=== design 1 ===
==> design_1/sizing.png <==
(4 px per um)
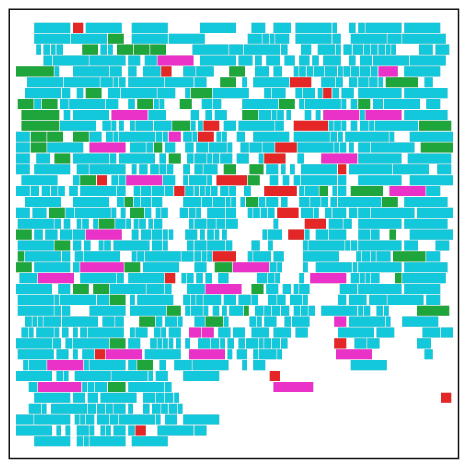
==> design_1/congestion_map.png <==
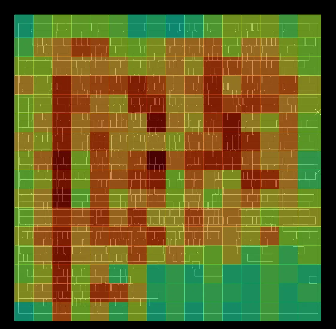
`config.mk`:
```
export PLATFORM = sky130hd
export DESIGN_NAME = keypad_event_scanner
export DESIGN_NICKNAME = d
export VERILOG_FILES = /design/src/rtl/keypad_pkg.sv /design/src/rtl/key_event_fifo.sv /design/src/rtl/keypad_event_scanner.sv
export SDC_FILE = /design/constraint.sdc
export NUM_CORES = 1
export LEC_CHECK = 0
export ABC_CLOCK_PERIOD_IN_PS = 15700
export CAP_MARGIN = 25
export CORE_UTILIZATION = 62
export DETAILED_ROUTE_END_ITERATION = 10
export MAX_ROUTING_LAYER = met4
export PLACE_DENSITY = 0.88
export REMOVE_ABC_BUFFERS = 1
export SLEW_MARGIN = 0
export SYNTH_ARGS = -nofsm -noshare
export SYNTH_HDL_FRONTEND = slang
export SYNTH_SLANG_ARGS = --single-unit
```
`constraint.sdc`:
```
create_clock -name Clk -period 15.7 [get_ports Clk]
set_input_delay 1.57 -clock Clk [delete_from_list [all_inputs] [get_ports Clk]]
set_output_delay 1.57 -clock Clk [all_outputs]
set_load 0.02 [all_outputs]
```
`src/rtl/keypad_pkg.sv`:
```
// Shared types and matrix helpers for the keypad event scanner.
package keypad_pkg;

    localparam int unsigned MAX_KEYS   = 64;
    localparam int unsigned MAX_CODE_W = 6;

    typedef enum logic [1:0] {
        ST_IDLE,
        ST_HELD,
        ST_REPEAT,
        ST_MULTI
    } scan_state_t;

    typedef enum logic [1:0] {
        KC_NONE,
        KC_SINGLE,
        KC_MULTI
    } key_class_t;

    typedef struct packed {
        logic                  is_repeat;
        logic                  is_release;
        logic [MAX_CODE_W-1:0] code;
    } key_event_t;

    // Saturating popcount: none, exactly one, or more than one key closed.
    function automatic key_class_t matrix_class(input logic [MAX_KEYS-1:0] m);
        int unsigned n;
        n = 0;
        for (int i = 0; i < MAX_KEYS; i++) begin
            if (m[i] && n < 2) n++;
        end
        if (n == 0)      return KC_NONE;
        else if (n == 1) return KC_SINGLE;
        else             return KC_MULTI;
    endfunction

    function automatic logic [MAX_CODE_W-1:0] lowest_set(input logic [MAX_KEYS-1:0] m);
        logic [MAX_CODE_W-1:0] idx;
        logic                  found;
        idx   = '0;
        found = 1'b0;
        for (int i = 0; i < MAX_KEYS; i++) begin
            if (m[i] && !found) begin
                idx   = MAX_CODE_W'(i);
                found = 1'b1;
            end
        end
        return idx;
    endfunction

endpackage

```
`src/rtl/key_event_fifo.sv`:
```
// Synchronous event FIFO with a registered head word and sticky overflow flag.
module key_event_fifo #(
    parameter int unsigned DEPTH = 4,
    parameter int unsigned WIDTH = 6
) (
    input  logic             Clk,
    input  logic             Rst_n,
    input  logic             push,
    input  logic [WIDTH-1:0] push_data,
    input  logic             ready,
    output logic             valid,
    output logic [WIDTH-1:0] head,
    output logic             ovf,
    input  logic             ovf_clr
);

    localparam int unsigned AW = $clog2(DEPTH);
    localparam int unsigned CW = AW + 1;

    logic [WIDTH-1:0] mem [DEPTH];
    logic [AW-1:0]    rd_q, wr_q, rd_d;
    logic [CW-1:0]    cnt_q, cnt_d, left_c;
    logic             pop_c, full_c, wr_en_c, ovf_d;
    logic [WIDTH-1:0] head_d;

    // A full FIFO still accepts a push when the head leaves in the same cycle.
    always_comb begin
        pop_c   = valid & ready;
        full_c  = (cnt_q == CW'(DEPTH));
        wr_en_c = push && (!full_c || pop_c);
        rd_d    = rd_q + AW'(pop_c);
        left_c  = cnt_q - CW'(pop_c);
        cnt_d   = left_c + CW'(wr_en_c);
        if (left_c != '0)  head_d = mem[rd_d];
        else if (wr_en_c)  head_d = push_data;
        else               head_d = '0;
        ovf_d = ovf;
        if (ovf_clr)            ovf_d = 1'b0;
        if (push && !wr_en_c)   ovf_d = 1'b1;
    end

    always_ff @(posedge Clk) begin
        if (wr_en_c) mem[wr_q] <= push_data;
    end

    always_ff @(posedge Clk or negedge Rst_n) begin
        if (!Rst_n) begin
            rd_q  <= '0;
            wr_q  <= '0;
            cnt_q <= '0;
            valid <= 1'b0;
            head  <= '0;
            ovf   <= 1'b0;
        end else begin
            rd_q  <= rd_d;
            wr_q  <= wr_q + AW'(wr_en_c);
            cnt_q <= cnt_d;
            valid <= (cnt_d != '0);
            head  <= head_d;
            ovf   <= ovf_d;
        end
    end

endmodule

```
`src/rtl/keypad_event_scanner.sv`:
```
// Matrix keypad scanner: column drive, frame debounce, key event FSM and event FIFO.
module keypad_event_scanner
    import keypad_pkg::*;
#(
    parameter int unsigned ROWS            = 4,
    parameter int unsigned COLS            = 4,
    parameter int unsigned SCAN_DIV        = 50000,
    parameter int unsigned DEBOUNCE_FRAMES = 4,
    parameter int unsigned FIFO_DEPTH      = 4,
    parameter int unsigned REPEAT_EN       = 1,
    parameter int unsigned REPEAT_DELAY    = 50,
    parameter int unsigned REPEAT_RATE     = 10,
    localparam int unsigned CODE_W         = $clog2(ROWS * COLS)
) (
    input  logic              Clk,
    input  logic              Rst_n,
    input  logic [ROWS-1:0]   key_r,
    output logic [COLS-1:0]   key_c,
    output logic              ev_valid,
    input  logic              ev_ready,
    output logic [CODE_W-1:0] ev_code,
    output logic              ev_release,
    output logic              ev_repeat,
    output logic              key_down,
    output logic [CODE_W-1:0] key_code,
    output logic              ghost,
    output logic              ovf,
    input  logic              ovf_clr
);

    localparam int unsigned NKEYS   = ROWS * COLS;
    localparam int unsigned SLOT_W  = $clog2(SCAN_DIV);
    localparam int unsigned COL_W   = $clog2(COLS);
    localparam int unsigned STAB_W  = $clog2(DEBOUNCE_FRAMES + 1);
    localparam int unsigned REP_MAX = (REPEAT_DELAY > REPEAT_RATE) ? REPEAT_DELAY : REPEAT_RATE;
    localparam int unsigned REP_W   = $clog2(REP_MAX + 1);

    logic [SLOT_W-1:0] slot_q;
    logic [COL_W-1:0]  col_q;
    logic [NKEYS-1:0]  raw_q, raw_d, prev_q, deb_q;
    logic [STAB_W-1:0] stab_q, stab_d;
    logic              slot_end, frame_done_q, fsm_tick_q;
    key_class_t        deb_cls;
    logic [CODE_W-1:0] deb_code;

    assign slot_end = (slot_q == SLOT_W'(SCAN_DIV - 1));
    assign deb_cls  = matrix_class(MAX_KEYS'(deb_q));
    assign deb_code = CODE_W'(lowest_set(MAX_KEYS'(deb_q)));

    // Closed contact reads 0 on its row while its column is driven low.
    always_comb begin
        raw_d = raw_q;
        for (int r = 0; r < ROWS; r++) begin
            for (int c = 0; c < COLS; c++) begin
                if (slot_end && col_q == COL_W'(c)) raw_d[r*COLS + c] = ~key_r[r];
            end
        end
        if (raw_q != prev_q)                                stab_d = STAB_W'(1);
        else if (stab_q == STAB_W'(DEBOUNCE_FRAMES))       stab_d = stab_q;
        else                                                stab_d = stab_q + STAB_W'(1);
    end

    always_ff @(posedge Clk or negedge Rst_n) begin
        if (!Rst_n) begin
            slot_q       <= '0;
            col_q        <= '0;
            key_c        <= {{(COLS-1){1'b1}}, 1'b0};
            raw_q        <= '0;
            prev_q       <= '0;
            deb_q        <= '0;
            stab_q       <= '0;
            frame_done_q <= 1'b0;
            fsm_tick_q   <= 1'b0;
            ghost        <= 1'b0;
        end else begin
            raw_q        <= raw_d;
            frame_done_q <= slot_end && (col_q == COL_W'(COLS - 1));
            fsm_tick_q   <= frame_done_q;
            ghost        <= (deb_cls == KC_MULTI);
            if (slot_end) begin
                slot_q <= '0;
                col_q  <= (col_q == COL_W'(COLS - 1)) ? '0 : col_q + COL_W'(1);
                key_c  <= {key_c[COLS-2:0], key_c[COLS-1]};
            end else begin
                slot_q <= slot_q + SLOT_W'(1);
            end
            if (frame_done_q) begin
                prev_q <= raw_q;
                stab_q <= stab_d;
                if (stab_d == STAB_W'(DEBOUNCE_FRAMES)) deb_q <= raw_q;
            end
        end
    end

    scan_state_t       state_q, state_d;
    logic              key_down_d, pend_q, pend_d, push_c;
    logic [CODE_W-1:0] key_code_d, pend_code_q, pend_code_d;
    logic [REP_W-1:0]  rep_q, rep_d, rep_inc, rep_lim;
    key_event_t        push_ev_c;

    // A key change while held emits the release now and the new press next cycle.
    always_comb begin
        state_d     = state_q;
        key_down_d  = key_down;
        key_code_d  = key_code;
        rep_d       = rep_q;
        pend_d      = 1'b0;
        pend_code_d = pend_code_q;
        push_c      = 1'b0;
        push_ev_c   = '0;
        rep_inc     = rep_q + REP_W'(1);
        rep_lim     = (state_q == ST_HELD) ? REP_W'(REPEAT_DELAY) : REP_W'(REPEAT_RATE);
        if (pend_q) begin
            push_c         = 1'b1;
            push_ev_c.code = MAX_CODE_W'(pend_code_q);
        end else if (fsm_tick_q) begin
            unique case (state_q)
                ST_IDLE, ST_MULTI: begin
                    if (deb_cls == KC_SINGLE) begin
                        push_c         = 1'b1;
                        push_ev_c.code = MAX_CODE_W'(deb_code);
                        key_down_d     = 1'b1;
                        key_code_d     = deb_code;
                        rep_d          = '0;
                        state_d        = ST_HELD;
                    end else if (deb_cls == KC_MULTI) begin
                        key_down_d = 1'b0;
                        state_d    = ST_MULTI;
                    end else begin
                        key_down_d = 1'b0;
                        state_d    = ST_IDLE;
                    end
                end
                ST_HELD, ST_REPEAT: begin
                    if (deb_cls != KC_SINGLE) begin
                        push_c               = 1'b1;
                        push_ev_c.is_release = 1'b1;
                        push_ev_c.code       = MAX_CODE_W'(key_code);
                        key_down_d           = 1'b0;
                        state_d              = (deb_cls == KC_NONE) ? ST_IDLE : ST_MULTI;
                    end else if (deb_code != key_code) begin
                        push_c               = 1'b1;
                        push_ev_c.is_release = 1'b1;
                        push_ev_c.code       = MAX_CODE_W'(key_code);
                        pend_d               = 1'b1;
                        pend_code_d          = deb_code;
                        key_code_d           = deb_code;
                        rep_d                = '0;
                        state_d              = ST_HELD;
                    end else if (REPEAT_EN != 0) begin
                        if (rep_inc == rep_lim) begin
                            push_c              = 1'b1;
                            push_ev_c.is_repeat = 1'b1;
                            push_ev_c.code      = MAX_CODE_W'(key_code);
                            rep_d               = '0;
                            state_d             = ST_REPEAT;
                        end else begin
                            rep_d = rep_inc;
                        end
                    end
                end
                default: state_d = ST_IDLE;
            endcase
        end
    end

    always_ff @(posedge Clk or negedge Rst_n) begin
        if (!Rst_n) begin
            state_q     <= ST_IDLE;
            key_down    <= 1'b0;
            key_code    <= '0;
            rep_q       <= '0;
            pend_q      <= 1'b0;
            pend_code_q <= '0;
        end else begin
            state_q     <= state_d;
            key_down    <= key_down_d;
            key_code    <= key_code_d;
            rep_q       <= rep_d;
            pend_q      <= pend_d;
            pend_code_q <= pend_code_d;
        end
    end

    // Code bits above CODE_W are always zero.
    logic unused_code_hi;
    assign unused_code_hi = ^push_ev_c.code;

    logic [CODE_W+1:0] head;

    key_event_fifo #(
        .DEPTH (FIFO_DEPTH),
        .WIDTH (CODE_W + 2)
    ) u_fifo (
        .Clk       (Clk),
        .Rst_n     (Rst_n),
        .push      (push_c),
        .push_data ({push_ev_c.is_repeat, push_ev_c.is_release, push_ev_c.code[CODE_W-1:0]}),
        .ready     (ev_ready),
        .valid     (ev_valid),
        .head      (head),
        .ovf       (ovf),
        .ovf_clr   (ovf_clr)
    );

    assign ev_repeat  = head[CODE_W+1];
    assign ev_release = head[CODE_W];
    assign ev_code    = head[CODE_W-1:0];

endmodule

```
==> reports/qor.yml <==
run_status: "finished, violations left"
violations: "DRC"
cts_buffers: 17
dr_wl_met2_um: 8735
ys_types: 79
vias_per_cell: 6.406
yosys.area.top_type: "dfrtp_1"
highest_layer: "met4"
slowest_delay_ps: 600
power.group.top: "the clock network"
design.core.area_um2: 11610
path_max_fanout: 7
dpl.hpwl_um: 11690
synth-main-ff-cell: "dfrtp_1"
num_vias: 5791
synth-xor-area-share_pct: 6.198
whs_path_depth: 1
worst_ep_arrival_time_ps: 13960
postRouteWirelength_um: 16820
io_pins: 26
grt.total_usage_pct: 29.11
layout_top_cells: "106 x dfrtp_1, 70 x nand2_1, 52 x o21ai_0"
comb_cells: 524
synth_stat.cells: 725
p_sw_share_pct: 26.30
signal_buffers: 34
p_comb_share_pct: 17.2
antennaDiodeCount: 0
placed_cell_area_um2: 7864
cts_tree: "yes"
drtAntennaViolNets: 0
end_kind: "flop"
die_h_um: 111.9
dr_wl_met3_um: 740
holdBufCountCts: 0
reg2regPathDepth: 59
ys_sh_mux_pct: 8.035
pg_comb_mw: 0.160
maxCapViolations: 0
worst_slew_pin_slew_ps: 964.4
rrSetupSlack_ps: 1860
yosys.area_share.aoi_pct: 13.90
gr-total-overflow: 0
syn_to_final_growth_pct: 13.20
slew_viol_final: 0
rsz0062_at_grt: "false"
whs_endpoint: "slot_q[0]$_DFF_PN0_"
dr.pass1.iters: 9
hold_viol: 0
final_cells: 904
clock_sink_count: 133
yosysWarningCount: 0
crit_family: "AND-OR/OR-AND gates"
place_ws_ps: 2111
drc_errors: 2
cpMostUsedCell: "ha_1"
timing.hold.ws_ps: 478.1
ys_seq_share_pct: 46.09
common_cells: "106 x dfrtp_1, 70 x nand2_1, 52 x o21ai_0"
rr_endpoint: "u_fifo.mem[1][4]$_DFFE_PP_"
share_seq_of_total_power_pct: 40.3
comb_area_share_pct: 44.63
synthAdderAreaFrac_pct: 5.947
yosysChipArea_um2: 7490
crit_required_ps: 15820
switchingPower_mw: 0.2438
register_area_um2: 3452
## Picture notes: design_1/sizing.png
magenta -> x6 and larger  # cells 25, share 3.3%
cyan -> x1 and smaller  # cells 649, share 85%
green -> x2  # cells 63, share 8.3%
red -> x3 and x4  # cells 24, share 3.2%

## Picture notes: design_1/congestion_map.png
met3 Usage GRT: 5.934%
met1 track utilization from global routing: 33.14%

[flip-flops by register name, indices dropped and copies added (netlist names)]
signal / flops
col_q: 2
deb_q: 16
frame_done_q: 1
fsm_tick_q: 1
ghost: 1
key_c: 4
key_code: 4
key_down: 1
pend_code_q: 4
pend_q: 1
prev_q: 16
raw_q: 16
rep_q: 6
slot_q: 16
stab_q: 3
state_q: 2
u_fifo.cnt_q: 3
u_fifo.head: 6
u_fifo.mem: 24
u_fifo.ovf: 1
u_fifo.rd_q: 2
u_fifo.valid: 1
u_fifo.wr_q: 2

=== design 2 ===
==> design_2/m3.png <==
(4 px per um)
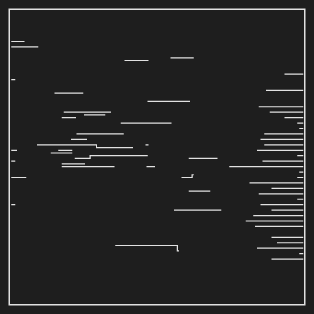
==> design_2/m2.png <==
(4 px per um)
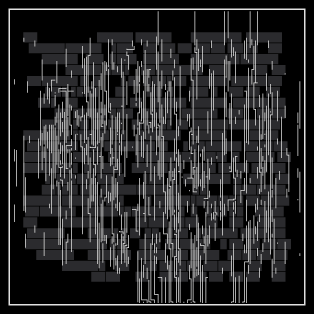
--- src/rtl/touch_spi_responder.sv ---
// -----------------------------------------------------------------------------
// touch_spi_responder
// SPI mode-0 slave that mimics a resistive touch-screen controller. The master
// clocks in a command byte that begins with a start bit. The block then returns
// a 16-bit frame {busy=0, D11..D0, 000} that holds the selected conversion
// source. All SPI pins are oversampled by the system clock.
//
// Ports
//   clk, reset_n            system clock, async active-low reset
//   spi_sclk/ss_n/mosi      SPI inputs from the master (asynchronous to clk)
//   spi_miso, spi_miso_oe   response bit and its drive enable
//   x_pos, y_pos, z1, z2    12-bit conversion sources, snapshotted per frame
//   pen_down                panel-touched level
//   penirq_n                registered active-low pen interrupt
//   cmd_valid, cmd_byte     one-clk strobe and last accepted command
// -----------------------------------------------------------------------------
module touch_spi_responder #(
   parameter int SYNC_STAGES  = 2,  // 2..3
   parameter int SCLK_MAX_DIV = 8   // min clk periods per sclk period
) (
   input  logic        clk,
   input  logic        reset_n,
   input  logic        spi_sclk,
   input  logic        spi_ss_n,
   input  logic        spi_mosi,
   output logic        spi_miso,
   output logic        spi_miso_oe,
   input  logic [11:0] x_pos,
   input  logic [11:0] y_pos,
   input  logic [11:0] z1,
   input  logic [11:0] z2,
   input  logic        pen_down,
   output logic        penirq_n,
   output logic        cmd_valid,
   output logic [7:0]  cmd_byte
);

   // MISO only settles before the master samples it when a half sclk period
   // covers the synchronizer latency. This empty block records that
   // relationship. It places no hardware.
   if (SCLK_MAX_DIV < 2 * (SYNC_STAGES + 1)) begin : g_sclk_too_fast
   end

   typedef enum logic [1:0] {HUNT, CMD, RESP} state_t;

   logic [SYNC_STAGES-1:0] sclk_sync_q, sclk_sync_d;
   logic [SYNC_STAGES-1:0] ss_sync_q,   ss_sync_d;
   logic [SYNC_STAGES-1:0] mosi_sync_q, mosi_sync_d;
   logic                   sclk_dly_q,  sclk_dly_d;

   state_t      state_q,      state_d;
   logic [3:0]  bit_cnt_q,    bit_cnt_d;
   logic [7:1]  cmd_shift_q,  cmd_shift_d;   // bit 0 arrives straight from mosi
   logic [15:0] resp_shift_q, resp_shift_d;
   logic        spi_miso_q,   spi_miso_d;
   logic        cmd_valid_q,  cmd_valid_d;
   logic [7:0]  cmd_byte_q,   cmd_byte_d;
   logic        irq_en_q,     irq_en_d;
   logic        penirq_n_q,   penirq_n_d;

   logic        sclk_s, ss_s, mosi_s, sclk_rise, sclk_fall;
   logic [7:0]  cmd_full;
   logic [11:0] src, src_masked;

   assign sclk_s    = sclk_sync_q[SYNC_STAGES-1];
   assign ss_s      = ss_sync_q[SYNC_STAGES-1];
   assign mosi_s    = mosi_sync_q[SYNC_STAGES-1];
   // The delayed copy resets to 0, the same value as the sclk synchronizer.
   // Reset release therefore cannot produce a false edge.
   assign sclk_rise = sclk_s & ~sclk_dly_q;
   assign sclk_fall = ~sclk_s & sclk_dly_q;

   assign cmd_full  = {cmd_shift_q, mosi_s};

   always_comb begin
      src = 12'h000;
      case (cmd_full[6:4])
         3'b101:  src = x_pos;
         3'b001:  src = y_pos;
         3'b011:  src = z1;
         3'b100:  src = z2;
         default: src = 12'h000;
      endcase
      // 8-bit mode returns only D11..D4.
      src_masked = cmd_full[3] ? {src[11:4], 4'h0} : src;
   end

   always_comb begin
      sclk_sync_d  = {sclk_sync_q[SYNC_STAGES-2:0], spi_sclk};
      ss_sync_d    = {ss_sync_q[SYNC_STAGES-2:0],   spi_ss_n};
      mosi_sync_d  = {mosi_sync_q[SYNC_STAGES-2:0], spi_mosi};
      sclk_dly_d   = sclk_s;

      state_d      = state_q;
      bit_cnt_d    = bit_cnt_q;
      cmd_shift_d  = cmd_shift_q;
      resp_shift_d = resp_shift_q;
      spi_miso_d   = spi_miso_q;
      cmd_valid_d  = 1'b0;
      cmd_byte_d   = cmd_byte_q;
      irq_en_d     = irq_en_q;

      if (ss_s) begin
         state_d    = HUNT;
         bit_cnt_d  = 4'd0;
         spi_miso_d = 1'b0;
      end else begin
         case (state_q)
            HUNT: begin
               spi_miso_d = 1'b0;
               if (sclk_rise && mosi_s) begin
                  state_d     = CMD;
                  cmd_shift_d = 7'b100_0000;
                  bit_cnt_d   = 4'd1;
               end
            end
            CMD: begin
               if (sclk_rise) begin
                  if (bit_cnt_q == 4'd7) begin
                     state_d      = RESP;
                     bit_cnt_d    = 4'd0;
                     cmd_byte_d   = cmd_full;
                     cmd_valid_d  = 1'b1;
                     irq_en_d     = (cmd_full[1:0] == 2'b00);
                     resp_shift_d = {1'b0, src_masked, 3'b000};
                  end else begin
                     // Bit n (1..6) lands at position 7-n, which equals ~n over 3 bits.
                     cmd_shift_d[~bit_cnt_q[2:0]] = mosi_s;
                     bit_cnt_d = bit_cnt_q + 4'd1;
                  end
               end
            end
            RESP: begin
               if (sclk_fall) begin
                  spi_miso_d   = resp_shift_q[15];
                  resp_shift_d = {resp_shift_q[14:0], 1'b0};
               end
               if (sclk_rise) begin
                  if (bit_cnt_q == 4'd15) begin
                     state_d    = HUNT;
                     bit_cnt_d  = 4'd0;
                     spi_miso_d = 1'b0;
                  end else begin
                     bit_cnt_d = bit_cnt_q + 4'd1;
                  end
               end
            end
            default: begin
               state_d    = HUNT;
               bit_cnt_d  = 4'd0;
               spi_miso_d = 1'b0;
            end
         endcase
      end

      penirq_n_d = ~(pen_down & irq_en_q & (state_q != RESP));
   end

   always_ff @(posedge clk or negedge reset_n) begin
      if (!reset_n) begin
         sclk_sync_q  <= '0;
         ss_sync_q    <= '1;
         mosi_sync_q  <= '0;
         sclk_dly_q   <= 1'b0;
         state_q      <= HUNT;
         bit_cnt_q    <= 4'd0;
         cmd_shift_q  <= '0;
         resp_shift_q <= '0;
         spi_miso_q   <= 1'b0;
         cmd_valid_q  <= 1'b0;
         cmd_byte_q   <= 8'h00;
         irq_en_q     <= 1'b1;
         penirq_n_q   <= 1'b1;
      end else begin
         sclk_sync_q  <= sclk_sync_d;
         ss_sync_q    <= ss_sync_d;
         mosi_sync_q  <= mosi_sync_d;
         sclk_dly_q   <= sclk_dly_d;
         state_q      <= state_d;
         bit_cnt_q    <= bit_cnt_d;
         cmd_shift_q  <= cmd_shift_d;
         resp_shift_q <= resp_shift_d;
         spi_miso_q   <= spi_miso_d;
         cmd_valid_q  <= cmd_valid_d;
         cmd_byte_q   <= cmd_byte_d;
         irq_en_q     <= irq_en_d;
         penirq_n_q   <= penirq_n_d;
      end
   end

   assign spi_miso    = spi_miso_q;
   assign spi_miso_oe = ~ss_s;
   assign penirq_n    = penirq_n_q;
   assign cmd_valid   = cmd_valid_q;
   assign cmd_byte    = cmd_byte_q;

endmodule

--- config.mk ---
export PLATFORM = sky130hd
export DESIGN_NAME = touch_spi_responder
export DESIGN_NICKNAME = d
export VERILOG_FILES = /design/src/rtl/touch_spi_responder.sv
export SDC_FILE = /design/constraint.sdc
export NUM_CORES = 1
export LEC_CHECK = 0
export CORE_MARGIN = 3
export CORE_UTILIZATION = 54
export CTS_BUF_LIST = sky130_fd_sc_hd__clkbuf_4 sky130_fd_sc_hd__clkbuf_8
export CTS_CLUSTER_DIAMETER = 40
export DETAILED_ROUTE_END_ITERATION = 7
export PLACE_DENSITY = 0.88
export SLEW_MARGIN = 20
export SYNTH_ARGS = -nofsm -noshare
export SYNTH_HDL_FRONTEND = slang
export SYNTH_SLANG_ARGS = --single-unit
--- constraint.sdc ---
create_clock -name clk -period 3 [get_ports clk]
set_input_delay 0.6 -clock clk [delete_from_list [all_inputs] [get_ports clk]]
set_output_delay 0.6 -clock clk [all_outputs]
set_load 0.01 [all_outputs]
==> reports/qor.yml <==
insertion_delay_ps: 300
logic_area_um2: 1219
netlist_instances: 250
whs_path_depth: 0
comb_area_share_pct: 38.12
cts_tree: "yes"
yosysWarningCount: 0
clock_path_buffers: 2
logic_family: "AND-OR/OR-AND gates"
fp_nets: 305
power_density_nw_per_um2: 352.4
synth_stat.cells: 250
cts_resized: 0
ys_seq_share_pct: 45.98
pg_comb_mw: 0.121
post-cts-setup-buffers: 0
hold_class: "flop to flop"
synth_flops: 45
cp_cell_sequence: "nand2b_1, a211oi_1, a22oi_1, a21oi_1"
grt_max_degree: 46
num_vias: 2108
floorplan.tapcells: 50
synth.cell_area_um2: 2460
rsz0062_at_grt: "false"
startpoint: "cmd_shift_q[4]$_DFFE_PN0P_"
seq_area_share_pct: 35.38
max_freq_mhz: 455.8
cts_buffers: 5
ys_sh_mux_pct: 13.84
p_int_mw: 0.8584
maxCapViolations: 0
place.gp.congestion: 0.9013
flop-count: 45
layout_top_cells: "64 x clkdlybuf4s50_1, 41 x dfrtp_1, 25 x mux2i_1"
finalSetupViolCount: 0
syn_to_final_growth_pct: 29.96
avgSynthCellArea_um2: 9.839
netlist.area_leader.share_pct: 41.71
grt_first_pass_wirelength_um: 9777
period_minus_slack_ps: 2194
tns_ps: 0
signal_buffers: 67
crit_slowest_cell: "dfrtp_1"
yosys.area_share.simple_pct: 17.29
rr_endpoint: "resp_shift_q[5]$_DFFE_PN0P_"
p_sw_share_pct: 23.80
comb_cells: 177
power.group.top: "registers"
dpl.hpwl_um: 4343
clock_area_share_pct: 2.818
switchingPower_mw: 0.2681
design.core.area_um2: 4202
pwr-share-clk_pct: 33.5
end_kind: "flop"
run_status: "completed"
## Picture notes: design_2/m3.png
longest straight run = 18.2 um
share of all routed wire = 7.4%
main direction = horizontal

## Picture notes: design_2/m2.png
nets with wire on the layer = 297
wire length on this layer = 2890 um
share of all routed wire = 49%

## per-stage QoR
step	power (mW)	area, um^2	worst slack, ps	instances
CTS	1.136	3197	801.3	356
global route	1.177	3197	621.6	356
finish	1.126	3197	806.2	356
detailed placement	0.7613	3107	807.1	348
global placement	0.7589	3107	969.0	348
floorplan	0.6709	2460	1274	250
## routing by layer
metal / global-route usage [%] / share of wire (%) / vias up
met5: 0 / 0 / -
met4: 6.237 / 0.76 / 0
met3: 5.335 / 7.4 / 5
met2: 36.42 / 49 / 81
met1: 33.21 / 43 / 990
li1: - / - / 1032

=== design 3 ===
==> config.mk <==
export PLATFORM = sky130hd
export DESIGN_NAME = regfile_key_writer
export DESIGN_NICKNAME = d
export VERILOG_FILES = /design/src/rtl/regfile_key_writer.sv
export SDC_FILE = /design/constraint.sdc
export NUM_CORES = 1
export LEC_CHECK = 0
export CORE_MARGIN = 1.5
export CORE_UTILIZATION = 46
export CTS_CLUSTER_SIZE = 8
export DETAILED_ROUTE_END_ITERATION = 16
export GPL_TIMING_DRIVEN = 0
export PLACE_DENSITY = 0.9
export SLEW_MARGIN = 10
export SYNTH_ARGS = -nofsm -noshare
export SYNTH_HDL_FRONTEND = slang
export SYNTH_SLANG_ARGS = --single-unit
==> constraint.sdc <==
create_clock -name clk -period 4.62 [get_ports clk]
set_input_delay 0.924 -clock clk [delete_from_list [all_inputs] [get_ports clk]]
set_output_delay 0.924 -clock clk [all_outputs]
set_load 0.01 [all_outputs]
==> src/rtl/regfile_key_writer.sv <==
// -----------------------------------------------------------------------------
// regfile_key_writer
//
// Write front-end for a switch-driven register file. It turns a raw, bouncing,
// active-low push-button into exactly one clean, single-cycle write strobe per
// press. The address and data for that write are registered alongside the
// strobe.
//
// Optional feature macro: AUTO_INC_EN
//   defined   : wr_addr comes from an internal address pointer. The pointer
//               increments after every strobe and can be loaded from sw_addr
//               with addr_load.
//   undefined : wr_addr is captured from sw_addr and addr_load is ignored.
//
// Parameters
//   DATA_WIDTH       width of sw_data / wr_data
//   ADDR_WIDTH       width of sw_addr / wr_addr
//   DEBOUNCE_CYCLES  stable-level cycles required on press and release (>= 2)
//
// Ports
//   clk        in   system clock, rising edge
//   rst_n      in   asynchronous active-low reset
//   key_n      in   raw push-button (0 = pressed), asynchronous to clk
//   sw_data    in   data to write
//   sw_addr    in   write address, or the pointer load value with AUTO_INC_EN
//   addr_load  in   load the address pointer from sw_addr (AUTO_INC_EN only)
//   wr_en      out  one-cycle write strobe
//   wr_addr    out  registered write address
//   wr_data    out  registered write data
//   busy       out  high whenever the FSM is not idle
//   wr_count   out  number of strobes issued, wraps modulo 256
// -----------------------------------------------------------------------------
module regfile_key_writer #(
  parameter int DATA_WIDTH      = 32,
  parameter int ADDR_WIDTH      = 5,
  parameter int DEBOUNCE_CYCLES = 4
) (
  input  logic                  clk,
  input  logic                  rst_n,
  input  logic                  key_n,
  input  logic [DATA_WIDTH-1:0] sw_data,
  input  logic [ADDR_WIDTH-1:0] sw_addr,
  input  logic                  addr_load,
  output logic                  wr_en,
  output logic [ADDR_WIDTH-1:0] wr_addr,
  output logic [DATA_WIDTH-1:0] wr_data,
  output logic                  busy,
  output logic [7:0]            wr_count
);

  localparam int CW = $clog2(DEBOUNCE_CYCLES);
  localparam logic [CW-1:0] CNT_LAST = CW'(DEBOUNCE_CYCLES - 1);

  typedef enum logic [2:0] {
    IDLE     = 3'd0,
    DB_PRESS = 3'd1,
    FIRE     = 3'd2,
    HELD     = 3'd3,
    DB_REL   = 3'd4
  } state_t;

  state_t          state_r;
  logic [CW-1:0]   cnt_r;
  logic            sync_meta_r;
  logic            key_s;
  logic [ADDR_WIDTH-1:0] fire_addr_s;

  // Two-flop synchronizer for the asynchronous button. The flops reset to the
  // released level so that reset never looks like a press.
  always_ff @(posedge clk or negedge rst_n) begin
    if (!rst_n) begin
      sync_meta_r <= 1'b1;
      key_s       <= 1'b1;
    end else begin
      sync_meta_r <= key_n;
      key_s       <= sync_meta_r;
    end
  end

`ifdef AUTO_INC_EN
  logic [ADDR_WIDTH-1:0] ptr_r;

  // Address pointer. In FIRE the increment takes priority over a load, so a
  // load request during the strobe cycle is dropped.
  always_ff @(posedge clk or negedge rst_n) begin
    if (!rst_n) begin
      ptr_r <= '0;
    end else if (state_r == FIRE) begin
      ptr_r <= ptr_r + ADDR_WIDTH'(1);
    end else if (addr_load) begin
      ptr_r <= sw_addr;
    end else begin
      ptr_r <= ptr_r;
    end
  end

  assign fire_addr_s = ptr_r;
`else
  logic unused_addr_load;
  assign unused_addr_load = addr_load;
  assign fire_addr_s      = sw_addr;
`endif

  // Debounce FSM. wr_en and busy are registered from the next state, so they
  // change on the same edge as the state.
  always_ff @(posedge clk or negedge rst_n) begin
    if (!rst_n) begin
      state_r  <= IDLE;
      cnt_r    <= '0;
      wr_en    <= 1'b0;
      wr_addr  <= '0;
      wr_data  <= '0;
      busy     <= 1'b0;
      wr_count <= 8'd0;
    end else begin
      wr_en <= 1'b0;
      case (state_r)
        IDLE: begin
          if (!key_s) begin
            state_r <= DB_PRESS;
            cnt_r   <= '0;
            busy    <= 1'b1;
          end else begin
            busy    <= 1'b0;
          end
        end
        DB_PRESS: begin
          if (key_s) begin
            state_r <= IDLE;
            cnt_r   <= '0;
            busy    <= 1'b0;
          end else if (cnt_r == CNT_LAST) begin
            state_r <= FIRE;
            cnt_r   <= '0;
            wr_en   <= 1'b1;
            wr_data <= sw_data;
            wr_addr <= fire_addr_s;
          end else begin
            cnt_r   <= cnt_r + CW'(1);
          end
        end
        FIRE: begin
          state_r  <= HELD;
          cnt_r    <= '0;
          wr_count <= wr_count + 8'd1;
        end
        HELD: begin
          if (key_s) begin
            state_r <= DB_REL;
            cnt_r   <= '0;
          end else begin
            cnt_r   <= cnt_r;
          end
        end
        DB_REL: begin
          if (!key_s) begin
            state_r <= HELD;
            cnt_r   <= '0;
          end else if (cnt_r == CNT_LAST) begin
            state_r <= IDLE;
            cnt_r   <= '0;
            busy    <= 1'b0;
          end else begin
            cnt_r   <= cnt_r + CW'(1);
          end
        end
        default: begin
          state_r <= IDLE;
          cnt_r   <= '0;
          busy    <= 1'b0;
        end
      endcase
    end
  end

endmodule
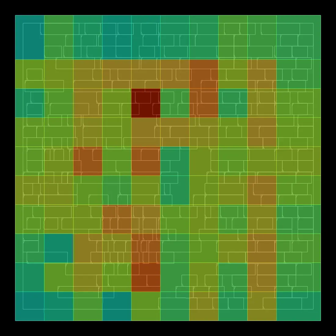
(design_3/congestion_map.png)
M2 GR Usage: 29.26%
final core occ: 69.31%
met3 Usage GRT: 5.801%
met1 track utilization from global routing: 22.82%

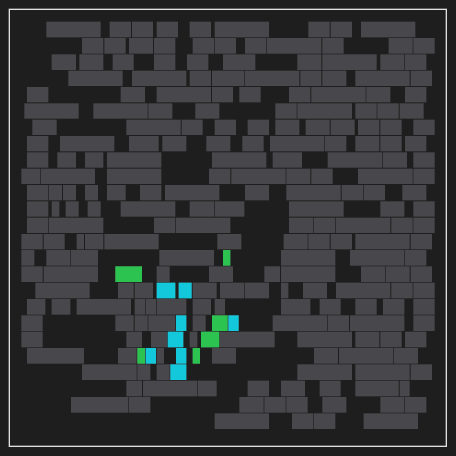
(design_3/gates.png)
(6 px per um)
green -> nor cells  # cells 6, most used nor2_1, where bottom centre
cyan -> aoi and oai cells  # cells 8, most used o21ai_0, where bottom centre

==> reports/qor.yml <==
run_status: "completed"
io_buffers: 86
syn_to_final_growth_pct: 45.93
area_leaders: "dfrtp_1 58%, mux2_2 18%, buf_6 3.0%"
io_pins: 88
antennaDiodeCount: 0
netlist_instances: 150
inverters: 1
floorplan.tapcells: 54
hold_viol: 0
place_ws_ps: 2726
post-route-period-util_pct: 48.14
vias_per_cell: 5.138
comb_area_share_pct: 24.36
initCoreUtil_pct: 47.49
drc_errors: 0
p_int_mw: 1.018
tns_ps: 0
rrSetupSlack_ps: 2940
r2r-start: "cnt_r[0]$_DFFE_PN0P_"
hold_class: "flop to flop"
pwr.group.clock_mw: 0.245
-- worst register-to-register path, cell delays in order, from the launching register on --
cell	delay, ps
dfrtp_1	420
ha_1	260
and3_4	210
buf_6	150
buf_6	170
mux2_2	350
-- registers in the layout (all words and copies together), names as in the netlist --
| name | cells |
|---|---|
| wr_data | 32 |
| wr_en | 1 |
| state_r | 3 |
| sync_meta_r | 1 |
| key_s | 1 |
| cnt_r | 2 |
| busy | 1 |
| wr_count | 8 |
| wr_addr | 5 |

=== design 4 ===
`config.mk`:
```
export PLATFORM = sky130hd
export DESIGN_NAME = fb_write_arbiter
export DESIGN_NICKNAME = d
export VERILOG_FILES = /design/src/rtl/fb_write_arbiter.sv
export SDC_FILE = /design/constraint.sdc
export NUM_CORES = 1
export LEC_CHECK = 0
export CAP_MARGIN = 15
export CORE_ASPECT_RATIO = 1.4
export CORE_MARGIN = 2
export CORE_UTILIZATION = 46
export CTS_BUF_LIST = sky130_fd_sc_hd__clkbuf_8
export DETAILED_ROUTE_END_ITERATION = 12
export GPL_TIMING_DRIVEN = 1
export PLACE_DENSITY = 0.93
export SLEW_MARGIN = 10
export SYNTH_ARGS = -nofsm -noshare
export SYNTH_HDL_FRONTEND = slang
export SYNTH_SLANG_ARGS = --single-unit
```
`constraint.sdc`:
```
create_clock -name clk -period 2.4 [get_ports clk]
set_input_delay 0.24 -clock clk [delete_from_list [all_inputs] [get_ports clk]]
set_output_delay 0.24 -clock clk [all_outputs]
set_load 0.01 [all_outputs]
```
`src/rtl/fb_write_arbiter.sv`:
```
// fb_write_arbiter: round-robin owner of the framebuffer write port with a built-in clear sequencer
module fb_write_arbiter #(
  parameter int N_REQ = 3,
  parameter int ADDR_W = 9,
  parameter int DATA_W = 4,
  parameter int DEPTH = 512,
  parameter logic [DATA_W-1:0] CLR_VAL = '0
) (
  input  logic                     clk,
  input  logic                     rst,
  input  logic [N_REQ-1:0]         req,
  input  logic [N_REQ*ADDR_W-1:0]  req_addr,
  input  logic [N_REQ*DATA_W-1:0]  req_data,
  input  logic [N_REQ*DATA_W-1:0]  req_we,
  input  logic                     clear_req,
  output logic [N_REQ-1:0]         gnt,
  output logic                     clear_busy,
  output logic [ADDR_W-1:0]        fb_addr,
  output logic [DATA_W-1:0]        fb_data,
  output logic [DATA_W-1:0]        fb_we
);
  localparam int PW = $clog2(N_REQ);
  localparam logic [1:0] S_CLEAR = 2'd0, S_IDLE = 2'd1, S_GRANT = 2'd2;
  logic [1:0] state;
  logic [ADDR_W-1:0] clr_ctr;
  logic [PW-1:0] rr_ptr, owner, win, win_hi, win_lo;
  logic hit_hi, clear_pend;
  assign win = hit_hi ? win_hi : win_lo;
  assign clear_busy = (state == S_CLEAR) || clear_pend;
  // round-robin pick: lowest requester at or above rr_ptr, otherwise wrap to the lowest one
  always_comb begin
    win_hi = '0;
    win_lo = '0;
    hit_hi = 1'b0;
    for (int i = N_REQ - 1; i >= 0; i--) begin
      if (req[i]) win_lo = PW'(i);
      if (req[i] && PW'(i) >= rr_ptr) begin
        win_hi = PW'(i);
        hit_hi = 1'b1;
      end
    end
  end
  // clear sequencing, burst ownership and the registered framebuffer write port
  always_ff @(posedge clk) begin
    if (!rst) begin
      state <= S_CLEAR;
      clr_ctr <= '0;
      rr_ptr <= '0;
      owner <= '0;
      clear_pend <= 1'b0;
      gnt <= '0;
      fb_addr <= '0;
      fb_data <= '0;
      fb_we <= '0;
    end else begin
      case (state)
        S_CLEAR: begin
          fb_addr <= clr_ctr;
          fb_data <= CLR_VAL;
          fb_we <= '1;
          clr_ctr <= (clr_ctr == ADDR_W'(DEPTH - 1)) ? '0 : clr_ctr + 1'b1;
          if (clr_ctr == ADDR_W'(DEPTH - 1)) begin
            clear_pend <= 1'b0;
            state <= S_IDLE;
          end
        end
        S_IDLE: begin
          fb_we <= '0;
          if (clear_req || clear_pend) state <= S_CLEAR;
          else if (|req) begin
            gnt <= N_REQ'(1) << win;
            owner <= win;
            state <= S_GRANT;
          end
        end
        S_GRANT: begin
          if (clear_req) clear_pend <= 1'b1;
          if (req[owner]) begin
            fb_addr <= req_addr[owner*ADDR_W +: ADDR_W];
            fb_data <= req_data[owner*DATA_W +: DATA_W];
            fb_we <= req_we[owner*DATA_W +: DATA_W];
          end else begin
            gnt <= '0;
            fb_we <= '0;
            rr_ptr <= (owner == PW'(N_REQ - 1)) ? '0 : owner + 1'b1;
            state <= S_IDLE;
          end
        end
        default: state <= S_CLEAR;
      endcase
    end
  end
endmodule
```
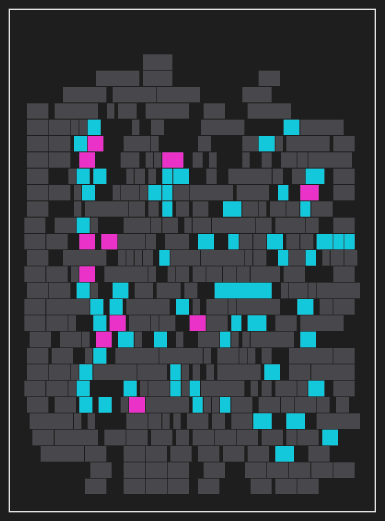
(design_4/gates.png)
(6 px per um)
cyan -> aoi and oai cells  # cells 57, most used o22ai_1
magenta -> non-inverting ao/oa cells  # cells 11, most used a21o_1

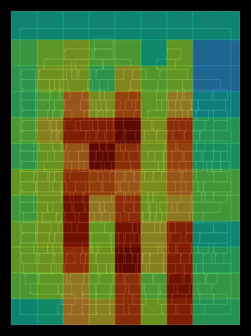
(design_4/congestion_map.png)
met1 track utilization from global routing: 26.80%
drt wl/cell: 14.75 um
met3 Usage GRT: 4.031%
GRT Total Usage: 24.07%
grt peak-use layer: met2

==> reports/qor.yml <==
run_status: "completed"
end_kind: "output port"
whs_path_depth: 1
clock_buffers: 6
path_max_fanout: 12
p_sw_share_pct: 22.78
yosys.area.top_type: "dfxtp_1"
ys_seq_share_pct: 34.72
p_comb_share_pct: 14.3
signal_buffers: 85
timing.hold.ws_ps: 465.5
flop-count: 36
common_cells: "36 x dfxtp_1, 35 x nand2_1, 21 x nor2_1"
tns_ps: 0
io_pins: 78
setup_ws_ps: 353.0
cts-root-buf: "clkbuf_8"
cts_resized: 0
clock_area_share_pct: 3.023
power.group.top: "registers"
grt_first_pass_wirelength_um: 9480
comb_cells: 198
fp_nets: 313
worst_slew_pin_slew_ps: 618.8
final_cells: 388
worst_ep_arrival_time_ps: 1810
placed_cell_area_um2: 2890
highest_layer: "met4"
yosysChipArea_um2: 2076
htreeDepth: 2
use_met2_pct: 41.54
slew_headroom_pct: 58.47
cp_cell_sequence: "or2_1, nand2b_1, clkdlybuf4s50_1"
rsz0062_at_grt: "false"
critPathBufInv: 1
drt-met1-wl_um: 2266
logic_area_um2: 1260
clk_pin_slew_ps: 70
rrSetupSlack_ps: 420
p_leak_nw: 1.018
p_seq_mw: 0.618
cts_buffers: 5
reg2regPathDepth: 7
vias_per_cell: 5.570
place.gp.congestion: 0.9386
initCoreUtil_pct: 48.57
slowest_delay_ps: 590
drt-initial-drc-count: 116
post-cts-setup-buffers: 0
netlist_instances: 254
clock_path_buffers: 2
place_ws_ps: 421.2
rr_endpoint: "clr_ctr[3]$_SDFFE_PN0P_"
comb_area_share_pct: 42.28
dp_cells: 380
worstSetupEndpoint: "clear_busy"
hold_class: "flop to flop"
grt_max_degree: 23
gr-total-overflow: 0
holdBufCountCts: 0
area_leaders: "dfxtp_1 35%, mux2i_1 8.7%, nand2_1 6.3%"
seq_area_share_pct: 24.18
tool_warnings: 26
register_area_um2: 720.7
-- placed cells by master, fill, tap and decap left out, drive strengths merged, types with 2 or more instances in the layout --
master,count
a21boi,12
a21o,9
a21oi,7
and2,5
buf,8
clkbuf,6
clkdlybuf4s50,77
dfxtp,36
ha,2
inv,3
mux2i,19
nand2,36
nand2b,8
nand3,12
nand3b,2
nor2,21
nor2b,7
nor3,2
nor3b,2
o21ai,11
o22ai,18
o2bb2ai,5
or3,3
xnor2,4

=== design 5 ===
### config.mk
export PLATFORM = sky130hd
export DESIGN_NAME = issue_port_arbiter
export DESIGN_NICKNAME = d
export VERILOG_FILES = /design/src/rtl/issue_port_arbiter_pkg.sv /design/src/rtl/issue_port_arbiter_rr_picker.sv /design/src/rtl/issue_port_arbiter.sv
export SDC_FILE = /design/constraint.sdc
export NUM_CORES = 1
export LEC_CHECK = 0
export CAP_MARGIN = 20
export CORE_MARGIN = 1
export CORE_UTILIZATION = 34
export CTS_BUF_LIST = sky130_fd_sc_hd__clkbuf_4
export CTS_CLUSTER_DIAMETER = 60
export DETAILED_ROUTE_END_ITERATION = 10
export GPL_ROUTABILITY_DRIVEN = 0
export PLACE_DENSITY = 0.87
export SKIP_CTS_REPAIR_TIMING = 1
export SKIP_LAST_GASP = 1
export SYNTH_ARGS = -nofsm -noshare
export SYNTH_HDL_FRONTEND = slang
export SYNTH_HIERARCHICAL = 1
export SYNTH_SLANG_ARGS = --single-unit
### constraint.sdc
create_clock -name clk -period 3.7 [get_ports clk]
set_input_delay 0.74 -clock clk [delete_from_list [all_inputs] [get_ports clk]]
set_output_delay 0.74 -clock clk [all_outputs]
set_load 0.03 [all_outputs]
### src/rtl/issue_port_arbiter_pkg.sv
// ============================================================================
// Module      : issue_port_arbiter_pkg
// Description : Shared types for the issue-port arbiter: the issue payload,
//               the default option-code payload and the source-index type.
// Revision    : 1.0  initial release
// ============================================================================
`default_nettype none

package issue_port_arbiter_pkg;

  // Default number of reservation stations sharing one issue port.
  localparam int ISSUE_PORT_REQ_NUM = 4;

  // Index of the reservation station that won the port.
  typedef logic [$clog2(ISSUE_PORT_REQ_NUM)-1:0] IssuePortSrcT;

  // Generic issue payload carried from a reservation-station head to the FU.
  typedef struct packed {
    logic [5:0] rob_idx;
    logic [6:0] dst_preg;
    logic [6:0] src1_preg;
    logic [6:0] src2_preg;
    logic [4:0] flags;
  } IssueBaseSt;

  // Default FU-specific option code.
  typedef struct packed {
    logic [3:0] opcode;
    logic [1:0] size;
    logic       is_signed;
  } OptionCodeSt;

endpackage

`default_nettype wire

### src/rtl/issue_port_arbiter_rr_picker.sv
// ============================================================================
// Module      : rr_picker
// Description : Combinational round-robin picker. Scans the request vector
//               starting at start_i and wrapping, returns a one-hot grant,
//               the winner index and an any-request flag.
// Revision    : 1.0  initial release
// ============================================================================
`default_nettype none

module rr_picker
  import issue_port_arbiter_pkg::*;
#(
  parameter  int REQ_NUM = 4,
  localparam int IDX_W   = $clog2(REQ_NUM)
) (
  input  logic [REQ_NUM-1:0] req_i,
  input  logic [IDX_W-1:0]   start_i,
  output logic [REQ_NUM-1:0] grant_o,
  output logic [IDX_W-1:0]   idx_o,
  output logic               any_o
);

  // First set request at or after start_i, with wrap-around.
  always_comb begin
    int pos;
    pos     = 0;
    grant_o = '0;
    idx_o   = '0;
    any_o   = 1'b0;
    for (int k = 0; k < REQ_NUM; k++) begin
      pos = int'(start_i) + k;
      if (pos >= REQ_NUM) pos = pos - REQ_NUM;
      if (!any_o && req_i[IDX_W'(pos)]) begin
        any_o                 = 1'b1;
        idx_o                 = IDX_W'(pos);
        grant_o[IDX_W'(pos)]  = 1'b1;
      end
    end
  end

endmodule

`default_nettype wire

### src/rtl/issue_port_arbiter.sv
// ============================================================================
// Module      : issue_port_arbiter
// Description : Shares one FU issue port between REQ_NUM in-order reservation
//               stations. Round-robin pick, one-deep registered output stage,
//               grant blocking while a non-pipelined op occupies the FU.
//               Optional per-requester stall counters are compiled in with
//               the macro ISSUE_ARB_PERF_CNT_EN.
// Revision    : 1.0  initial release
// ============================================================================
`default_nettype none

module issue_port_arbiter
  import issue_port_arbiter_pkg::*;
#(
  parameter  int  REQ_NUM     = 4,
  parameter  type OPTION_CODE = OptionCodeSt,
  parameter  int  MAX_OCCUPY  = 8,
  localparam int  OCC_W       = $clog2(MAX_OCCUPY + 1),
  localparam int  SRC_W       = $clog2(REQ_NUM)
) (
  input  logic                            clk,
  input  logic                            rst,
  input  logic                            flush_i,
  input  logic       [REQ_NUM-1:0]        req_valid_i,
  output logic       [REQ_NUM-1:0]        req_ready_o,
  input  IssueBaseSt [REQ_NUM-1:0]        req_base_i,
  input  OPTION_CODE [REQ_NUM-1:0]        req_oc_i,
  input  logic       [REQ_NUM-1:0][OCC_W-1:0] req_occupy_i,
  output logic                            fu_valid_o,
  input  logic                            fu_ready_i,
  output IssueBaseSt                      fu_base_o,
  output OPTION_CODE                      fu_oc_o,
  output logic       [SRC_W-1:0]          fu_src_o
`ifdef ISSUE_ARB_PERF_CNT_EN
  ,
  output logic       [REQ_NUM-1:0][31:0]  stall_cnt_o
`endif
);

  logic                 out_valid_q, out_valid_d;
  IssueBaseSt           base_q, base_d;
  OPTION_CODE           oc_q, oc_d;
  logic [SRC_W-1:0]     src_q, src_d;
  logic [SRC_W-1:0]     rr_q, rr_d;
  logic [OCC_W-1:0]     busy_q, busy_d;

  logic                 w_can_load;
  logic [REQ_NUM-1:0]   w_pick_onehot;
  logic [SRC_W-1:0]     w_win_idx;
  logic                 w_pick_any;
  logic                 w_grant;
  logic [OCC_W-1:0]     w_occ_sel;
  logic [OCC_W-1:0]     w_busy_load;
  logic [SRC_W-1:0]     w_rr_next;

  rr_picker #(
    .REQ_NUM (REQ_NUM)
  ) u_picker (
    .req_i   (req_valid_i),
    .start_i (rr_q),
    .grant_o (w_pick_onehot),
    .idx_o   (w_win_idx),
    .any_o   (w_pick_any)
  );

  // The stage can accept when it is empty or draining, the FU is free and no
  // flush/reset is in progress; req_valid_i never depends on req_ready_o.
  assign w_can_load  = (~out_valid_q | fu_ready_i) & (busy_q == '0) & ~flush_i & ~rst;
  assign w_grant     = w_can_load & w_pick_any;
  assign req_ready_o = w_pick_onehot & {REQ_NUM{w_can_load}};

  // Occupancy 0 behaves as 1; the counter holds the extra cycles beyond the first.
  assign w_occ_sel   = req_occupy_i[w_win_idx];
  assign w_busy_load = (w_occ_sel == '0) ? '0 : w_occ_sel - OCC_W'(1);
  assign w_rr_next   = (w_win_idx == SRC_W'(REQ_NUM - 1)) ? '0 : w_win_idx + SRC_W'(1);

  // Next-state for output stage, round-robin pointer and busy counter.
  always_comb begin
    out_valid_d = out_valid_q;
    base_d      = base_q;
    oc_d        = oc_q;
    src_d       = src_q;
    rr_d        = rr_q;
    busy_d      = busy_q;
    if (flush_i) begin
      out_valid_d = 1'b0;
      busy_d      = '0;
      rr_d        = '0;
    end else if (w_grant) begin
      out_valid_d = 1'b1;
      base_d      = req_base_i[w_win_idx];
      oc_d        = req_oc_i[w_win_idx];
      src_d       = w_win_idx;
      rr_d        = w_rr_next;
      busy_d      = w_busy_load;
    end else begin
      if (fu_ready_i) out_valid_d = 1'b0;
      if (busy_q != '0) busy_d = busy_q - OCC_W'(1);
    end
  end

  // State registers; reset also clears the held payload and source index.
  always_ff @(posedge clk) begin
    if (rst) begin
      out_valid_q <= 1'b0;
      base_q      <= '0;
      oc_q        <= '0;
      src_q       <= '0;
      rr_q        <= '0;
      busy_q      <= '0;
    end else begin
      out_valid_q <= out_valid_d;
      base_q      <= base_d;
      oc_q        <= oc_d;
      src_q       <= src_d;
      rr_q        <= rr_d;
      busy_q      <= busy_d;
    end
  end

  assign fu_valid_o = out_valid_q;
  assign fu_base_o  = base_q;
  assign fu_oc_o    = oc_q;
  assign fu_src_o   = src_q;

`ifdef ISSUE_ARB_PERF_CNT_EN
  for (genvar i = 0; i < REQ_NUM; i++) begin : g_perf_cnt
    logic [31:0] cnt_q;
    // Saturating count of cycles requester i was valid but not granted.
    always_ff @(posedge clk) begin
      if (rst) begin
        cnt_q <= '0;
      end else if (req_valid_i[i] && !req_ready_o[i] && (cnt_q != '1)) begin
        cnt_q <= cnt_q + 32'd1;
      end
    end
    assign stall_cnt_o[i] = cnt_q;
  end
`endif

endmodule

`default_nettype wire

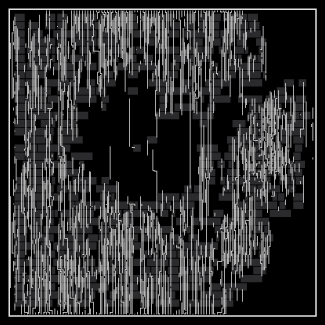
(design_5/m2.png)
(3 px per um)
share of all routed wire = 56%
wire length on this layer = 6760 um
nets with wire on the layer = 685
main direction = vertical

==> reports/qor.yml <==
run_status: "completed"
place_ws_ps: -202.3
drtAntennaViolNets: 0
synth_flops: 48
largestClassByArea: "non-clock buffers"
slew_viol_final: 0
timing.hold.ws_ps: 463.4
ys_seq_share_pct: 28.38
antenna_found_initial: 0
clock_skew_ps: 23.72
comb_cells: 268
post-route-period-util_pct: 95.80
clk_pin_slew_ps: 130
fin_util_pct: 60.74
hold_viol: 0
tns_ps: 0
pg_comb_mw: 1.31
clock_path_buffers: 2
area_leaders: "mux4_2 31%, dfxtp_1 28%, nand2_1 11%"
fp.dieW_um: 101.8
p_leak_nw: 2.061
signal_buffers: 245
switchingPower_mw: 0.8236
hold_class: "flop to flop"
register_area_um2: 960.9
worst_slew_pin_slew_ps: 459.3
die_h_um: 101.8
seq_area_share_pct: 16.26
crit_slowest_cell: "mux4_2"
p_sw_share_pct: 37.80
max_freq_mhz: 282.1
final_nets: 763
share_seq_of_total_power_pct: 28.7
ys_types: 42
avgSynthCellArea_um2: 9.729
period_minus_slack_ps: 3545
critPathBufInv: 5
power.group.top: "combinational logic"
grt_first_pass_wirelength_um: 18610
synthAdderAreaFrac_pct: 4.065
floorplan.tapcells: 133
htreeDepth: 2
netlist_instances: 348
num_vias: 3753
path_max_fanout: 10
io_pins: 226
dpl.hpwl_um: 9810
chipArea_um2: 10360
design.core.area_um2: 9729
cts-root-buf: "clkbuf_4"
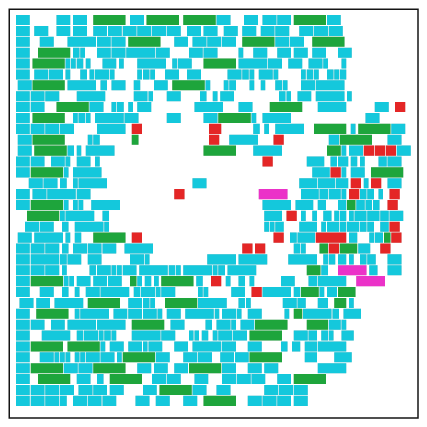
(design_5/sizing.png)
(4 px per um)
cyan -> x1 and smaller  # cells 482, share 84%
magenta -> x6 and larger  # cells 3, share 0.52%
red -> x3 and x4  # cells 28, share 4.9%
green -> x2  # cells 60, share 10%

registers in the layout (all words and copies together), names as in the netlist:
name and cells:
fu_oc_o 7, fu_valid_o 1, rr_q 2, fu_base_o 32, busy_q 4, fu_src_o 2
metal layers:
| metal | track usage [%] | wire length [um] | share of wire [%] | vias up |
|---|---|---|---|---|
| met4 | 7.915 | 255 | 2.1 | 0 |
| met5 | 0 | 0 | 0 | - |
| met3 | 5.866 | 766 | 6.4 | 20 |
| met2 | 45.53 | 6755 | 56 | 183 |
| li1 | - | - | - | 1729 |
| met1 | 24.59 | 4241 | 35 | 1821 |

=== design 6 ===
==> design_6/m2.png <==
(4 px per um)
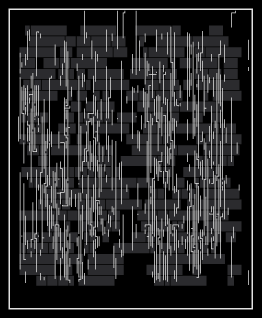
==> design_6/sizing.png <==
(6 px per um)
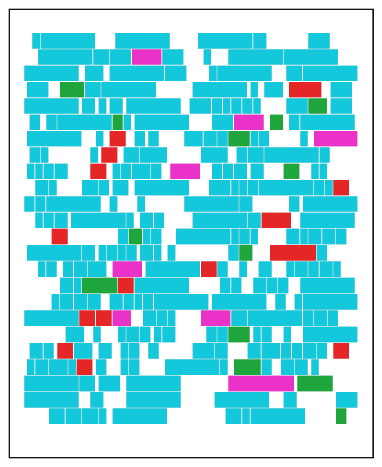
--- src/rtl/button_debounce2.sv ---
// Two-channel push-button synchronizer and debouncer with one-clock press/release pulses.
// Each channel feeds a clean, clock-aligned level to the downstream two-input logic stage.

module button_debounce2_chan #(
  parameter int unsigned DEBOUNCE_CYCLES = 120000,
  parameter bit          ACTIVE_LOW      = 1'b1
) (
  input  logic clk,
  input  logic rst_n,
  input  logic btn,
  output logic db,
  output logic rise,
  output logic fall
);

  localparam int unsigned CNT_WIDTH = $clog2(DEBOUNCE_CYCLES + 1);
  localparam logic [CNT_WIDTH-1:0] CNT_LAST = CNT_WIDTH'(DEBOUNCE_CYCLES - 1);
  localparam logic [CNT_WIDTH-1:0] CNT_ONE  = CNT_WIDTH'(1);

  typedef enum logic {
    IDLE,
    COUNT
  } state_e;

  state_e               state_q, state_d;
  logic [CNT_WIDTH-1:0] cnt_q, cnt_d;
  logic                 db_q, db_d;
  logic                 rise_q, fall_q;
  logic                 sync1_q, sync2_q;
  logic                 p;

  assign p = ACTIVE_LOW ? ~btn : btn;

  // NOTE: sequential state uses non-blocking assignments so every flop samples pre-edge values.
  always_ff @(posedge clk or negedge rst_n) begin
    if (!rst_n) begin
      sync1_q <= 1'b0;
      sync2_q <= 1'b0;
      state_q <= IDLE;
      cnt_q   <= '0;
      db_q    <= 1'b0;
      rise_q  <= 1'b0;
      fall_q  <= 1'b0;
    end else begin
      sync1_q <= p;
      sync2_q <= sync1_q;
      state_q <= state_d;
      cnt_q   <= cnt_d;
      db_q    <= db_d;
      rise_q  <= db_d & ~db_q;
      fall_q  <= ~db_d & db_q;
    end
  end

  // NOTE: every next-state signal gets a default first so no latch can be inferred.
  always_comb begin
    state_d = state_q;
    cnt_d   = cnt_q;
    db_d    = db_q;
    case (state_q)
      IDLE: begin
        if (sync2_q != db_q) begin
          if (DEBOUNCE_CYCLES == 1) begin
            db_d = sync2_q;
          end else begin
            state_d = COUNT;
            cnt_d   = CNT_ONE;
          end
        end
      end
      COUNT: begin
        if (sync2_q == db_q) begin
          state_d = IDLE;
          cnt_d   = '0;
        end else if (cnt_q == CNT_LAST) begin
          db_d    = sync2_q;
          cnt_d   = '0;
          state_d = IDLE;
        end else begin
          cnt_d = cnt_q + CNT_ONE;
        end
      end
      default: begin
        state_d = IDLE;
        cnt_d   = '0;
      end
    endcase
  end

  assign db   = db_q;
  assign rise = rise_q;
  assign fall = fall_q;

endmodule

module button_debounce2 #(
  parameter int unsigned DEBOUNCE_CYCLES = 120000,
  parameter bit          ACTIVE_LOW      = 1'b1
) (
  input  logic clk,
  input  logic rst_n,
  input  logic btn_a,
  input  logic btn_b,
  output logic a_db,
  output logic b_db,
  output logic a_rise,
  output logic a_fall,
  output logic b_rise,
  output logic b_fall
);

  button_debounce2_chan #(
    .DEBOUNCE_CYCLES(DEBOUNCE_CYCLES),
    .ACTIVE_LOW     (ACTIVE_LOW)
  ) u_chan_a (
    .clk  (clk),
    .rst_n(rst_n),
    .btn  (btn_a),
    .db   (a_db),
    .rise (a_rise),
    .fall (a_fall)
  );

  button_debounce2_chan #(
    .DEBOUNCE_CYCLES(DEBOUNCE_CYCLES),
    .ACTIVE_LOW     (ACTIVE_LOW)
  ) u_chan_b (
    .clk  (clk),
    .rst_n(rst_n),
    .btn  (btn_b),
    .db   (b_db),
    .rise (b_rise),
    .fall (b_fall)
  );

endmodule

--- config.mk ---
export PLATFORM = sky130hd
export DESIGN_NAME = button_debounce2
export DESIGN_NICKNAME = d
export VERILOG_FILES = /design/src/rtl/button_debounce2.sv
export SDC_FILE = /design/constraint.sdc
export NUM_CORES = 1
export LEC_CHECK = 0
export CORE_ASPECT_RATIO = 1.25
export CORE_MARGIN = 2
export CORE_UTILIZATION = 60
export CTS_CLUSTER_SIZE = 12
export DETAILED_ROUTE_END_ITERATION = 16
export HOLD_SLACK_MARGIN = 0.08
export PLACE_DENSITY = 0.78
export SLEW_MARGIN = 20
export SYNTH_ARGS = -nofsm -noshare
export SYNTH_HDL_FRONTEND = slang
export SYNTH_SLANG_ARGS = --single-unit
--- constraint.sdc ---
create_clock -name clk -period 2.4 [get_ports clk]
set_clock_uncertainty 0.2 [all_clocks]
set_input_delay 0.36 -clock clk [delete_from_list [all_inputs] [get_ports clk]]
set_output_delay 0.36 -clock clk [all_outputs]
set_load 0.05 [all_outputs]
==> reports/qor.yml <==
ys_sh_mux_pct: 2.361
worst_ep_arrival_time_ps: 2170
async_flop_share_pct: 100.0
drc_errors: 0
path_max_fanout: 8
dr.pass1.iters: 4
syn_to_final_growth_pct: 14.11
pg_comb_mw: 0.0936
logic_area_um2: 1155
common_cells: "46 x dfrtp_1, 35 x nand2_1, 25 x nand3_1"
p_comb_share_pct: 6.3
floorplan.tapcells: 54
drt-initial-drc-count: 110
avgSynthCellArea_um2: 9.352
worstSetupEndpoint: "u_chan_b.cnt_q[4]$_DFFE_PN0P_"
run_status: "completed"
cpMostUsedCell: "a21o_1"
start_kind: "flop"
place.gp.congestion: 0.8644
area_leaders: "dfrtp_1 48%, nand2_1 5.5%, nand3_1 5.2%"
dpl.hpwl_um: 3330
rr_endpoint: "u_chan_b.cnt_q[4]$_DFFE_PN0P_"
lay_top_count: "dfrtp_1"
max_freq_mhz: 460.8
holdBufCountCts: 1
crit_slowest_cell: "dfrtp_1"
post-cts-setup-buffers: 0
synth_stat.cells: 255
Notes on design_6/m2.png above:
longest straight run = 25.8 um
share of all routed wire = 53%

Notes on design_6/sizing.png above:
magenta -> x6 and larger  # cells 8, share 2.9%
green -> x2  # cells 13, share 4.7%
red -> x3 and x4  # cells 15, share 5.4%
cyan -> x1 and smaller  # cells 242, share 87%

through the flow:
step	setup WS [ps]	total power, mW	area (um^2)	hold WS, ps
after detailed placement	212.8	0.9121	2592	71.32
after floorplan	305.5	0.8708	2385	-135.6
after global routing	42.06	1.544	2721	167.6
after global placement	274.2	0.9100	2592	70.41
final	229.9	1.480	2721	158.3
after CTS	201.0	1.493	2715	161.4
routing by layer:
layer	part of all wire [%]	up-vias	GRT usage (%)
met3	2.5	10	4.348
met5	0	-	0
met1	43	959	27.79
li1	-	984	-
met4	2.1	0	8.395
met2	52	32	40.58

=== design 7 ===
## config.mk

```make
export PLATFORM = sky130hd
export DESIGN_NAME = muldiv_sched_ctrl_flat
export DESIGN_NICKNAME = d
export VERILOG_FILES = /design/src/rtl/muldiv_sched_ctrl_if.sv /design/src/rtl/muldiv_sched_ctrl.sv /design/src/flat_wrapper.sv
export SDC_FILE = /design/constraint.sdc
export NUM_CORES = 1
export LEC_CHECK = 0
export ABC_CLOCK_PERIOD_IN_PS = 4200
export CAP_MARGIN = 20
export CORE_MARGIN = 3
export CORE_UTILIZATION = 50
export CTS_BUF_LIST = sky130_fd_sc_hd__clkbuf_4 sky130_fd_sc_hd__clkbuf_8
export CTS_CLUSTER_SIZE = 40
export DETAILED_ROUTE_END_ITERATION = 7
export GPL_ROUTABILITY_DRIVEN = 0
export PLACE_DENSITY = 0.85
export SYNTH_ARGS = -nofsm -noshare
export SYNTH_HDL_FRONTEND = slang
export SYNTH_SLANG_ARGS = --single-unit
```

## constraint.sdc

```tcl
create_clock -name clk -period 4.2 [get_ports clk]
set_clock_uncertainty 0.2 [all_clocks]
set_input_delay 0.42 -clock clk [delete_from_list [all_inputs] [get_ports clk]]
set_output_delay 0.42 -clock clk [all_outputs]
set_load 0.02 [all_outputs]
```

## src/rtl/muldiv_sched_ctrl_if.sv

```systemverilog
// Pipeline <-> MUL/DIV sequencer signal bundle: hazard inputs from EX/ID/WB, issue/write-port/enable outputs.
// master = the sequencer itself, slave = the surrounding pipeline and MUL/DIV unit.
interface muldiv_sched_ctrl_if;
  logic       EX_valid;
  logic       EX_md_op;
  logic       EX_is_div;
  logic [4:0] EX_rd_addr;
  logic       ext_hold;
  logic [4:0] ID_rs1_addr;
  logic [4:0] ID_rs2_addr;
  logic       ID_rd_rs2_en;
  logic [4:0] ID_rd_addr;
  logic       ID_rd_wren;
  logic       WB_rd_wren;
  logic       md_early_done;
  logic       md_start;
  logic       md_busy;
  logic       md_wb_sel;
  logic [4:0] md_wb_rd_addr;
  logic       pc_en;
  logic       IF_ID_en;
  logic       ID_EX_en;
  logic       EX_MEM_en;
  logic       MEM_WB_en;
  logic       ID_EX_rst_n;
  logic       EX_MEM_rst_n;

  modport master (
    input  EX_valid, EX_md_op, EX_is_div, EX_rd_addr, ext_hold,
    input  ID_rs1_addr, ID_rs2_addr, ID_rd_rs2_en, ID_rd_addr, ID_rd_wren,
    input  WB_rd_wren, md_early_done,
    output md_start, md_busy, md_wb_sel, md_wb_rd_addr,
    output pc_en, IF_ID_en, ID_EX_en, EX_MEM_en, MEM_WB_en,
    output ID_EX_rst_n, EX_MEM_rst_n
  );

  modport slave (
    output EX_valid, EX_md_op, EX_is_div, EX_rd_addr, ext_hold,
    output ID_rs1_addr, ID_rs2_addr, ID_rd_rs2_en, ID_rd_addr, ID_rd_wren,
    output WB_rd_wren, md_early_done,
    input  md_start, md_busy, md_wb_sel, md_wb_rd_addr,
    input  pc_en, IF_ID_en, ID_EX_en, EX_MEM_en, MEM_WB_en,
    input  ID_EX_rst_n, EX_MEM_rst_n
  );
endinterface

```

## src/rtl/muldiv_sched_ctrl.sv

```systemverilog
// MUL/DIV sequencer: issue -> result write after MUL_LAT/DIV_LAT cycles; stalls the pipeline for structural, RAW/WAW and WB-port hazards.
// Optional `MD_EARLY_OUT_EN lets md_early_done end BUSY early; enables/outputs are forced benign while rst_n is low.
module muldiv_sched_ctrl #(
  parameter int MUL_LAT = 4,
  parameter int DIV_LAT = 33
) (
  input logic                clk,
  input logic                rst_n,
  muldiv_sched_ctrl_if.master md
);
  localparam logic [1:0] IDLE  = 2'd0;
  localparam logic [1:0] BUSY  = 2'd1;
  localparam logic [1:0] WRITE = 2'd2;
  localparam logic [7:0] MUL_CNT = 8'(MUL_LAT - 1);
  localparam logic [7:0] DIV_CNT = 8'(DIV_LAT - 1);

  logic [1:0] state, state_nxt;
  logic [7:0] cnt, cnt_nxt, issue_cnt;
  logic [4:0] pend_rd, pend_rd_nxt, haz_rd;
  logic       ex_md, issue, early, wb_sel_raw, wb_collide, struct_haz, rd_haz;

  assign ex_md     = md.EX_valid & md.EX_md_op;
  assign issue     = (state == IDLE) & ex_md & ~md.ext_hold;
  assign issue_cnt = md.EX_is_div ? DIV_CNT : MUL_CNT;

`ifdef MD_EARLY_OUT_EN
  assign early = md.md_early_done;
`else
  logic unused_early_done;
  assign unused_early_done = md.md_early_done;
  assign early = 1'b0;
`endif

  // cnt hits 0 in the WRITE cycle itself, so BUSY hands over when cnt is 1.
  always_comb begin
    state_nxt   = state;
    cnt_nxt     = cnt;
    pend_rd_nxt = pend_rd;
    case (state)
      IDLE: begin
        if (issue) begin
          pend_rd_nxt = md.EX_rd_addr;
          cnt_nxt     = issue_cnt;
          state_nxt   = (issue_cnt == 8'd0) ? WRITE : BUSY;
        end
      end
      BUSY: begin
        if (cnt != 8'd0) cnt_nxt = cnt - 8'd1;
        if ((cnt <= 8'd1) || early) state_nxt = WRITE;
      end
      WRITE:   state_nxt = IDLE;
      default: state_nxt = IDLE;
    endcase
  end

  always_ff @(posedge clk) begin
    if (!rst_n) begin
      state   <= IDLE;
      cnt     <= 8'd0;
      pend_rd <= 5'd0;
    end else begin
      state   <= state_nxt;
      cnt     <= cnt_nxt;
      pend_rd <= pend_rd_nxt;
    end
  end

  assign wb_sel_raw = (state == WRITE) & (pend_rd != 5'd0);
  assign wb_collide = wb_sel_raw & md.WB_rd_wren;
  assign struct_haz = ex_md & (state != IDLE);
  // In IDLE the op sitting in EX is about to become the pending write.
  assign haz_rd     = (state != IDLE) ? pend_rd : (ex_md ? md.EX_rd_addr : 5'd0);
  assign rd_haz     = (haz_rd != 5'd0) &
                      ((md.ID_rs1_addr == haz_rd) |
                       ((md.ID_rs2_addr == haz_rd) & ~md.ID_rd_rs2_en) |
                       (md.ID_rd_wren & (md.ID_rd_addr == haz_rd)));

  always_comb begin
    md.md_start      = 1'b0;
    md.md_busy       = 1'b0;
    md.md_wb_sel     = 1'b0;
    md.md_wb_rd_addr = 5'd0;
    md.pc_en         = 1'b1;
    md.IF_ID_en      = 1'b1;
    md.ID_EX_en      = 1'b1;
    md.EX_MEM_en     = 1'b1;
    md.MEM_WB_en     = 1'b1;
    md.ID_EX_rst_n   = 1'b1;
    md.EX_MEM_rst_n  = 1'b1;
    if (rst_n) begin
      md.md_start      = issue;
      md.md_busy       = (state != IDLE);
      md.md_wb_sel     = wb_sel_raw;
      md.md_wb_rd_addr = (state == WRITE) ? pend_rd : 5'd0;
      if (wb_collide) begin
        md.pc_en     = 1'b0;
        md.IF_ID_en  = 1'b0;
        md.ID_EX_en  = 1'b0;
        md.EX_MEM_en = 1'b0;
        md.MEM_WB_en = 1'b0;
      end else if (struct_haz) begin
        md.pc_en        = 1'b0;
        md.IF_ID_en     = 1'b0;
        md.ID_EX_en     = 1'b0;
        md.EX_MEM_rst_n = 1'b0;
      end else if (rd_haz) begin
        md.pc_en       = 1'b0;
        md.IF_ID_en    = 1'b0;
        md.ID_EX_rst_n = 1'b0;
      end
    end
  end
endmodule

```

## src/flat_wrapper.sv

```systemverilog
// flat-port wrapper written by rule: the top's interface ports become plain ports
module muldiv_sched_ctrl_flat 
#(
  parameter int MUL_LAT = 4,
  parameter int DIV_LAT = 33
)
  (clk, rst_n, md_EX_valid, md_EX_md_op, md_EX_is_div, md_EX_rd_addr, md_ext_hold, md_ID_rs1_addr, md_ID_rs2_addr, md_ID_rd_rs2_en, md_ID_rd_addr, md_ID_rd_wren, md_WB_rd_wren, md_md_early_done, md_md_start, md_md_busy, md_md_wb_sel, md_md_wb_rd_addr, md_pc_en, md_IF_ID_en, md_ID_EX_en, md_EX_MEM_en, md_MEM_WB_en, md_ID_EX_rst_n, md_EX_MEM_rst_n);
  muldiv_sched_ctrl_if md_i ();
  input logic clk;
  input logic rst_n;
  input wire logic [$bits(md_i.EX_valid)-1:0] md_EX_valid;
  input wire logic [$bits(md_i.EX_md_op)-1:0] md_EX_md_op;
  input wire logic [$bits(md_i.EX_is_div)-1:0] md_EX_is_div;
  input wire logic [$bits(md_i.EX_rd_addr)-1:0] md_EX_rd_addr;
  input wire logic [$bits(md_i.ext_hold)-1:0] md_ext_hold;
  input wire logic [$bits(md_i.ID_rs1_addr)-1:0] md_ID_rs1_addr;
  input wire logic [$bits(md_i.ID_rs2_addr)-1:0] md_ID_rs2_addr;
  input wire logic [$bits(md_i.ID_rd_rs2_en)-1:0] md_ID_rd_rs2_en;
  input wire logic [$bits(md_i.ID_rd_addr)-1:0] md_ID_rd_addr;
  input wire logic [$bits(md_i.ID_rd_wren)-1:0] md_ID_rd_wren;
  input wire logic [$bits(md_i.WB_rd_wren)-1:0] md_WB_rd_wren;
  input wire logic [$bits(md_i.md_early_done)-1:0] md_md_early_done;
  output wire logic [$bits(md_i.md_start)-1:0] md_md_start;
  output wire logic [$bits(md_i.md_busy)-1:0] md_md_busy;
  output wire logic [$bits(md_i.md_wb_sel)-1:0] md_md_wb_sel;
  output wire logic [$bits(md_i.md_wb_rd_addr)-1:0] md_md_wb_rd_addr;
  output wire logic [$bits(md_i.pc_en)-1:0] md_pc_en;
  output wire logic [$bits(md_i.IF_ID_en)-1:0] md_IF_ID_en;
  output wire logic [$bits(md_i.ID_EX_en)-1:0] md_ID_EX_en;
  output wire logic [$bits(md_i.EX_MEM_en)-1:0] md_EX_MEM_en;
  output wire logic [$bits(md_i.MEM_WB_en)-1:0] md_MEM_WB_en;
  output wire logic [$bits(md_i.ID_EX_rst_n)-1:0] md_ID_EX_rst_n;
  output wire logic [$bits(md_i.EX_MEM_rst_n)-1:0] md_EX_MEM_rst_n;
  assign md_i.EX_valid = md_EX_valid;
  assign md_i.EX_md_op = md_EX_md_op;
  assign md_i.EX_is_div = md_EX_is_div;
  assign md_i.EX_rd_addr = md_EX_rd_addr;
  assign md_i.ext_hold = md_ext_hold;
  assign md_i.ID_rs1_addr = md_ID_rs1_addr;
  assign md_i.ID_rs2_addr = md_ID_rs2_addr;
  assign md_i.ID_rd_rs2_en = md_ID_rd_rs2_en;
  assign md_i.ID_rd_addr = md_ID_rd_addr;
  assign md_i.ID_rd_wren = md_ID_rd_wren;
  assign md_i.WB_rd_wren = md_WB_rd_wren;
  assign md_i.md_early_done = md_md_early_done;
  assign md_md_start = md_i.md_start;
  assign md_md_busy = md_i.md_busy;
  assign md_md_wb_sel = md_i.md_wb_sel;
  assign md_md_wb_rd_addr = md_i.md_wb_rd_addr;
  assign md_pc_en = md_i.pc_en;
  assign md_IF_ID_en = md_i.IF_ID_en;
  assign md_ID_EX_en = md_i.ID_EX_en;
  assign md_EX_MEM_en = md_i.EX_MEM_en;
  assign md_MEM_WB_en = md_i.MEM_WB_en;
  assign md_ID_EX_rst_n = md_i.ID_EX_rst_n;
  assign md_EX_MEM_rst_n = md_i.EX_MEM_rst_n;
  muldiv_sched_ctrl #(.MUL_LAT(MUL_LAT), .DIV_LAT(DIV_LAT)) u_core (.clk(clk), .rst_n(rst_n), .md(md_i));
endmodule
```

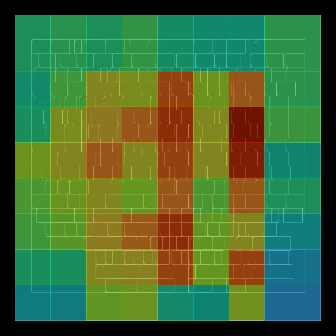
(design_7/congestion_map.png)
met1 track utilization from global routing: 30.42%
GRT Total Usage: 22.51%

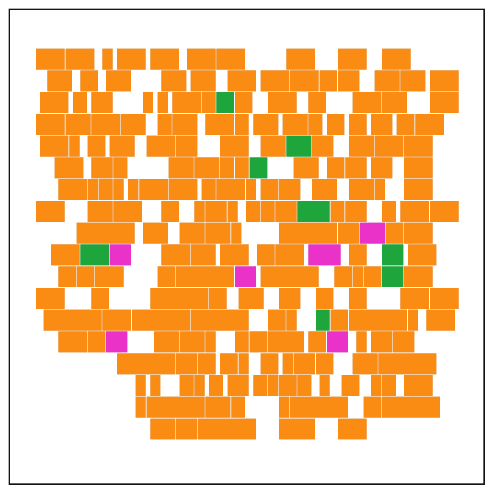
(design_7/sizing.png)
(8 px per um)
green -> x2  # cells 8, share 3.7%
orange -> x1 and smaller  # cells 205, share 94%
magenta -> x3 and x4  # cells 6, share 2.7%

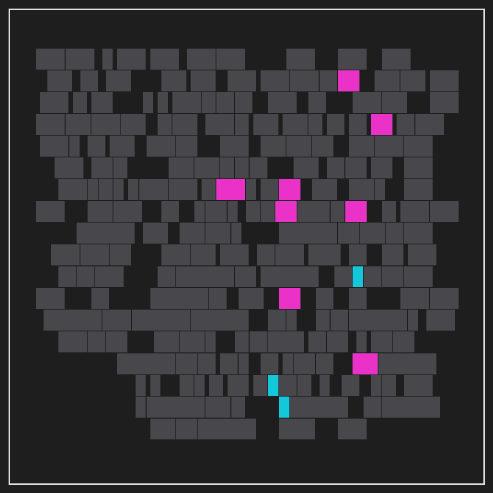
(design_7/gates.png)
(8 px per um)
magenta -> non-inverting ao/oa cells  # cells 8, most used o21a_1
cyan -> inv cells  # cells 3, most used inv_1

==> reports/qor.yml <==
period_minus_slack_ps: 3933
critPathBufInv: 1
drt-met1-wl_um: 1677
startpoint: "u_core.state[1]$_SDFFE_PN0P_"
cts_buffers: 3
buf_share_pct: 23.51
tns_ps: 0
logic_family: "simple AND/OR/NAND/NOR gates"
grt_first_pass_wirelength_um: 6175
grt_max_degree: 19
vias_per_cell: 5.992
run_status: "completed"
design.core.area_um2: 2590
register_area_um2: 300.3
slew_headroom_pct: 43.71
max_freq_mhz: 254.3
crit_required_ps: 3580
wl_per_cell_um: 14.88
seq_area_share_pct: 16.12
post-cts-setup-buffers: 0
yosys.area_share.aoi_pct: 25.58
first_global_vias: 1382
worst_ep_arrival_time_ps: 3310
ys_sh_mux_pct: 4.336
logic_area_um2: 1049
-- report_power, final --
group          internal (mW)  switching (mW)  total, mW
combinational         0.0741          0.0680      0.142
clock                 0.0355          0.0498     0.0852
sequential             0.151          0.0141      0.165
total                  0.261           0.132      0.393
-- flip-flops by register name, summed over array words and instances (netlist names) --
signal,count
u_core.cnt,8
u_core.pend_rd,5
u_core.state,2
-- through the flow --
step,util (%),setup slack (ps)
floorplan,-,1210
global placement,70.87,633.1
detailed placement,70.87,585.1
CTS,71.93,303.1
global route,71.93,43.57
finish,71.93,267.1

=== design 8 ===
### config.mk
export PLATFORM = sky130hd
export DESIGN_NAME = fetch_sequencer
export DESIGN_NICKNAME = d
export VERILOG_FILES = /design/src/rtl/fetch_pkg.sv /design/src/rtl/byte_fifo.sv /design/src/rtl/fetch_sequencer.sv
export SDC_FILE = /design/constraint.sdc
export NUM_CORES = 1
export LEC_CHECK = 0
export CORE_MARGIN = 2
export CORE_UTILIZATION = 40
export CTS_CLUSTER_DIAMETER = 150
export DETAILED_ROUTE_END_ITERATION = 8
export PLACE_DENSITY_LB_ADDON = 0.1
export SLEW_MARGIN = 10
export SYNTH_ARGS = -nofsm -noshare
export SYNTH_HDL_FRONTEND = slang
export SYNTH_SLANG_ARGS = --single-unit
export TNS_END_PERCENT = 50
### constraint.sdc
create_clock -name clk -period 8.7 [get_ports clk]
set_input_delay 0.87 -clock clk [delete_from_list [all_inputs] [get_ports clk]]
set_output_delay 0.87 -clock clk [all_outputs]
set_load 0.01 [all_outputs]
### src/rtl/fetch_pkg.sv
// Shared types and default sizing for the instruction-byte fetch sequencer.
package fetch_pkg;

   localparam int unsigned DEF_ADDR_W = 8;
   localparam int unsigned DEF_DEPTH  = 4;

   typedef enum logic [0:0] {
      RUN,
      DRAIN
   } fetch_state_e;

endpackage

### src/rtl/byte_fifo.sv
// Circular byte buffer with wrapping pointers; clear overrides push and pop.
module byte_fifo #(
   parameter int unsigned DEPTH = 4
) (
   input  logic                   clk,
   input  logic                   sync_rst,
   input  logic                   clear,
   input  logic                   push,
   input  logic                   pop,
   input  logic [7:0]             wdata,
   output logic [7:0]             rdata,
   output logic [$clog2(DEPTH):0] count,
   output logic                   empty,
   output logic                   full
);

   localparam int unsigned PW = $clog2(DEPTH);

   logic [7:0]    storage [DEPTH];
   logic [PW-1:0] wr_ptr;
   logic [PW-1:0] rd_ptr;

   always_ff @(posedge clk) begin
      if (!sync_rst || clear) begin
         wr_ptr <= '0;
         rd_ptr <= '0;
         count  <= '0;
      end else begin
         if (push) wr_ptr <= wr_ptr + 1'b1;
         if (pop)  rd_ptr <= rd_ptr + 1'b1;
         if (push && !pop) begin
            count <= count + 1'b1;
         end else if (!push && pop) begin
            count <= count - 1'b1;
         end
      end
   end

   always_ff @(posedge clk) begin
      if (sync_rst && !clear && push) storage[wr_ptr] <= wdata;
   end

   always_comb begin
      rdata = storage[rd_ptr];
      empty = (count == '0);
      full  = (count == (PW+1)'(DEPTH));
   end

   assert property (@(posedge clk) disable iff (!sync_rst) !(pop && empty && !clear));

endmodule

### src/rtl/fetch_sequencer.sv
// Fetch controller: PC, credit-limited in-order byte reads, decode-side FIFO,
// immediate-byte tagging and redirect flush/drain.
module fetch_sequencer
   import fetch_pkg::*;
#(
   parameter int unsigned       ADDR_W   = DEF_ADDR_W,
   parameter int unsigned       DEPTH    = DEF_DEPTH,
   parameter logic [ADDR_W-1:0] RESET_PC = '0
) (
   input  logic              clk,
   input  logic              sync_rst,
   output logic              mem_req_valid,
   output logic [ADDR_W-1:0] mem_req_addr,
   input  logic              mem_req_ready,
   input  logic              mem_rsp_valid,
   input  logic [7:0]        mem_rsp_data,
   output logic [7:0]        opcode,
   output logic              opcode_valid,
   output logic              is_imm_byte,
   input  logic              stall_en,
   input  logic              dec_has_imm,
   input  logic              redirect_valid,
   input  logic [ADDR_W-1:0] redirect_pc,
   output logic              busy_drain
);

   localparam int unsigned CW      = $clog2(DEPTH) + 1;
   localparam logic [CW:0] DEPTH_W = (CW+1)'(DEPTH);

   fetch_state_e      state, state_next;
   logic [ADDR_W-1:0] pc, pc_next;
   logic [CW-1:0]     outstanding, outstanding_next;
   logic [CW-1:0]     fifo_count;
   logic              imm_pending, imm_pending_next;
   logic              fifo_empty, fifo_full;
   logic              run, pop, req_fire, push, fifo_clear;
   logic [CW:0]       used, in_flight;

   byte_fifo #(
      .DEPTH (DEPTH)
   ) u_fifo (
      .clk      (clk),
      .sync_rst (sync_rst),
      .clear    (fifo_clear),
      .push     (push),
      .pop      (pop),
      .wdata    (mem_rsp_data),
      .rdata    (opcode),
      .count    (fifo_count),
      .empty    (fifo_empty),
      .full     (fifo_full)
   );

   // Outputs are forced idle while reset is held, independent of stored state.
   always_comb begin
      run           = (state == RUN) && sync_rst;
      opcode_valid  = run && !fifo_empty;
      pop           = opcode_valid && !stall_en;
      used          = {1'b0, outstanding} + {1'b0, fifo_count};
      mem_req_valid = run && ((used - {{CW{1'b0}}, pop}) < DEPTH_W);
      mem_req_addr  = pc;
      req_fire      = mem_req_valid && mem_req_ready;
      is_imm_byte   = imm_pending && opcode_valid;
      busy_drain    = sync_rst && (state == DRAIN);
      in_flight     = {1'b0, outstanding} + {{CW{1'b0}}, req_fire}
                      - {{CW{1'b0}}, mem_rsp_valid};
   end

   always_comb begin
      state_next       = state;
      pc_next          = pc;
      outstanding_next = in_flight[CW-1:0];
      imm_pending_next = imm_pending;
      push             = mem_rsp_valid && (state == RUN);
      fifo_clear       = 1'b0;

      if (req_fire) pc_next = pc + 1'b1;

      if (pop) begin
         if (is_imm_byte) begin
            imm_pending_next = 1'b0;
         end else if (dec_has_imm) begin
            imm_pending_next = 1'b1;
         end
      end

      if (state == DRAIN && in_flight == '0) state_next = RUN;

      // A request accepted alongside the redirect is already in flight and gets drained.
      if (redirect_valid) begin
         pc_next          = redirect_pc;
         fifo_clear       = 1'b1;
         imm_pending_next = 1'b0;
         state_next       = (in_flight == '0) ? RUN : DRAIN;
      end
   end

   always_ff @(posedge clk) begin
      if (!sync_rst) begin
         state <= RUN;
      end else begin
         state <= state_next;
      end
   end

   always_ff @(posedge clk) begin
      if (!sync_rst) begin
         pc          <= RESET_PC;
         outstanding <= '0;
         imm_pending <= 1'b0;
      end else begin
         pc          <= pc_next;
         outstanding <= outstanding_next;
         imm_pending <= imm_pending_next;
      end
   end

   assert property (@(posedge clk) disable iff (!sync_rst)
                    !(mem_rsp_valid && outstanding == '0));
   assert property (@(posedge clk) disable iff (!sync_rst)
                    !(push && fifo_full && !fifo_clear));

endmodule

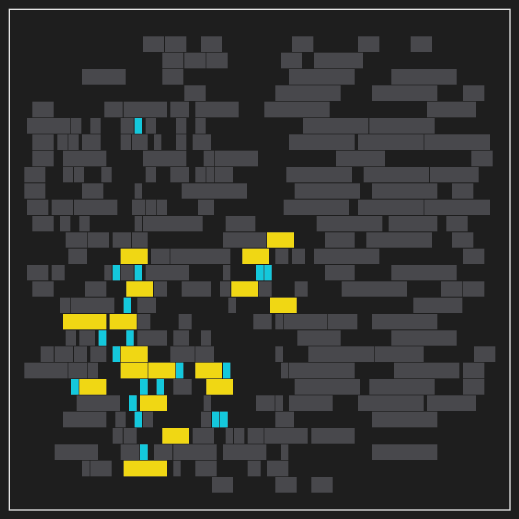
(design_8/gates.png)
(6 px per um)
cyan -> inv cells  # cells 19, most used inv_1
yellow -> fa/ha/maj cells  # cells 17, most used ha_1

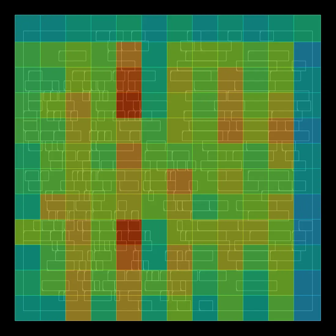
(design_8/congestion_map.png)
final core occ: 51.94%
drt wl/cell: 13.50 um
met1 track utilization from global routing: 16.54%

==> reports/qor.yml <==
rrSetupSlack_ps: 4610
post-route-period-util_pct: 60.41
synth_stat.cells: 195
synth-main-ff-cell: "edfxtp_1"
cts_tree: "yes"
synth-edff-count: 32
io_pins: 43
syn_to_final_growth_pct: 23.98
num_vias: 1530
cts_buffers: 5
pwr.group.clock_mw: 0.175
ys_seq_share_pct: 55.83
tns_ps: 0
drt-initial-drc-count: 60
inverters: 19
hold_viol: 0
startpoint: "sync_rst"
clock_buffers: 6
share_seq_of_total_power_pct: 47.3
clock_sink_count: 54
start_kind: "input pin"
yosys.area.top_type: "edfxtp_1"
dpl.hpwl_um: 3101
timing.hold.ws_ps: 470.1
flop-count: 54
place_ws_ps: 3293
crit_required_ps: 7830
run_status: "completed"
drc_errors: 0
worstSetupPathType: "input pin to output port"
worst_slew_pin_slew_ps: 808.9
## layout by cell type (no fill, tap or decap), drive strengths merged, types with 4 or more instances in the layout
master          n
nand2           7
edfxtp         32
a21oi          16
o21ai          10
mux4            8
dfxtp          22
xnor2          10
clkbuf          6
inv            20
nor2            9
and3            4
clkdlybuf4s50  42
xor2            4
ha             15
and2            4
## logic make-up after synthesis
family          after synthesis
xor+xnor                     14
flops                        54
compound gates               33
fa+ha+maj                    17
simple gates                 41
buf+inv                      26
mux                          10

=== design 9 ===
==> design_9/sizing.png <==
(4 px per um)
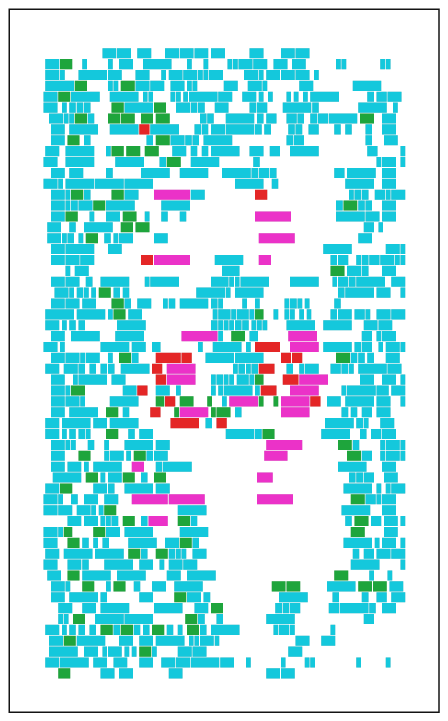
==> design_9/congestion_map.png <==
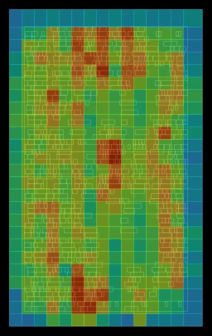
--- src/rtl/cpu_pkg.sv ---
// ============================================================================
// Module   : cpu_pkg
// Purpose  : Shared decode and status constants for the multiply/divide path.
// Revision : 1.0
// ============================================================================
`default_nettype none

package cpu_pkg;

    localparam logic [4:0]  OPC_RTYPE   = 5'b00000;
    localparam logic [4:0]  ALUOP_MUL   = 5'b00110;
    localparam logic [4:0]  ALUOP_DIV   = 5'b00111;

    localparam logic [31:0] RSTATUS_MUL = 32'd4;
    localparam logic [31:0] RSTATUS_DIV = 32'd5;

    localparam logic [1:0]  ST_IDLE     = 2'd0;
    localparam logic [1:0]  ST_BUSY     = 2'd1;
    localparam logic [1:0]  ST_DONE     = 2'd2;

    function automatic logic [31:0] rstatus_code(input logic is_div);
        return is_div ? RSTATUS_DIV : RSTATUS_MUL;
    endfunction

endpackage

`default_nettype wire

--- src/rtl/md_busy_counter.sv ---
// ============================================================================
// Module   : md_busy_counter
// Purpose  : Busy-cycle counter with clear/enable and a terminal-count flag.
// Revision : 1.0
// ============================================================================
`default_nettype none

module md_busy_counter #(
    parameter int               CNT_W    = 7,
    parameter logic [CNT_W-1:0] TC_VALUE = '1
) (
    input  logic             clk,
    input  logic             rst,
    input  logic             i_clear,
    input  logic             i_enable,
    output logic [CNT_W-1:0] o_count,
    output logic             o_terminal
);

    localparam logic [CNT_W-1:0] c_one = {{(CNT_W-1){1'b0}}, 1'b1};

    logic [CNT_W-1:0] r_count;

    always_ff @(posedge clk) begin
        if (rst || i_clear) begin
            r_count <= '0;
        end else if (i_enable) begin
            r_count <= r_count + c_one;
        end
    end

    assign o_count    = r_count;
    assign o_terminal = (r_count == TC_VALUE);

endmodule

`default_nettype wire

--- src/rtl/multdiv_sequencer.sv ---
// ============================================================================
// Module   : multdiv_sequencer
// Purpose  : X-stage sequencer for the multi-cycle multiply/divide unit.
// Revision : 1.0
// ============================================================================
`default_nettype none

module multdiv_sequencer
    import cpu_pkg::*;
#(
    parameter int TIMEOUT_CYCLES = 64,
    parameter int CNT_W          = 7
) (
    input  logic        clock,
    input  logic        reset,
    input  logic [4:0]  opcode_x,
    input  logic [4:0]  alu_op_x,
    input  logic        flush,
    input  logic [31:0] operand_a,
    input  logic [31:0] operand_b,
    input  logic [31:0] md_result,
    input  logic        md_exception,
    input  logic        md_ready,
    output logic [31:0] md_a,
    output logic [31:0] md_b,
    output logic        ctrl_mult,
    output logic        ctrl_div,
    output logic        stall,
    output logic        result_valid,
    output logic [31:0] result,
    output logic        exception,
    output logic [31:0] rstatus_val
);

    localparam logic [CNT_W-1:0] c_tc_value = CNT_W'(TIMEOUT_CYCLES - 1);

    logic [1:0]       r_state;
    logic             r_op_is_div;
    logic [31:0]      r_md_a;
    logic [31:0]      r_md_b;
    logic             r_ctrl_mult;
    logic             r_ctrl_div;
    logic [31:0]      r_result;
    logic             r_exception;
    logic [31:0]      r_rstatus;

    logic             w_is_md;
    logic             w_accept;
    logic             w_busy;
    logic             w_ready_acc;
    logic             w_timeout;
    logic             w_stall;
    logic [CNT_W-1:0] w_count;
    logic             w_terminal;

    assign w_is_md  = (opcode_x == OPC_RTYPE) &&
                      ((alu_op_x == ALUOP_MUL) || (alu_op_x == ALUOP_DIV));
    assign w_accept = (r_state == ST_IDLE) && w_is_md && !flush;
    assign w_busy   = (r_state == ST_BUSY);

    // The pulse cycle (count 0) cannot complete, so a stale ready from a
    // previous op never retires the new one.
    assign w_ready_acc = w_busy && !flush && md_ready && (w_count != '0);
    assign w_timeout   = w_busy && !flush && w_terminal && !w_ready_acc;

    md_busy_counter #(
        .CNT_W    (CNT_W),
        .TC_VALUE (c_tc_value)
    ) u_busy_counter (
        .clk        (clock),
        .rst        (reset),
        .i_clear    (w_accept),
        .i_enable   (w_busy),
        .o_count    (w_count),
        .o_terminal (w_terminal)
    );

    always_comb begin
        w_stall = 1'b0;
        case (r_state)
            ST_IDLE: w_stall = w_is_md && !flush;
            ST_BUSY: w_stall = 1'b1;
            default: w_stall = 1'b0;
        endcase
    end

    always_ff @(posedge clock) begin
        if (reset) begin
            r_state     <= ST_IDLE;
            r_op_is_div <= 1'b0;
            r_md_a      <= '0;
            r_md_b      <= '0;
            r_ctrl_mult <= 1'b0;
            r_ctrl_div  <= 1'b0;
            r_result    <= '0;
            r_exception <= 1'b0;
            r_rstatus   <= '0;
        end else begin
            r_ctrl_mult <= w_accept && !alu_op_x[0];
            r_ctrl_div  <= w_accept &&  alu_op_x[0];

            if (w_accept) begin
                r_md_a      <= operand_a;
                r_md_b      <= operand_b;
                r_op_is_div <= alu_op_x[0];
            end

            if (w_ready_acc) begin
                r_result    <= md_exception ? 32'd0 : md_result;
                r_exception <= md_exception;
                r_rstatus   <= md_exception ? rstatus_code(r_op_is_div) : 32'd0;
            end else if (w_timeout) begin
                r_result    <= 32'd0;
                r_exception <= 1'b1;
                r_rstatus   <= rstatus_code(r_op_is_div);
            end

            case (r_state)
                ST_IDLE: begin
                    if (w_accept) begin
                        r_state <= ST_BUSY;
                    end
                end
                ST_BUSY: begin
                    if (flush) begin
                        r_state <= ST_IDLE;
                    end else if (w_ready_acc || w_timeout) begin
                        r_state <= ST_DONE;
                    end
                end
                default: r_state <= ST_IDLE;
            endcase
        end
    end

    assign md_a         = r_md_a;
    assign md_b         = r_md_b;
    assign ctrl_mult    = r_ctrl_mult;
    assign ctrl_div     = r_ctrl_div;
    assign stall        = w_stall;
    assign result_valid = (r_state == ST_DONE);
    assign result       = r_result;
    assign exception    = r_exception;
    assign rstatus_val  = r_rstatus;

endmodule

`default_nettype wire

--- config.mk ---
export PLATFORM = sky130hd
export DESIGN_NAME = multdiv_sequencer
export DESIGN_NICKNAME = d
export VERILOG_FILES = /design/src/rtl/cpu_pkg.sv /design/src/rtl/md_busy_counter.sv /design/src/rtl/multdiv_sequencer.sv
export SDC_FILE = /design/constraint.sdc
export NUM_CORES = 1
export LEC_CHECK = 0
export ABC_AREA = 1
export CAP_MARGIN = 20
export CORE_ASPECT_RATIO = 1.75
export CORE_MARGIN = 8
export CORE_UTILIZATION = 35
export DETAILED_ROUTE_END_ITERATION = 10
export PLACE_DENSITY_LB_ADDON = 0.3
export SLEW_MARGIN = 20
export SYNTH_ARGS = -nofsm -noshare
export SYNTH_HDL_FRONTEND = slang
export SYNTH_SLANG_ARGS = --single-unit
export TNS_END_PERCENT = 1
--- constraint.sdc ---
create_clock -name clock -period 1.85 [get_ports clock]
set_input_delay 0.2775 -clock clock [delete_from_list [all_inputs] [get_ports clock]]
set_output_delay 0.2775 -clock clock [all_outputs]
set_load 0.03 [all_outputs]
==> reports/qor.yml <==
run_status: "completed"
post-cts-setup-buffers: 0
slew_viol_final: 0
max_freq_mhz: 571.3
use_met2_pct: 26.13
async_flop_share_pct: 0
area_leaders: "dfxtp_1 43%, o21ai_2 8.6%, nand3_1 8.0%"
setup_ws_ps: 99.60
insertion_delay_ps: 340
fp.dieW_um: 107.1
yosys.area_share.simple_pct: 25.25
grt.met1_usage_pct: 16.49
clock_buffers: 10
dr.pass1.iters: 4
vias_per_cell: 4.607
design.core.area_um2: 14300
grt.total_usage_pct: 15.31
rrSetupSlack_ps: 320
antennaDiodeCount: 0
startpoint: "flush"
tool_warnings: 27
grt_first_pass_wirelength_um: 23740
slowest_delay_ps: 480
About design_9/sizing.png:
cyan -> x1 and smaller  # cells 664, share 84%
green -> x2  # cells 87, share 11%
magenta -> x6 and larger  # cells 24, share 3.0%
red -> x3 and x4  # cells 19, share 2.4%

About design_9/congestion_map.png:
final core occ: 53.08%
drt wl/cell: 15.13 um
met3 Usage GRT: 7.303%

[power by group through the flow]
| stage | sequential (mW) | clock [mW] | combinational [mW] |
|---|---|---|---|
| 2_1_floorplan | 2.42 | 0 | 0.241 |
| 3_3_place_gp | 2.42 | 0 | 0.466 |
| 3_5_place_dp | 2.42 | 0 | 0.468 |
| 4_1_cts | 2.37 | 2.00 | 0.470 |
| 5_1_grt | 2.37 | 2.11 | 0.507 |
| 6_report | 2.37 | 1.92 | 0.471 |

=== design 10 ===
### src/rtl/pipelined_carry_select_subtractor.sv
// ---------------------------------------------------------------------------
// pipelined_carry_select_subtractor
//
// Purpose:
//   Pipelined WIDTH-bit subtractor computing diff = a - b - bin together with
//   the unsigned borrow-out and the two's-complement signed overflow flag.
//   The operand is split into SLICE-bit slices. Each pipeline stage resolves
//   exactly one slice using a carry-select scheme:
//    - two ripple differences are formed in parallel, one assuming borrow-in 0
//      and one assuming borrow-in 1;
//    - the registered borrow from the previous stage (or bin for stage 0)
//      picks the correct one.
//   Throughput is one result per cycle. Latency is STAGES = WIDTH/SLICE
//   cycles when the pipe is not stalled.
//
// Flow control:
//   One global advance enable, en = !out_valid | out_ready, moves every stage
//   at once. in_ready is en, so the producer sees back-pressure in the same
//   cycle the consumer stalls. Bubbles travel with the pipe; they are not
//   collapsed while it is stalled.
//
// Ports:
//   clk        in   1      rising-edge clock
//   rst        in   1      asynchronous reset, active-high
//   in_valid   in   1      input operands valid
//   in_ready   out  1      block accepts operands this cycle
//   a          in   WIDTH  minuend
//   b          in   WIDTH  subtrahend
//   bin        in   1      borrow-in, subtracted at bit 0
//   out_valid  out  1      result valid
//   out_ready  in   1      consumer accepts result this cycle
//   diff       out  WIDTH  (a - b - bin) mod 2^WIDTH
//   bout       out  1      borrow-out, 1 iff a < b + bin (unsigned)
//   ovf        out  1      signed overflow of a - b - bin
// ---------------------------------------------------------------------------
module pipelined_carry_select_subtractor #(
   parameter int WIDTH = 16,
   parameter int SLICE = 4
) (
   input  logic             clk,
   input  logic             rst,
   input  logic             in_valid,
   output logic             in_ready,
   input  logic [WIDTH-1:0] a,
   input  logic [WIDTH-1:0] b,
   input  logic             bin,
   output logic             out_valid,
   input  logic             out_ready,
   output logic [WIDTH-1:0] diff,
   output logic             bout,
   output logic             ovf
);

   // One pipeline stage per slice. This value is derived from the
   // parameters and is not meant to be overridden.
   localparam int STAGES = WIDTH / SLICE;

   logic en;
   logic ovf_q;
   logic ovf_d;

   // Ripple subtractor for one slice.
   // Returns {borrowOut, difference}.
   // The borrow out of a bit position is set in two cases:
   //  - the subtrahend bit is 1 and the minuend bit is 0;
   //  - the two bits are equal and a borrow is already coming in.
   function automatic logic [SLICE:0] rippleSub(
      input logic [SLICE-1:0] x,
      input logic [SLICE-1:0] y,
      input logic             borrowIn
   );
      logic [SLICE-1:0] d;
      logic             br;
      br = borrowIn;
      d  = '0;
      for (int i = 0; i < SLICE; i++) begin
         d[i] = x[i] ^ y[i] ^ br;
         br   = (~x[i] & y[i]) | (~(x[i] ^ y[i]) & br);
      end
      return {br, d};
   endfunction

   // Every stage advances together. While the output register holds a
   // result that the consumer has not taken, the whole pipe freezes and no
   // new operands are accepted.
   assign en       = !out_valid | out_ready;
   assign in_ready = en;

   // Build one stage per slice. Stage k registers:
   //  - the k+1 low slices of the difference resolved so far;
   //  - the borrow out of slice k;
   //  - the valid bit for this stage.
   // All stages except the last also carry:
   //  - the still-unresolved upper slices of a and b;
   //  - the operand sign bits, which the last stage needs for overflow.
   for (genvar k = 0; k < STAGES; k++) begin : gStage

      localparam int RES = (k + 1) * SLICE;
      localparam int REM = WIDTH - RES;

      logic [SLICE-1:0] sliceA;
      logic [SLICE-1:0] sliceB;
      logic             borrowIn;
      logic             validIn;
      logic             aMsbIn;
      logic             bMsbIn;
      logic [SLICE:0]   subZero;
      logic [SLICE:0]   subOne;
      logic [SLICE:0]   subSel;

      logic             valid_q;
      logic             valid_d;
      logic             borrow_q;
      logic             borrow_d;
      logic [RES-1:0]   diff_q;
      logic [RES-1:0]   diff_d;

      // Carry-select core.
      // Both borrow-in hypotheses are evaluated in parallel. Only the
      // borrow coming from the previous stage decides which one is kept,
      // so the critical path is one SLICE-wide ripple plus a mux.
      assign subZero  = rippleSub(sliceA, sliceB, 1'b0);
      assign subOne   = rippleSub(sliceA, sliceB, 1'b1);
      assign subSel   = borrowIn ? subOne : subZero;

      assign valid_d  = en ? validIn : valid_q;
      assign borrow_d = en ? subSel[SLICE] : borrow_q;

      if (k == 0) begin : gFirst
         // The first stage takes its slice straight from the ports.
         assign sliceA   = a[SLICE-1:0];
         assign sliceB   = b[SLICE-1:0];
         assign borrowIn = bin;
         assign validIn  = in_valid;
         assign aMsbIn   = a[WIDTH-1];
         assign bMsbIn   = b[WIDTH-1];
         assign diff_d   = en ? subSel[SLICE-1:0] : diff_q;
      end else begin : gNext
         // Later stages consume the lowest unresolved slice from their
         // predecessor. The new slice is appended above the bits that
         // are already resolved.
         assign sliceA   = gStage[k-1].gCarry.aRem_q[SLICE-1:0];
         assign sliceB   = gStage[k-1].gCarry.bRem_q[SLICE-1:0];
         assign borrowIn = gStage[k-1].borrow_q;
         assign validIn  = gStage[k-1].valid_q;
         assign aMsbIn   = gStage[k-1].gCarry.aMsb_q;
         assign bMsbIn   = gStage[k-1].gCarry.bMsb_q;
         assign diff_d   = en ? {subSel[SLICE-1:0], gStage[k-1].diff_q} : diff_q;
      end

      if (k < STAGES - 1) begin : gCarry
         logic [REM-1:0] aRem_q;
         logic [REM-1:0] aRem_d;
         logic [REM-1:0] bRem_q;
         logic [REM-1:0] bRem_d;
         logic           aMsb_q;
         logic           aMsb_d;
         logic           bMsb_q;
         logic           bMsb_d;

         if (k == 0) begin : gLoad
            assign aRem_d = en ? a[WIDTH-1:SLICE] : aRem_q;
            assign bRem_d = en ? b[WIDTH-1:SLICE] : bRem_q;
         end else begin : gShift
            // Drop the slice just resolved; the remainder shrinks by
            // one slice per stage.
            assign aRem_d = en ? gStage[k-1].gCarry.aRem_q[REM+SLICE-1:SLICE] : aRem_q;
            assign bRem_d = en ? gStage[k-1].gCarry.bRem_q[REM+SLICE-1:SLICE] : bRem_q;
         end

         assign aMsb_d = en ? aMsbIn : aMsb_q;
         assign bMsb_d = en ? bMsbIn : bMsb_q;

         // Operand bookkeeping registers for the slices still to come.
         always_ff @(posedge clk or posedge rst) begin
            if (rst) begin
               aRem_q <= '0;
               bRem_q <= '0;
               aMsb_q <= 1'b0;
               bMsb_q <= 1'b0;
            end else begin
               aRem_q <= aRem_d;
               bRem_q <= bRem_d;
               aMsb_q <= aMsb_d;
               bMsb_q <= bMsb_d;
            end
         end
      end else begin : gLast
         // Overflow is judged on the final difference, so bin is already
         // included. Subtracting operands of opposite sign overflows when
         // the result's sign differs from the minuend's sign.
         // subSel[SLICE-1] is the top bit of the top slice, i.e. diff[MSB].
         assign ovf_d = en ? ((aMsbIn ^ bMsbIn) & (subSel[SLICE-1] ^ aMsbIn)) : ovf_q;
      end

      // Per-stage valid, borrow and resolved-difference registers. The
      // async reset drops every in-flight operand immediately.
      always_ff @(posedge clk or posedge rst) begin
         if (rst) begin
            valid_q  <= 1'b0;
            borrow_q <= 1'b0;
            diff_q   <= '0;
         end else begin
            valid_q  <= valid_d;
            borrow_q <= borrow_d;
            diff_q   <= diff_d;
         end
      end
   end

   // The overflow flag exists only at the output stage. Its register lives
   // here so the output port has a single obvious source.
   always_ff @(posedge clk or posedge rst) begin
      if (rst) begin
         ovf_q <= 1'b0;
      end else begin
         ovf_q <= ovf_d;
      end
   end

   // The last stage is the output register. It holds its contents while
   // stalled and while idle, which keeps diff/bout/ovf stable.
   assign out_valid = gStage[STAGES-1].valid_q;
   assign diff      = gStage[STAGES-1].diff_q;
   assign bout      = gStage[STAGES-1].borrow_q;
   assign ovf       = ovf_q;

endmodule

### config.mk
export PLATFORM = sky130hd
export DESIGN_NAME = pipelined_carry_select_subtractor
export DESIGN_NICKNAME = d
export VERILOG_FILES = /design/src/rtl/pipelined_carry_select_subtractor.sv
export SDC_FILE = /design/constraint.sdc
export NUM_CORES = 1
export LEC_CHECK = 0
export CAP_MARGIN = 30
export CORE_UTILIZATION = 49
export DETAILED_ROUTE_END_ITERATION = 16
export GPL_TIMING_DRIVEN = 1
export PLACE_DENSITY = 0.75
export SLEW_MARGIN = 10
export SYNTH_ARGS = -nofsm -noshare
export SYNTH_HDL_FRONTEND = slang
export SYNTH_SLANG_ARGS = --single-unit
### constraint.sdc
create_clock -name clk -period 3.15 [get_ports clk]
set_input_delay 0.63 -clock clk [delete_from_list [all_inputs] [get_ports clk]]
set_output_delay 0.63 -clock clk [all_outputs]
set_load 0.005 [all_outputs]
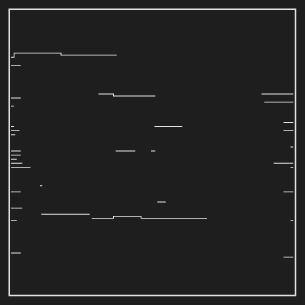
(design_10/m3.png)
(3 px per um)
share of all routed wire = 3.2%
wire length on this layer = 210 um
main direction = horizontal
nets with wire on the layer = 27
longest straight run = 21.8 um

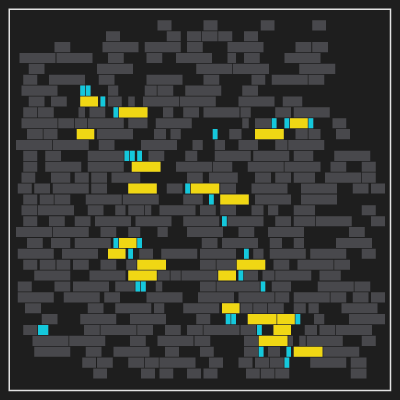
(design_10/gates.png)
(4 px per um)
cyan -> inv cells  # cells 30, most used inv_1
yellow -> fa/ha/maj cells  # cells 21, most used fa_1

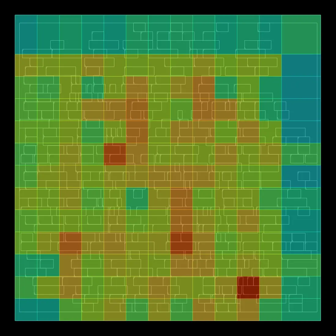
(design_10/congestion_map.png)
drt wl/cell: 14.66 um
met3 Usage GRT: 5.153%
grt peak-use layer: met2
GRT Total Usage: 17.20%

## power breakdown
group          switching (mW)  leakage [nW]  internal, mW
clock network           0.402        0.0981         0.383
registers               0.333          1.12          1.79
logic                   0.640          1.01          1.09
## per-stage QoR
step	utilization (%)	instance area, um^2	hold WS, ps	instances
2_1_floorplan	-	4238	430.5	282
3_3_place_gp	59.10	4905	439.6	435
3_5_place_dp	59.10	4905	451.4	435
4_1_cts	61.44	5099	470.8	450
5_1_grt	61.44	5099	515.6	450
6_report	61.44	5099	464.5	450
==> reports/qor.yml <==
run_status: "completed"
htreeDepth: 3
fp_nets: 340
clock_skew_ps: 5.491
seq_area_share_pct: 47.61
ys_seq_share_pct: 57.33
whs_endpoint: "out_valid$_DFFE_PP0P_"
dpl.hpwl_um: 4581
grt_first_pass_wirelength_um: 11430
inverters: 30
drt-initial-drc-count: 112
drive_above_1_share_pct: 33.33
cts_resized: 0
post-route-period-util_pct: 87.56
largestClassByArea: "sequential cells"
floorplan.tapcells: 105
synth-xor-area-share_pct: 1.034
power_density_nw_per_um2: 909.0
yosys.area.top_type: "dfrtp_1"
hold_viol: 0
synth-main-ff-cell: "dfrtp_1"
cts_buffers: 9
clock_area_share_pct: 3.804
ys_sh_mux_pct: 23.14
rr_endpoint: "ovf$_DFFE_PP0P_"
clock_sink_count: 97
dr.pass1.iters: 3
design.core.area_um2: 8299
r2r-start: "gStage[2].gCarry.aRem_q[0]$_DFFE_PP0P_"
clock_buffers: 10
synthAdderAreaFrac_pct: 8.333
cp_cell_sequence: "clkdlybuf4s50_1, inv_1, ha_1, nor2_1, a21oi_1, fa_1, fa_1, inv_1, fa_1, mux2_2"
reg_top3: "gStage.diff_q (24), gStage.gCarry.aRem_q (24), gStage.gCarry.bRem_q (24)"
drtAntennaViolNets: 0
clk_pin_slew_ps: 80
ys_types: 20
worstHoldStart: "gStage[2].valid_q$_DFFE_PP0P_"
worstSetupEndpoint: "gStage[0].diff_q[3]$_DFFE_PP0P_"
place.gp.congestion: 0.6816
layout_top_cells: "97 x dfrtp_1, 79 x mux2_2, 56 x clkdlybuf4s50_1"
grt_max_degree: 98
dr_wl_met2_um: 3406
slew_viol_final: 0
slew_headroom_pct: 64.68
ir_drop_mv: 0.5342
synth-edff-count: 0
tool_warnings: 31
postRouteWirelength_um: 6596
insertion_delay_ps: 350
hold_class: "flop to flop"
antennaDiodeCount: 0
total_power_mw: 4.635
reg2regPathDepth: 10
critPathBufInv: 3
die_h_um: 94.96
synth_flops: 97

=== design 11 ===
==> design_11/congestion_map.png <==
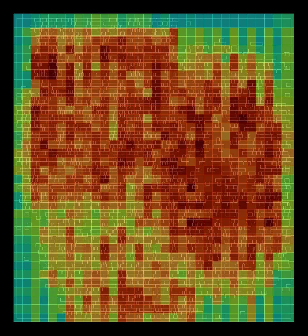
==> design_11/sizing.png <==
(2 px per um)
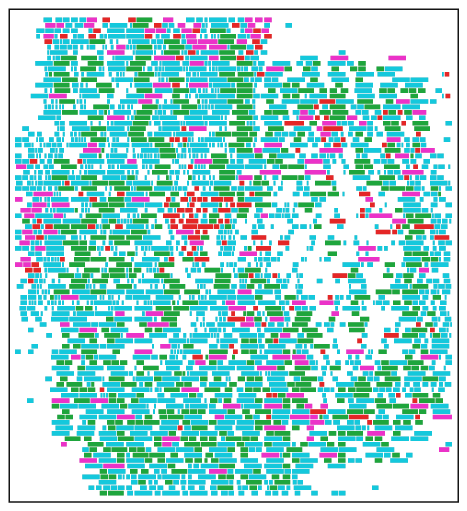
===== src/rtl/dm_pkg.sv =====
// Shared definitions for the data-memory store buffer: width codes, entry layout
// and pointer sizing.
package dm_pkg;

  localparam logic [1:0] WIDTH_WORD = 2'b00;
  localparam logic [1:0] WIDTH_HALF = 2'b01;
  localparam logic [1:0] WIDTH_BYTE = 2'b10;

  typedef struct packed {
    logic        valid;
    logic [29:0] word_addr;
    logic [31:0] data;
    logic [3:0]  be;
    logic [31:0] pc;
  } sb_entry_t;

  function automatic int depth_bits(input int depth);
    return (depth <= 2) ? 1 : $clog2(depth);
  endfunction

endpackage


===== src/rtl/dm_lane_gen.sv =====
// Maps an access (low address bits + width) onto DM byte lanes and replicates
// right-aligned data across the lanes it occupies.
module dm_lane_gen
  import dm_pkg::*;
(
  input  logic [1:0]  addr_lo,
  input  logic [1:0]  width,
  input  logic [31:0] data,
  output logic [3:0]  be,
  output logic [31:0] lane_data,
  output logic        align_ok
);

  // Misaligned words and the reserved width code produce no lanes at all.
  always_comb begin
    be        = 4'b0000;
    lane_data = '0;
    align_ok  = 1'b0;
    case (width)
      WIDTH_WORD: begin
        align_ok  = (addr_lo == 2'b00);
        be        = align_ok ? 4'b1111 : 4'b0000;
        lane_data = data;
      end
      WIDTH_HALF: begin
        align_ok  = 1'b1;
        be        = addr_lo[1] ? 4'b1100 : 4'b0011;
        lane_data = {2{data[15:0]}};
      end
      WIDTH_BYTE: begin
        align_ok  = 1'b1;
        be        = 4'b0001 << addr_lo;
        lane_data = {4{data[7:0]}};
      end
      default: ;
    endcase
  end

endmodule


===== src/rtl/dm_store_buffer.sv =====
// Store FIFO between MEM and the data memory: drains one store per idle DM
// cycle and forwards buffered bytes to loads, newest store winning.
module dm_store_buffer
  import dm_pkg::*;
#(
  parameter int DEPTH = 4
) (
  input  logic        clk,
  input  logic        reset,
  input  logic        st_valid,
  input  logic [31:0] st_addr,
  input  logic [31:0] st_data,
  input  logic [1:0]  st_width,
  input  logic [31:0] st_pc,
  output logic        st_ready,
  input  logic        ld_valid,
  input  logic [31:0] ld_addr,
  input  logic [1:0]  ld_width,
  output logic        ld_hit,
  output logic [31:0] ld_data,
  output logic        ld_stall,
  output logic        dm_we,
  output logic [31:0] dm_addr,
  output logic [31:0] dm_wd,
  output logic [3:0]  dm_be,
  output logic [31:0] dm_pc,
  output logic        empty
);

  localparam int PTR_W = depth_bits(DEPTH);
  localparam int CNT_W = PTR_W + 1;
  localparam logic [CNT_W-1:0] FULL_COUNT = CNT_W'(DEPTH);

  sb_entry_t        entries [DEPTH];
  logic [PTR_W-1:0] head;
  logic [PTR_W-1:0] tail;
  logic [CNT_W-1:0] count;

  logic [3:0]  st_be;
  logic [31:0] st_lane;
  logic        st_align_ok;
  logic [3:0]  ld_be;
  logic [31:0] ld_lane_unused;
  logic        ld_align_ok;

  dm_lane_gen u_st_lane (
    .addr_lo  (st_addr[1:0]),
    .width    (st_width),
    .data     (st_data),
    .be       (st_be),
    .lane_data(st_lane),
    .align_ok (st_align_ok)
  );

  dm_lane_gen u_ld_lane (
    .addr_lo  (ld_addr[1:0]),
    .width    (ld_width),
    .data     (32'd0),
    .be       (ld_be),
    .lane_data(ld_lane_unused),
    .align_ok (ld_align_ok)
  );

  logic push;
  logic drain_ok;

  // Full is judged on count alone, so a draining full buffer still refuses.
  assign st_ready = (count != FULL_COUNT);
  assign empty    = (count == '0);
  assign push     = st_valid && st_ready && st_align_ok;
  assign drain_ok = !empty && (!ld_valid || ld_stall);

  logic [31:0]      merge;
  logic [3:0]       covered;
  logic [PTR_W-1:0] idx;

  // Walk oldest to newest so later stores overwrite earlier bytes.
  always_comb begin
    merge   = '0;
    covered = 4'b0000;
    idx     = head;
    for (int i = 0; i < DEPTH; i++) begin
      idx = head + PTR_W'(i);
      if (entries[idx].valid && (entries[idx].word_addr == ld_addr[31:2])) begin
        covered = covered | entries[idx].be;
        for (int b = 0; b < 4; b++) begin
          if (entries[idx].be[b]) merge[8*b +: 8] = entries[idx].data[8*b +: 8];
        end
      end
    end
  end

  logic [3:0] need;
  assign need = (ld_valid && ld_align_ok) ? ld_be : 4'b0000;

  always_comb begin
    ld_hit   = 1'b0;
    ld_stall = 1'b0;
    ld_data  = '0;
    if ((covered & need) != 4'b0000) begin
      if ((covered & need) == need) begin
        ld_hit  = 1'b1;
        ld_data = merge;
      end else begin
        ld_stall = 1'b1;
      end
    end
  end

  sb_entry_t head_entry;
  assign head_entry = entries[head];
  assign dm_we   = drain_ok;
  assign dm_addr = head_entry.valid ? {head_entry.word_addr, 2'b00} : '0;
  assign dm_wd   = head_entry.valid ? head_entry.data : '0;
  assign dm_be   = head_entry.valid ? head_entry.be : 4'b0000;
  assign dm_pc   = head_entry.valid ? head_entry.pc : '0;

  // Popped entries are invalidated so the search never sees stale stores.
  always_ff @(posedge clk or negedge reset) begin
    if (!reset) begin
      head  <= '0;
      tail  <= '0;
      count <= '0;
      for (int i = 0; i < DEPTH; i++) entries[i] <= '0;
    end else begin
      if (push) begin
        entries[tail] <= '{valid: 1'b1, word_addr: st_addr[31:2], data: st_lane,
                           be: st_be, pc: st_pc};
        tail <= tail + 1'b1;
      end
      if (drain_ok) begin
        entries[head].valid <= 1'b0;
        head <= head + 1'b1;
      end
      case ({push, drain_ok})
        2'b10:   count <= count + 1'b1;
        2'b01:   count <= count - 1'b1;
        default: ;
      endcase
    end
  end

endmodule

===== config.mk =====
export PLATFORM = sky130hd
export DESIGN_NAME = dm_store_buffer
export DESIGN_NICKNAME = d
export VERILOG_FILES = /design/src/rtl/dm_pkg.sv /design/src/rtl/dm_lane_gen.sv /design/src/rtl/dm_store_buffer.sv
export SDC_FILE = /design/constraint.sdc
export NUM_CORES = 1
export LEC_CHECK = 0
export CAP_MARGIN = 20
export CORE_ASPECT_RATIO = 1.1
export CORE_MARGIN = 2
export CORE_UTILIZATION = 51
export DETAILED_ROUTE_END_ITERATION = 10
export GPL_TIMING_DRIVEN = 0
export PLACE_DENSITY = 0.84
export SETUP_SLACK_MARGIN = 0.3
export SYNTH_ARGS = -nofsm -noshare
export SYNTH_HDL_FRONTEND = slang
export SYNTH_SLANG_ARGS = --single-unit
export TNS_END_PERCENT = 20

===== constraint.sdc =====
create_clock -name clk -period 6.1 [get_ports clk]
set_input_delay 0.61 -clock clk [delete_from_list [all_inputs] [get_ports clk]]
set_output_delay 0.61 -clock clk [all_outputs]
set_load 0.05 [all_outputs]

==> reports/qor.yml <==
run_status: "finished, violations left"
violations: "setup timing"
tns_ps: -9493
finalSetupViolCount: 35
worstSetupPathType: "flop to output port"
drtAntennaViolNets: 0
signal_buffers: 501
ys_seq_share_pct: 37.25
clock_buffers: 56
crit_cells: 25
clock_skew_ps: 23.15
dp_cells: 3195
cts_tree: "yes"
pg_comb_mw: 13.4
netlist.area_leader.share_pct: 37.25
final_cells: 3339
p_seq_mw: 5.30
fp.dieW_um: 223.7
cts_resized: 516
setup_ws_ps: -342.6
## Picture notes: design_11/congestion_map.png
final core occ: 64.87%
M2 GR Usage: 62.24%

## Picture notes: design_11/sizing.png
red -> x3 and x4  # cells 151, share 5.7%
magenta -> x6 and larger  # cells 149, share 5.6%
green -> x2  # cells 588, share 22%
cyan -> x1 and smaller  # cells 1771, share 67%

## logic make-up after synthesis
logic type,after synthesis,synth area share [%]
multiplexers,657,37.34
AND/OR/NAND/NOR,517,9.390
flip-flops,403,37.25
AND-OR/OR-AND,347,7.962
buffers and inverters,212,3.627
XOR/XNOR,110,3.558
adder cells (fa/ha/maj),18,0.8595
other,1,0.01385
## metal layers
| metal | routed length (um) | up-vias |
|---|---|---|
| li1 | - | 9271 |
| met1 | 36030 | 11680 |
| met2 | 49520 | 1873 |
| met3 | 11750 | 496 |
| met4 | 8771 | 2 |
| met5 | 15 | - |


## Gallery

Gate-type map.
shot_01.png
(4 px per um)
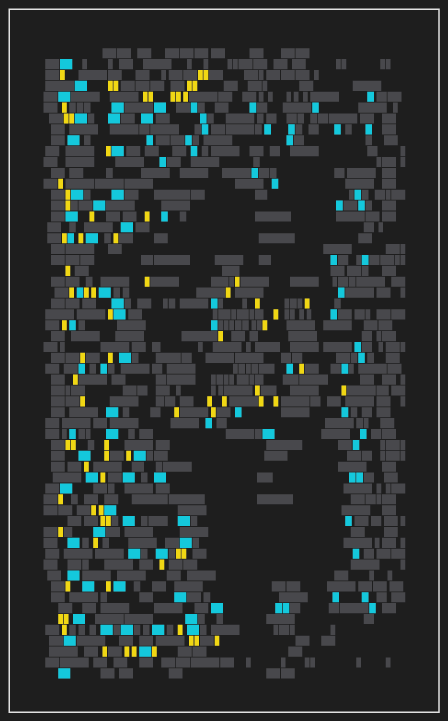
shot_02.png
(2 px per um)
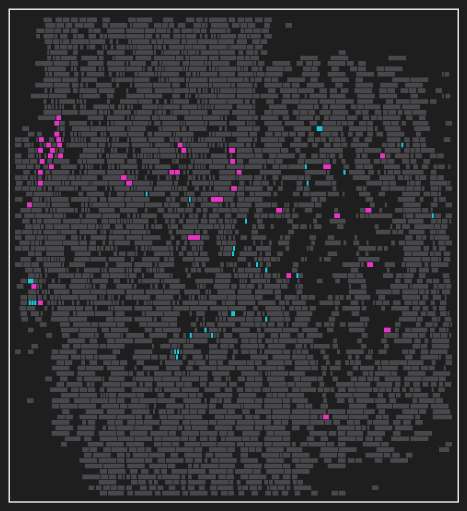
shot_03.png
(4 px per um)
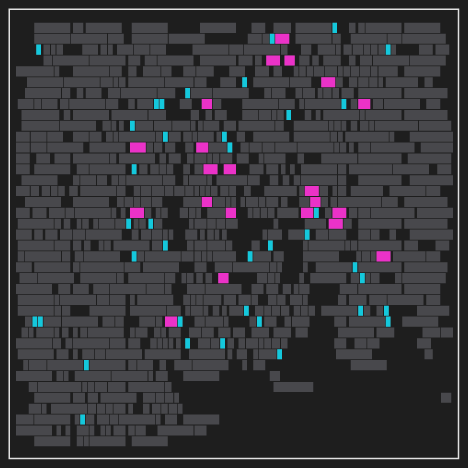
shot_04.png
(4 px per um)
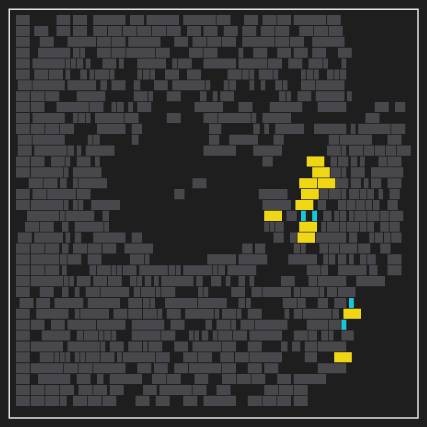
shot_05.png
(6 px per um)
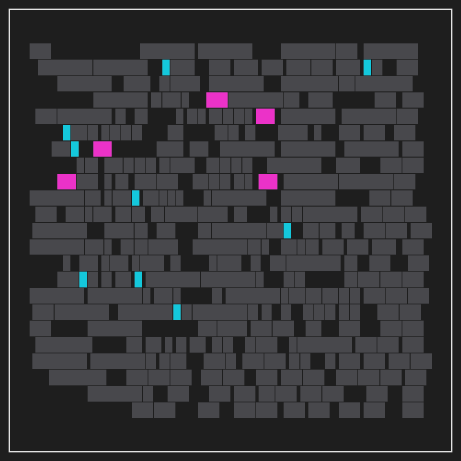
shot_06.png
(6 px per um)
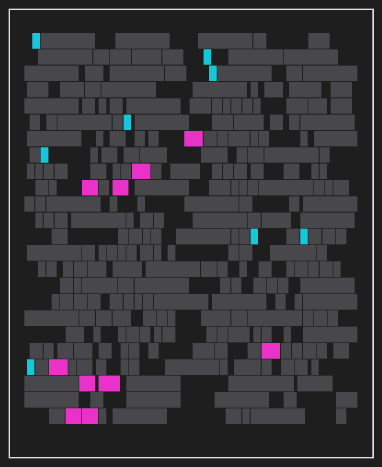
design 5: shot_04.png
design 6: shot_06.png
design 9: shot_01.png
design 1: shot_03.png
design 11: shot_02.png
design 2: shot_05.png


==> gallery <==
Metal 2.
panel A
(2 px per um)
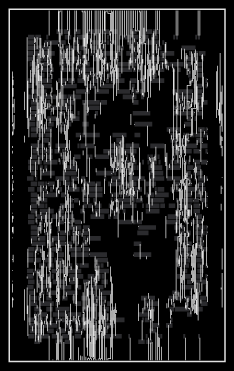
panel B
(3 px per um)
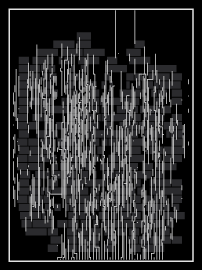
panel C
(1 px per um)
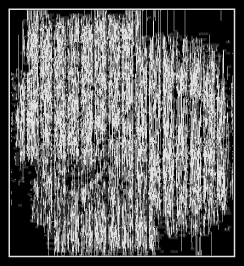
panel D
(2 px per um)
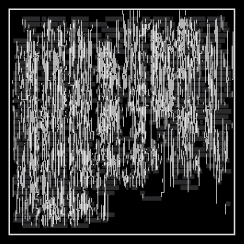
panel E
(3 px per um)
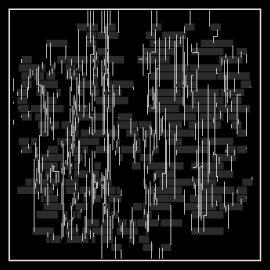
panel F
(4 px per um)
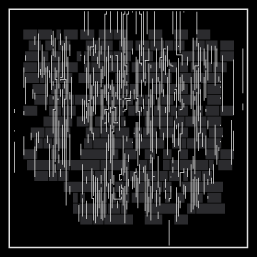
The one with the smallest die is panel F.
The one with the largest die is panel C.
Panel F is design 7.
Panel A is design 9.
Panel E is design 8.
Panel D is design 1.
Panel C is design 11.
Panel B is design 4.

Power is estimated from default activity; no workload was simulated.
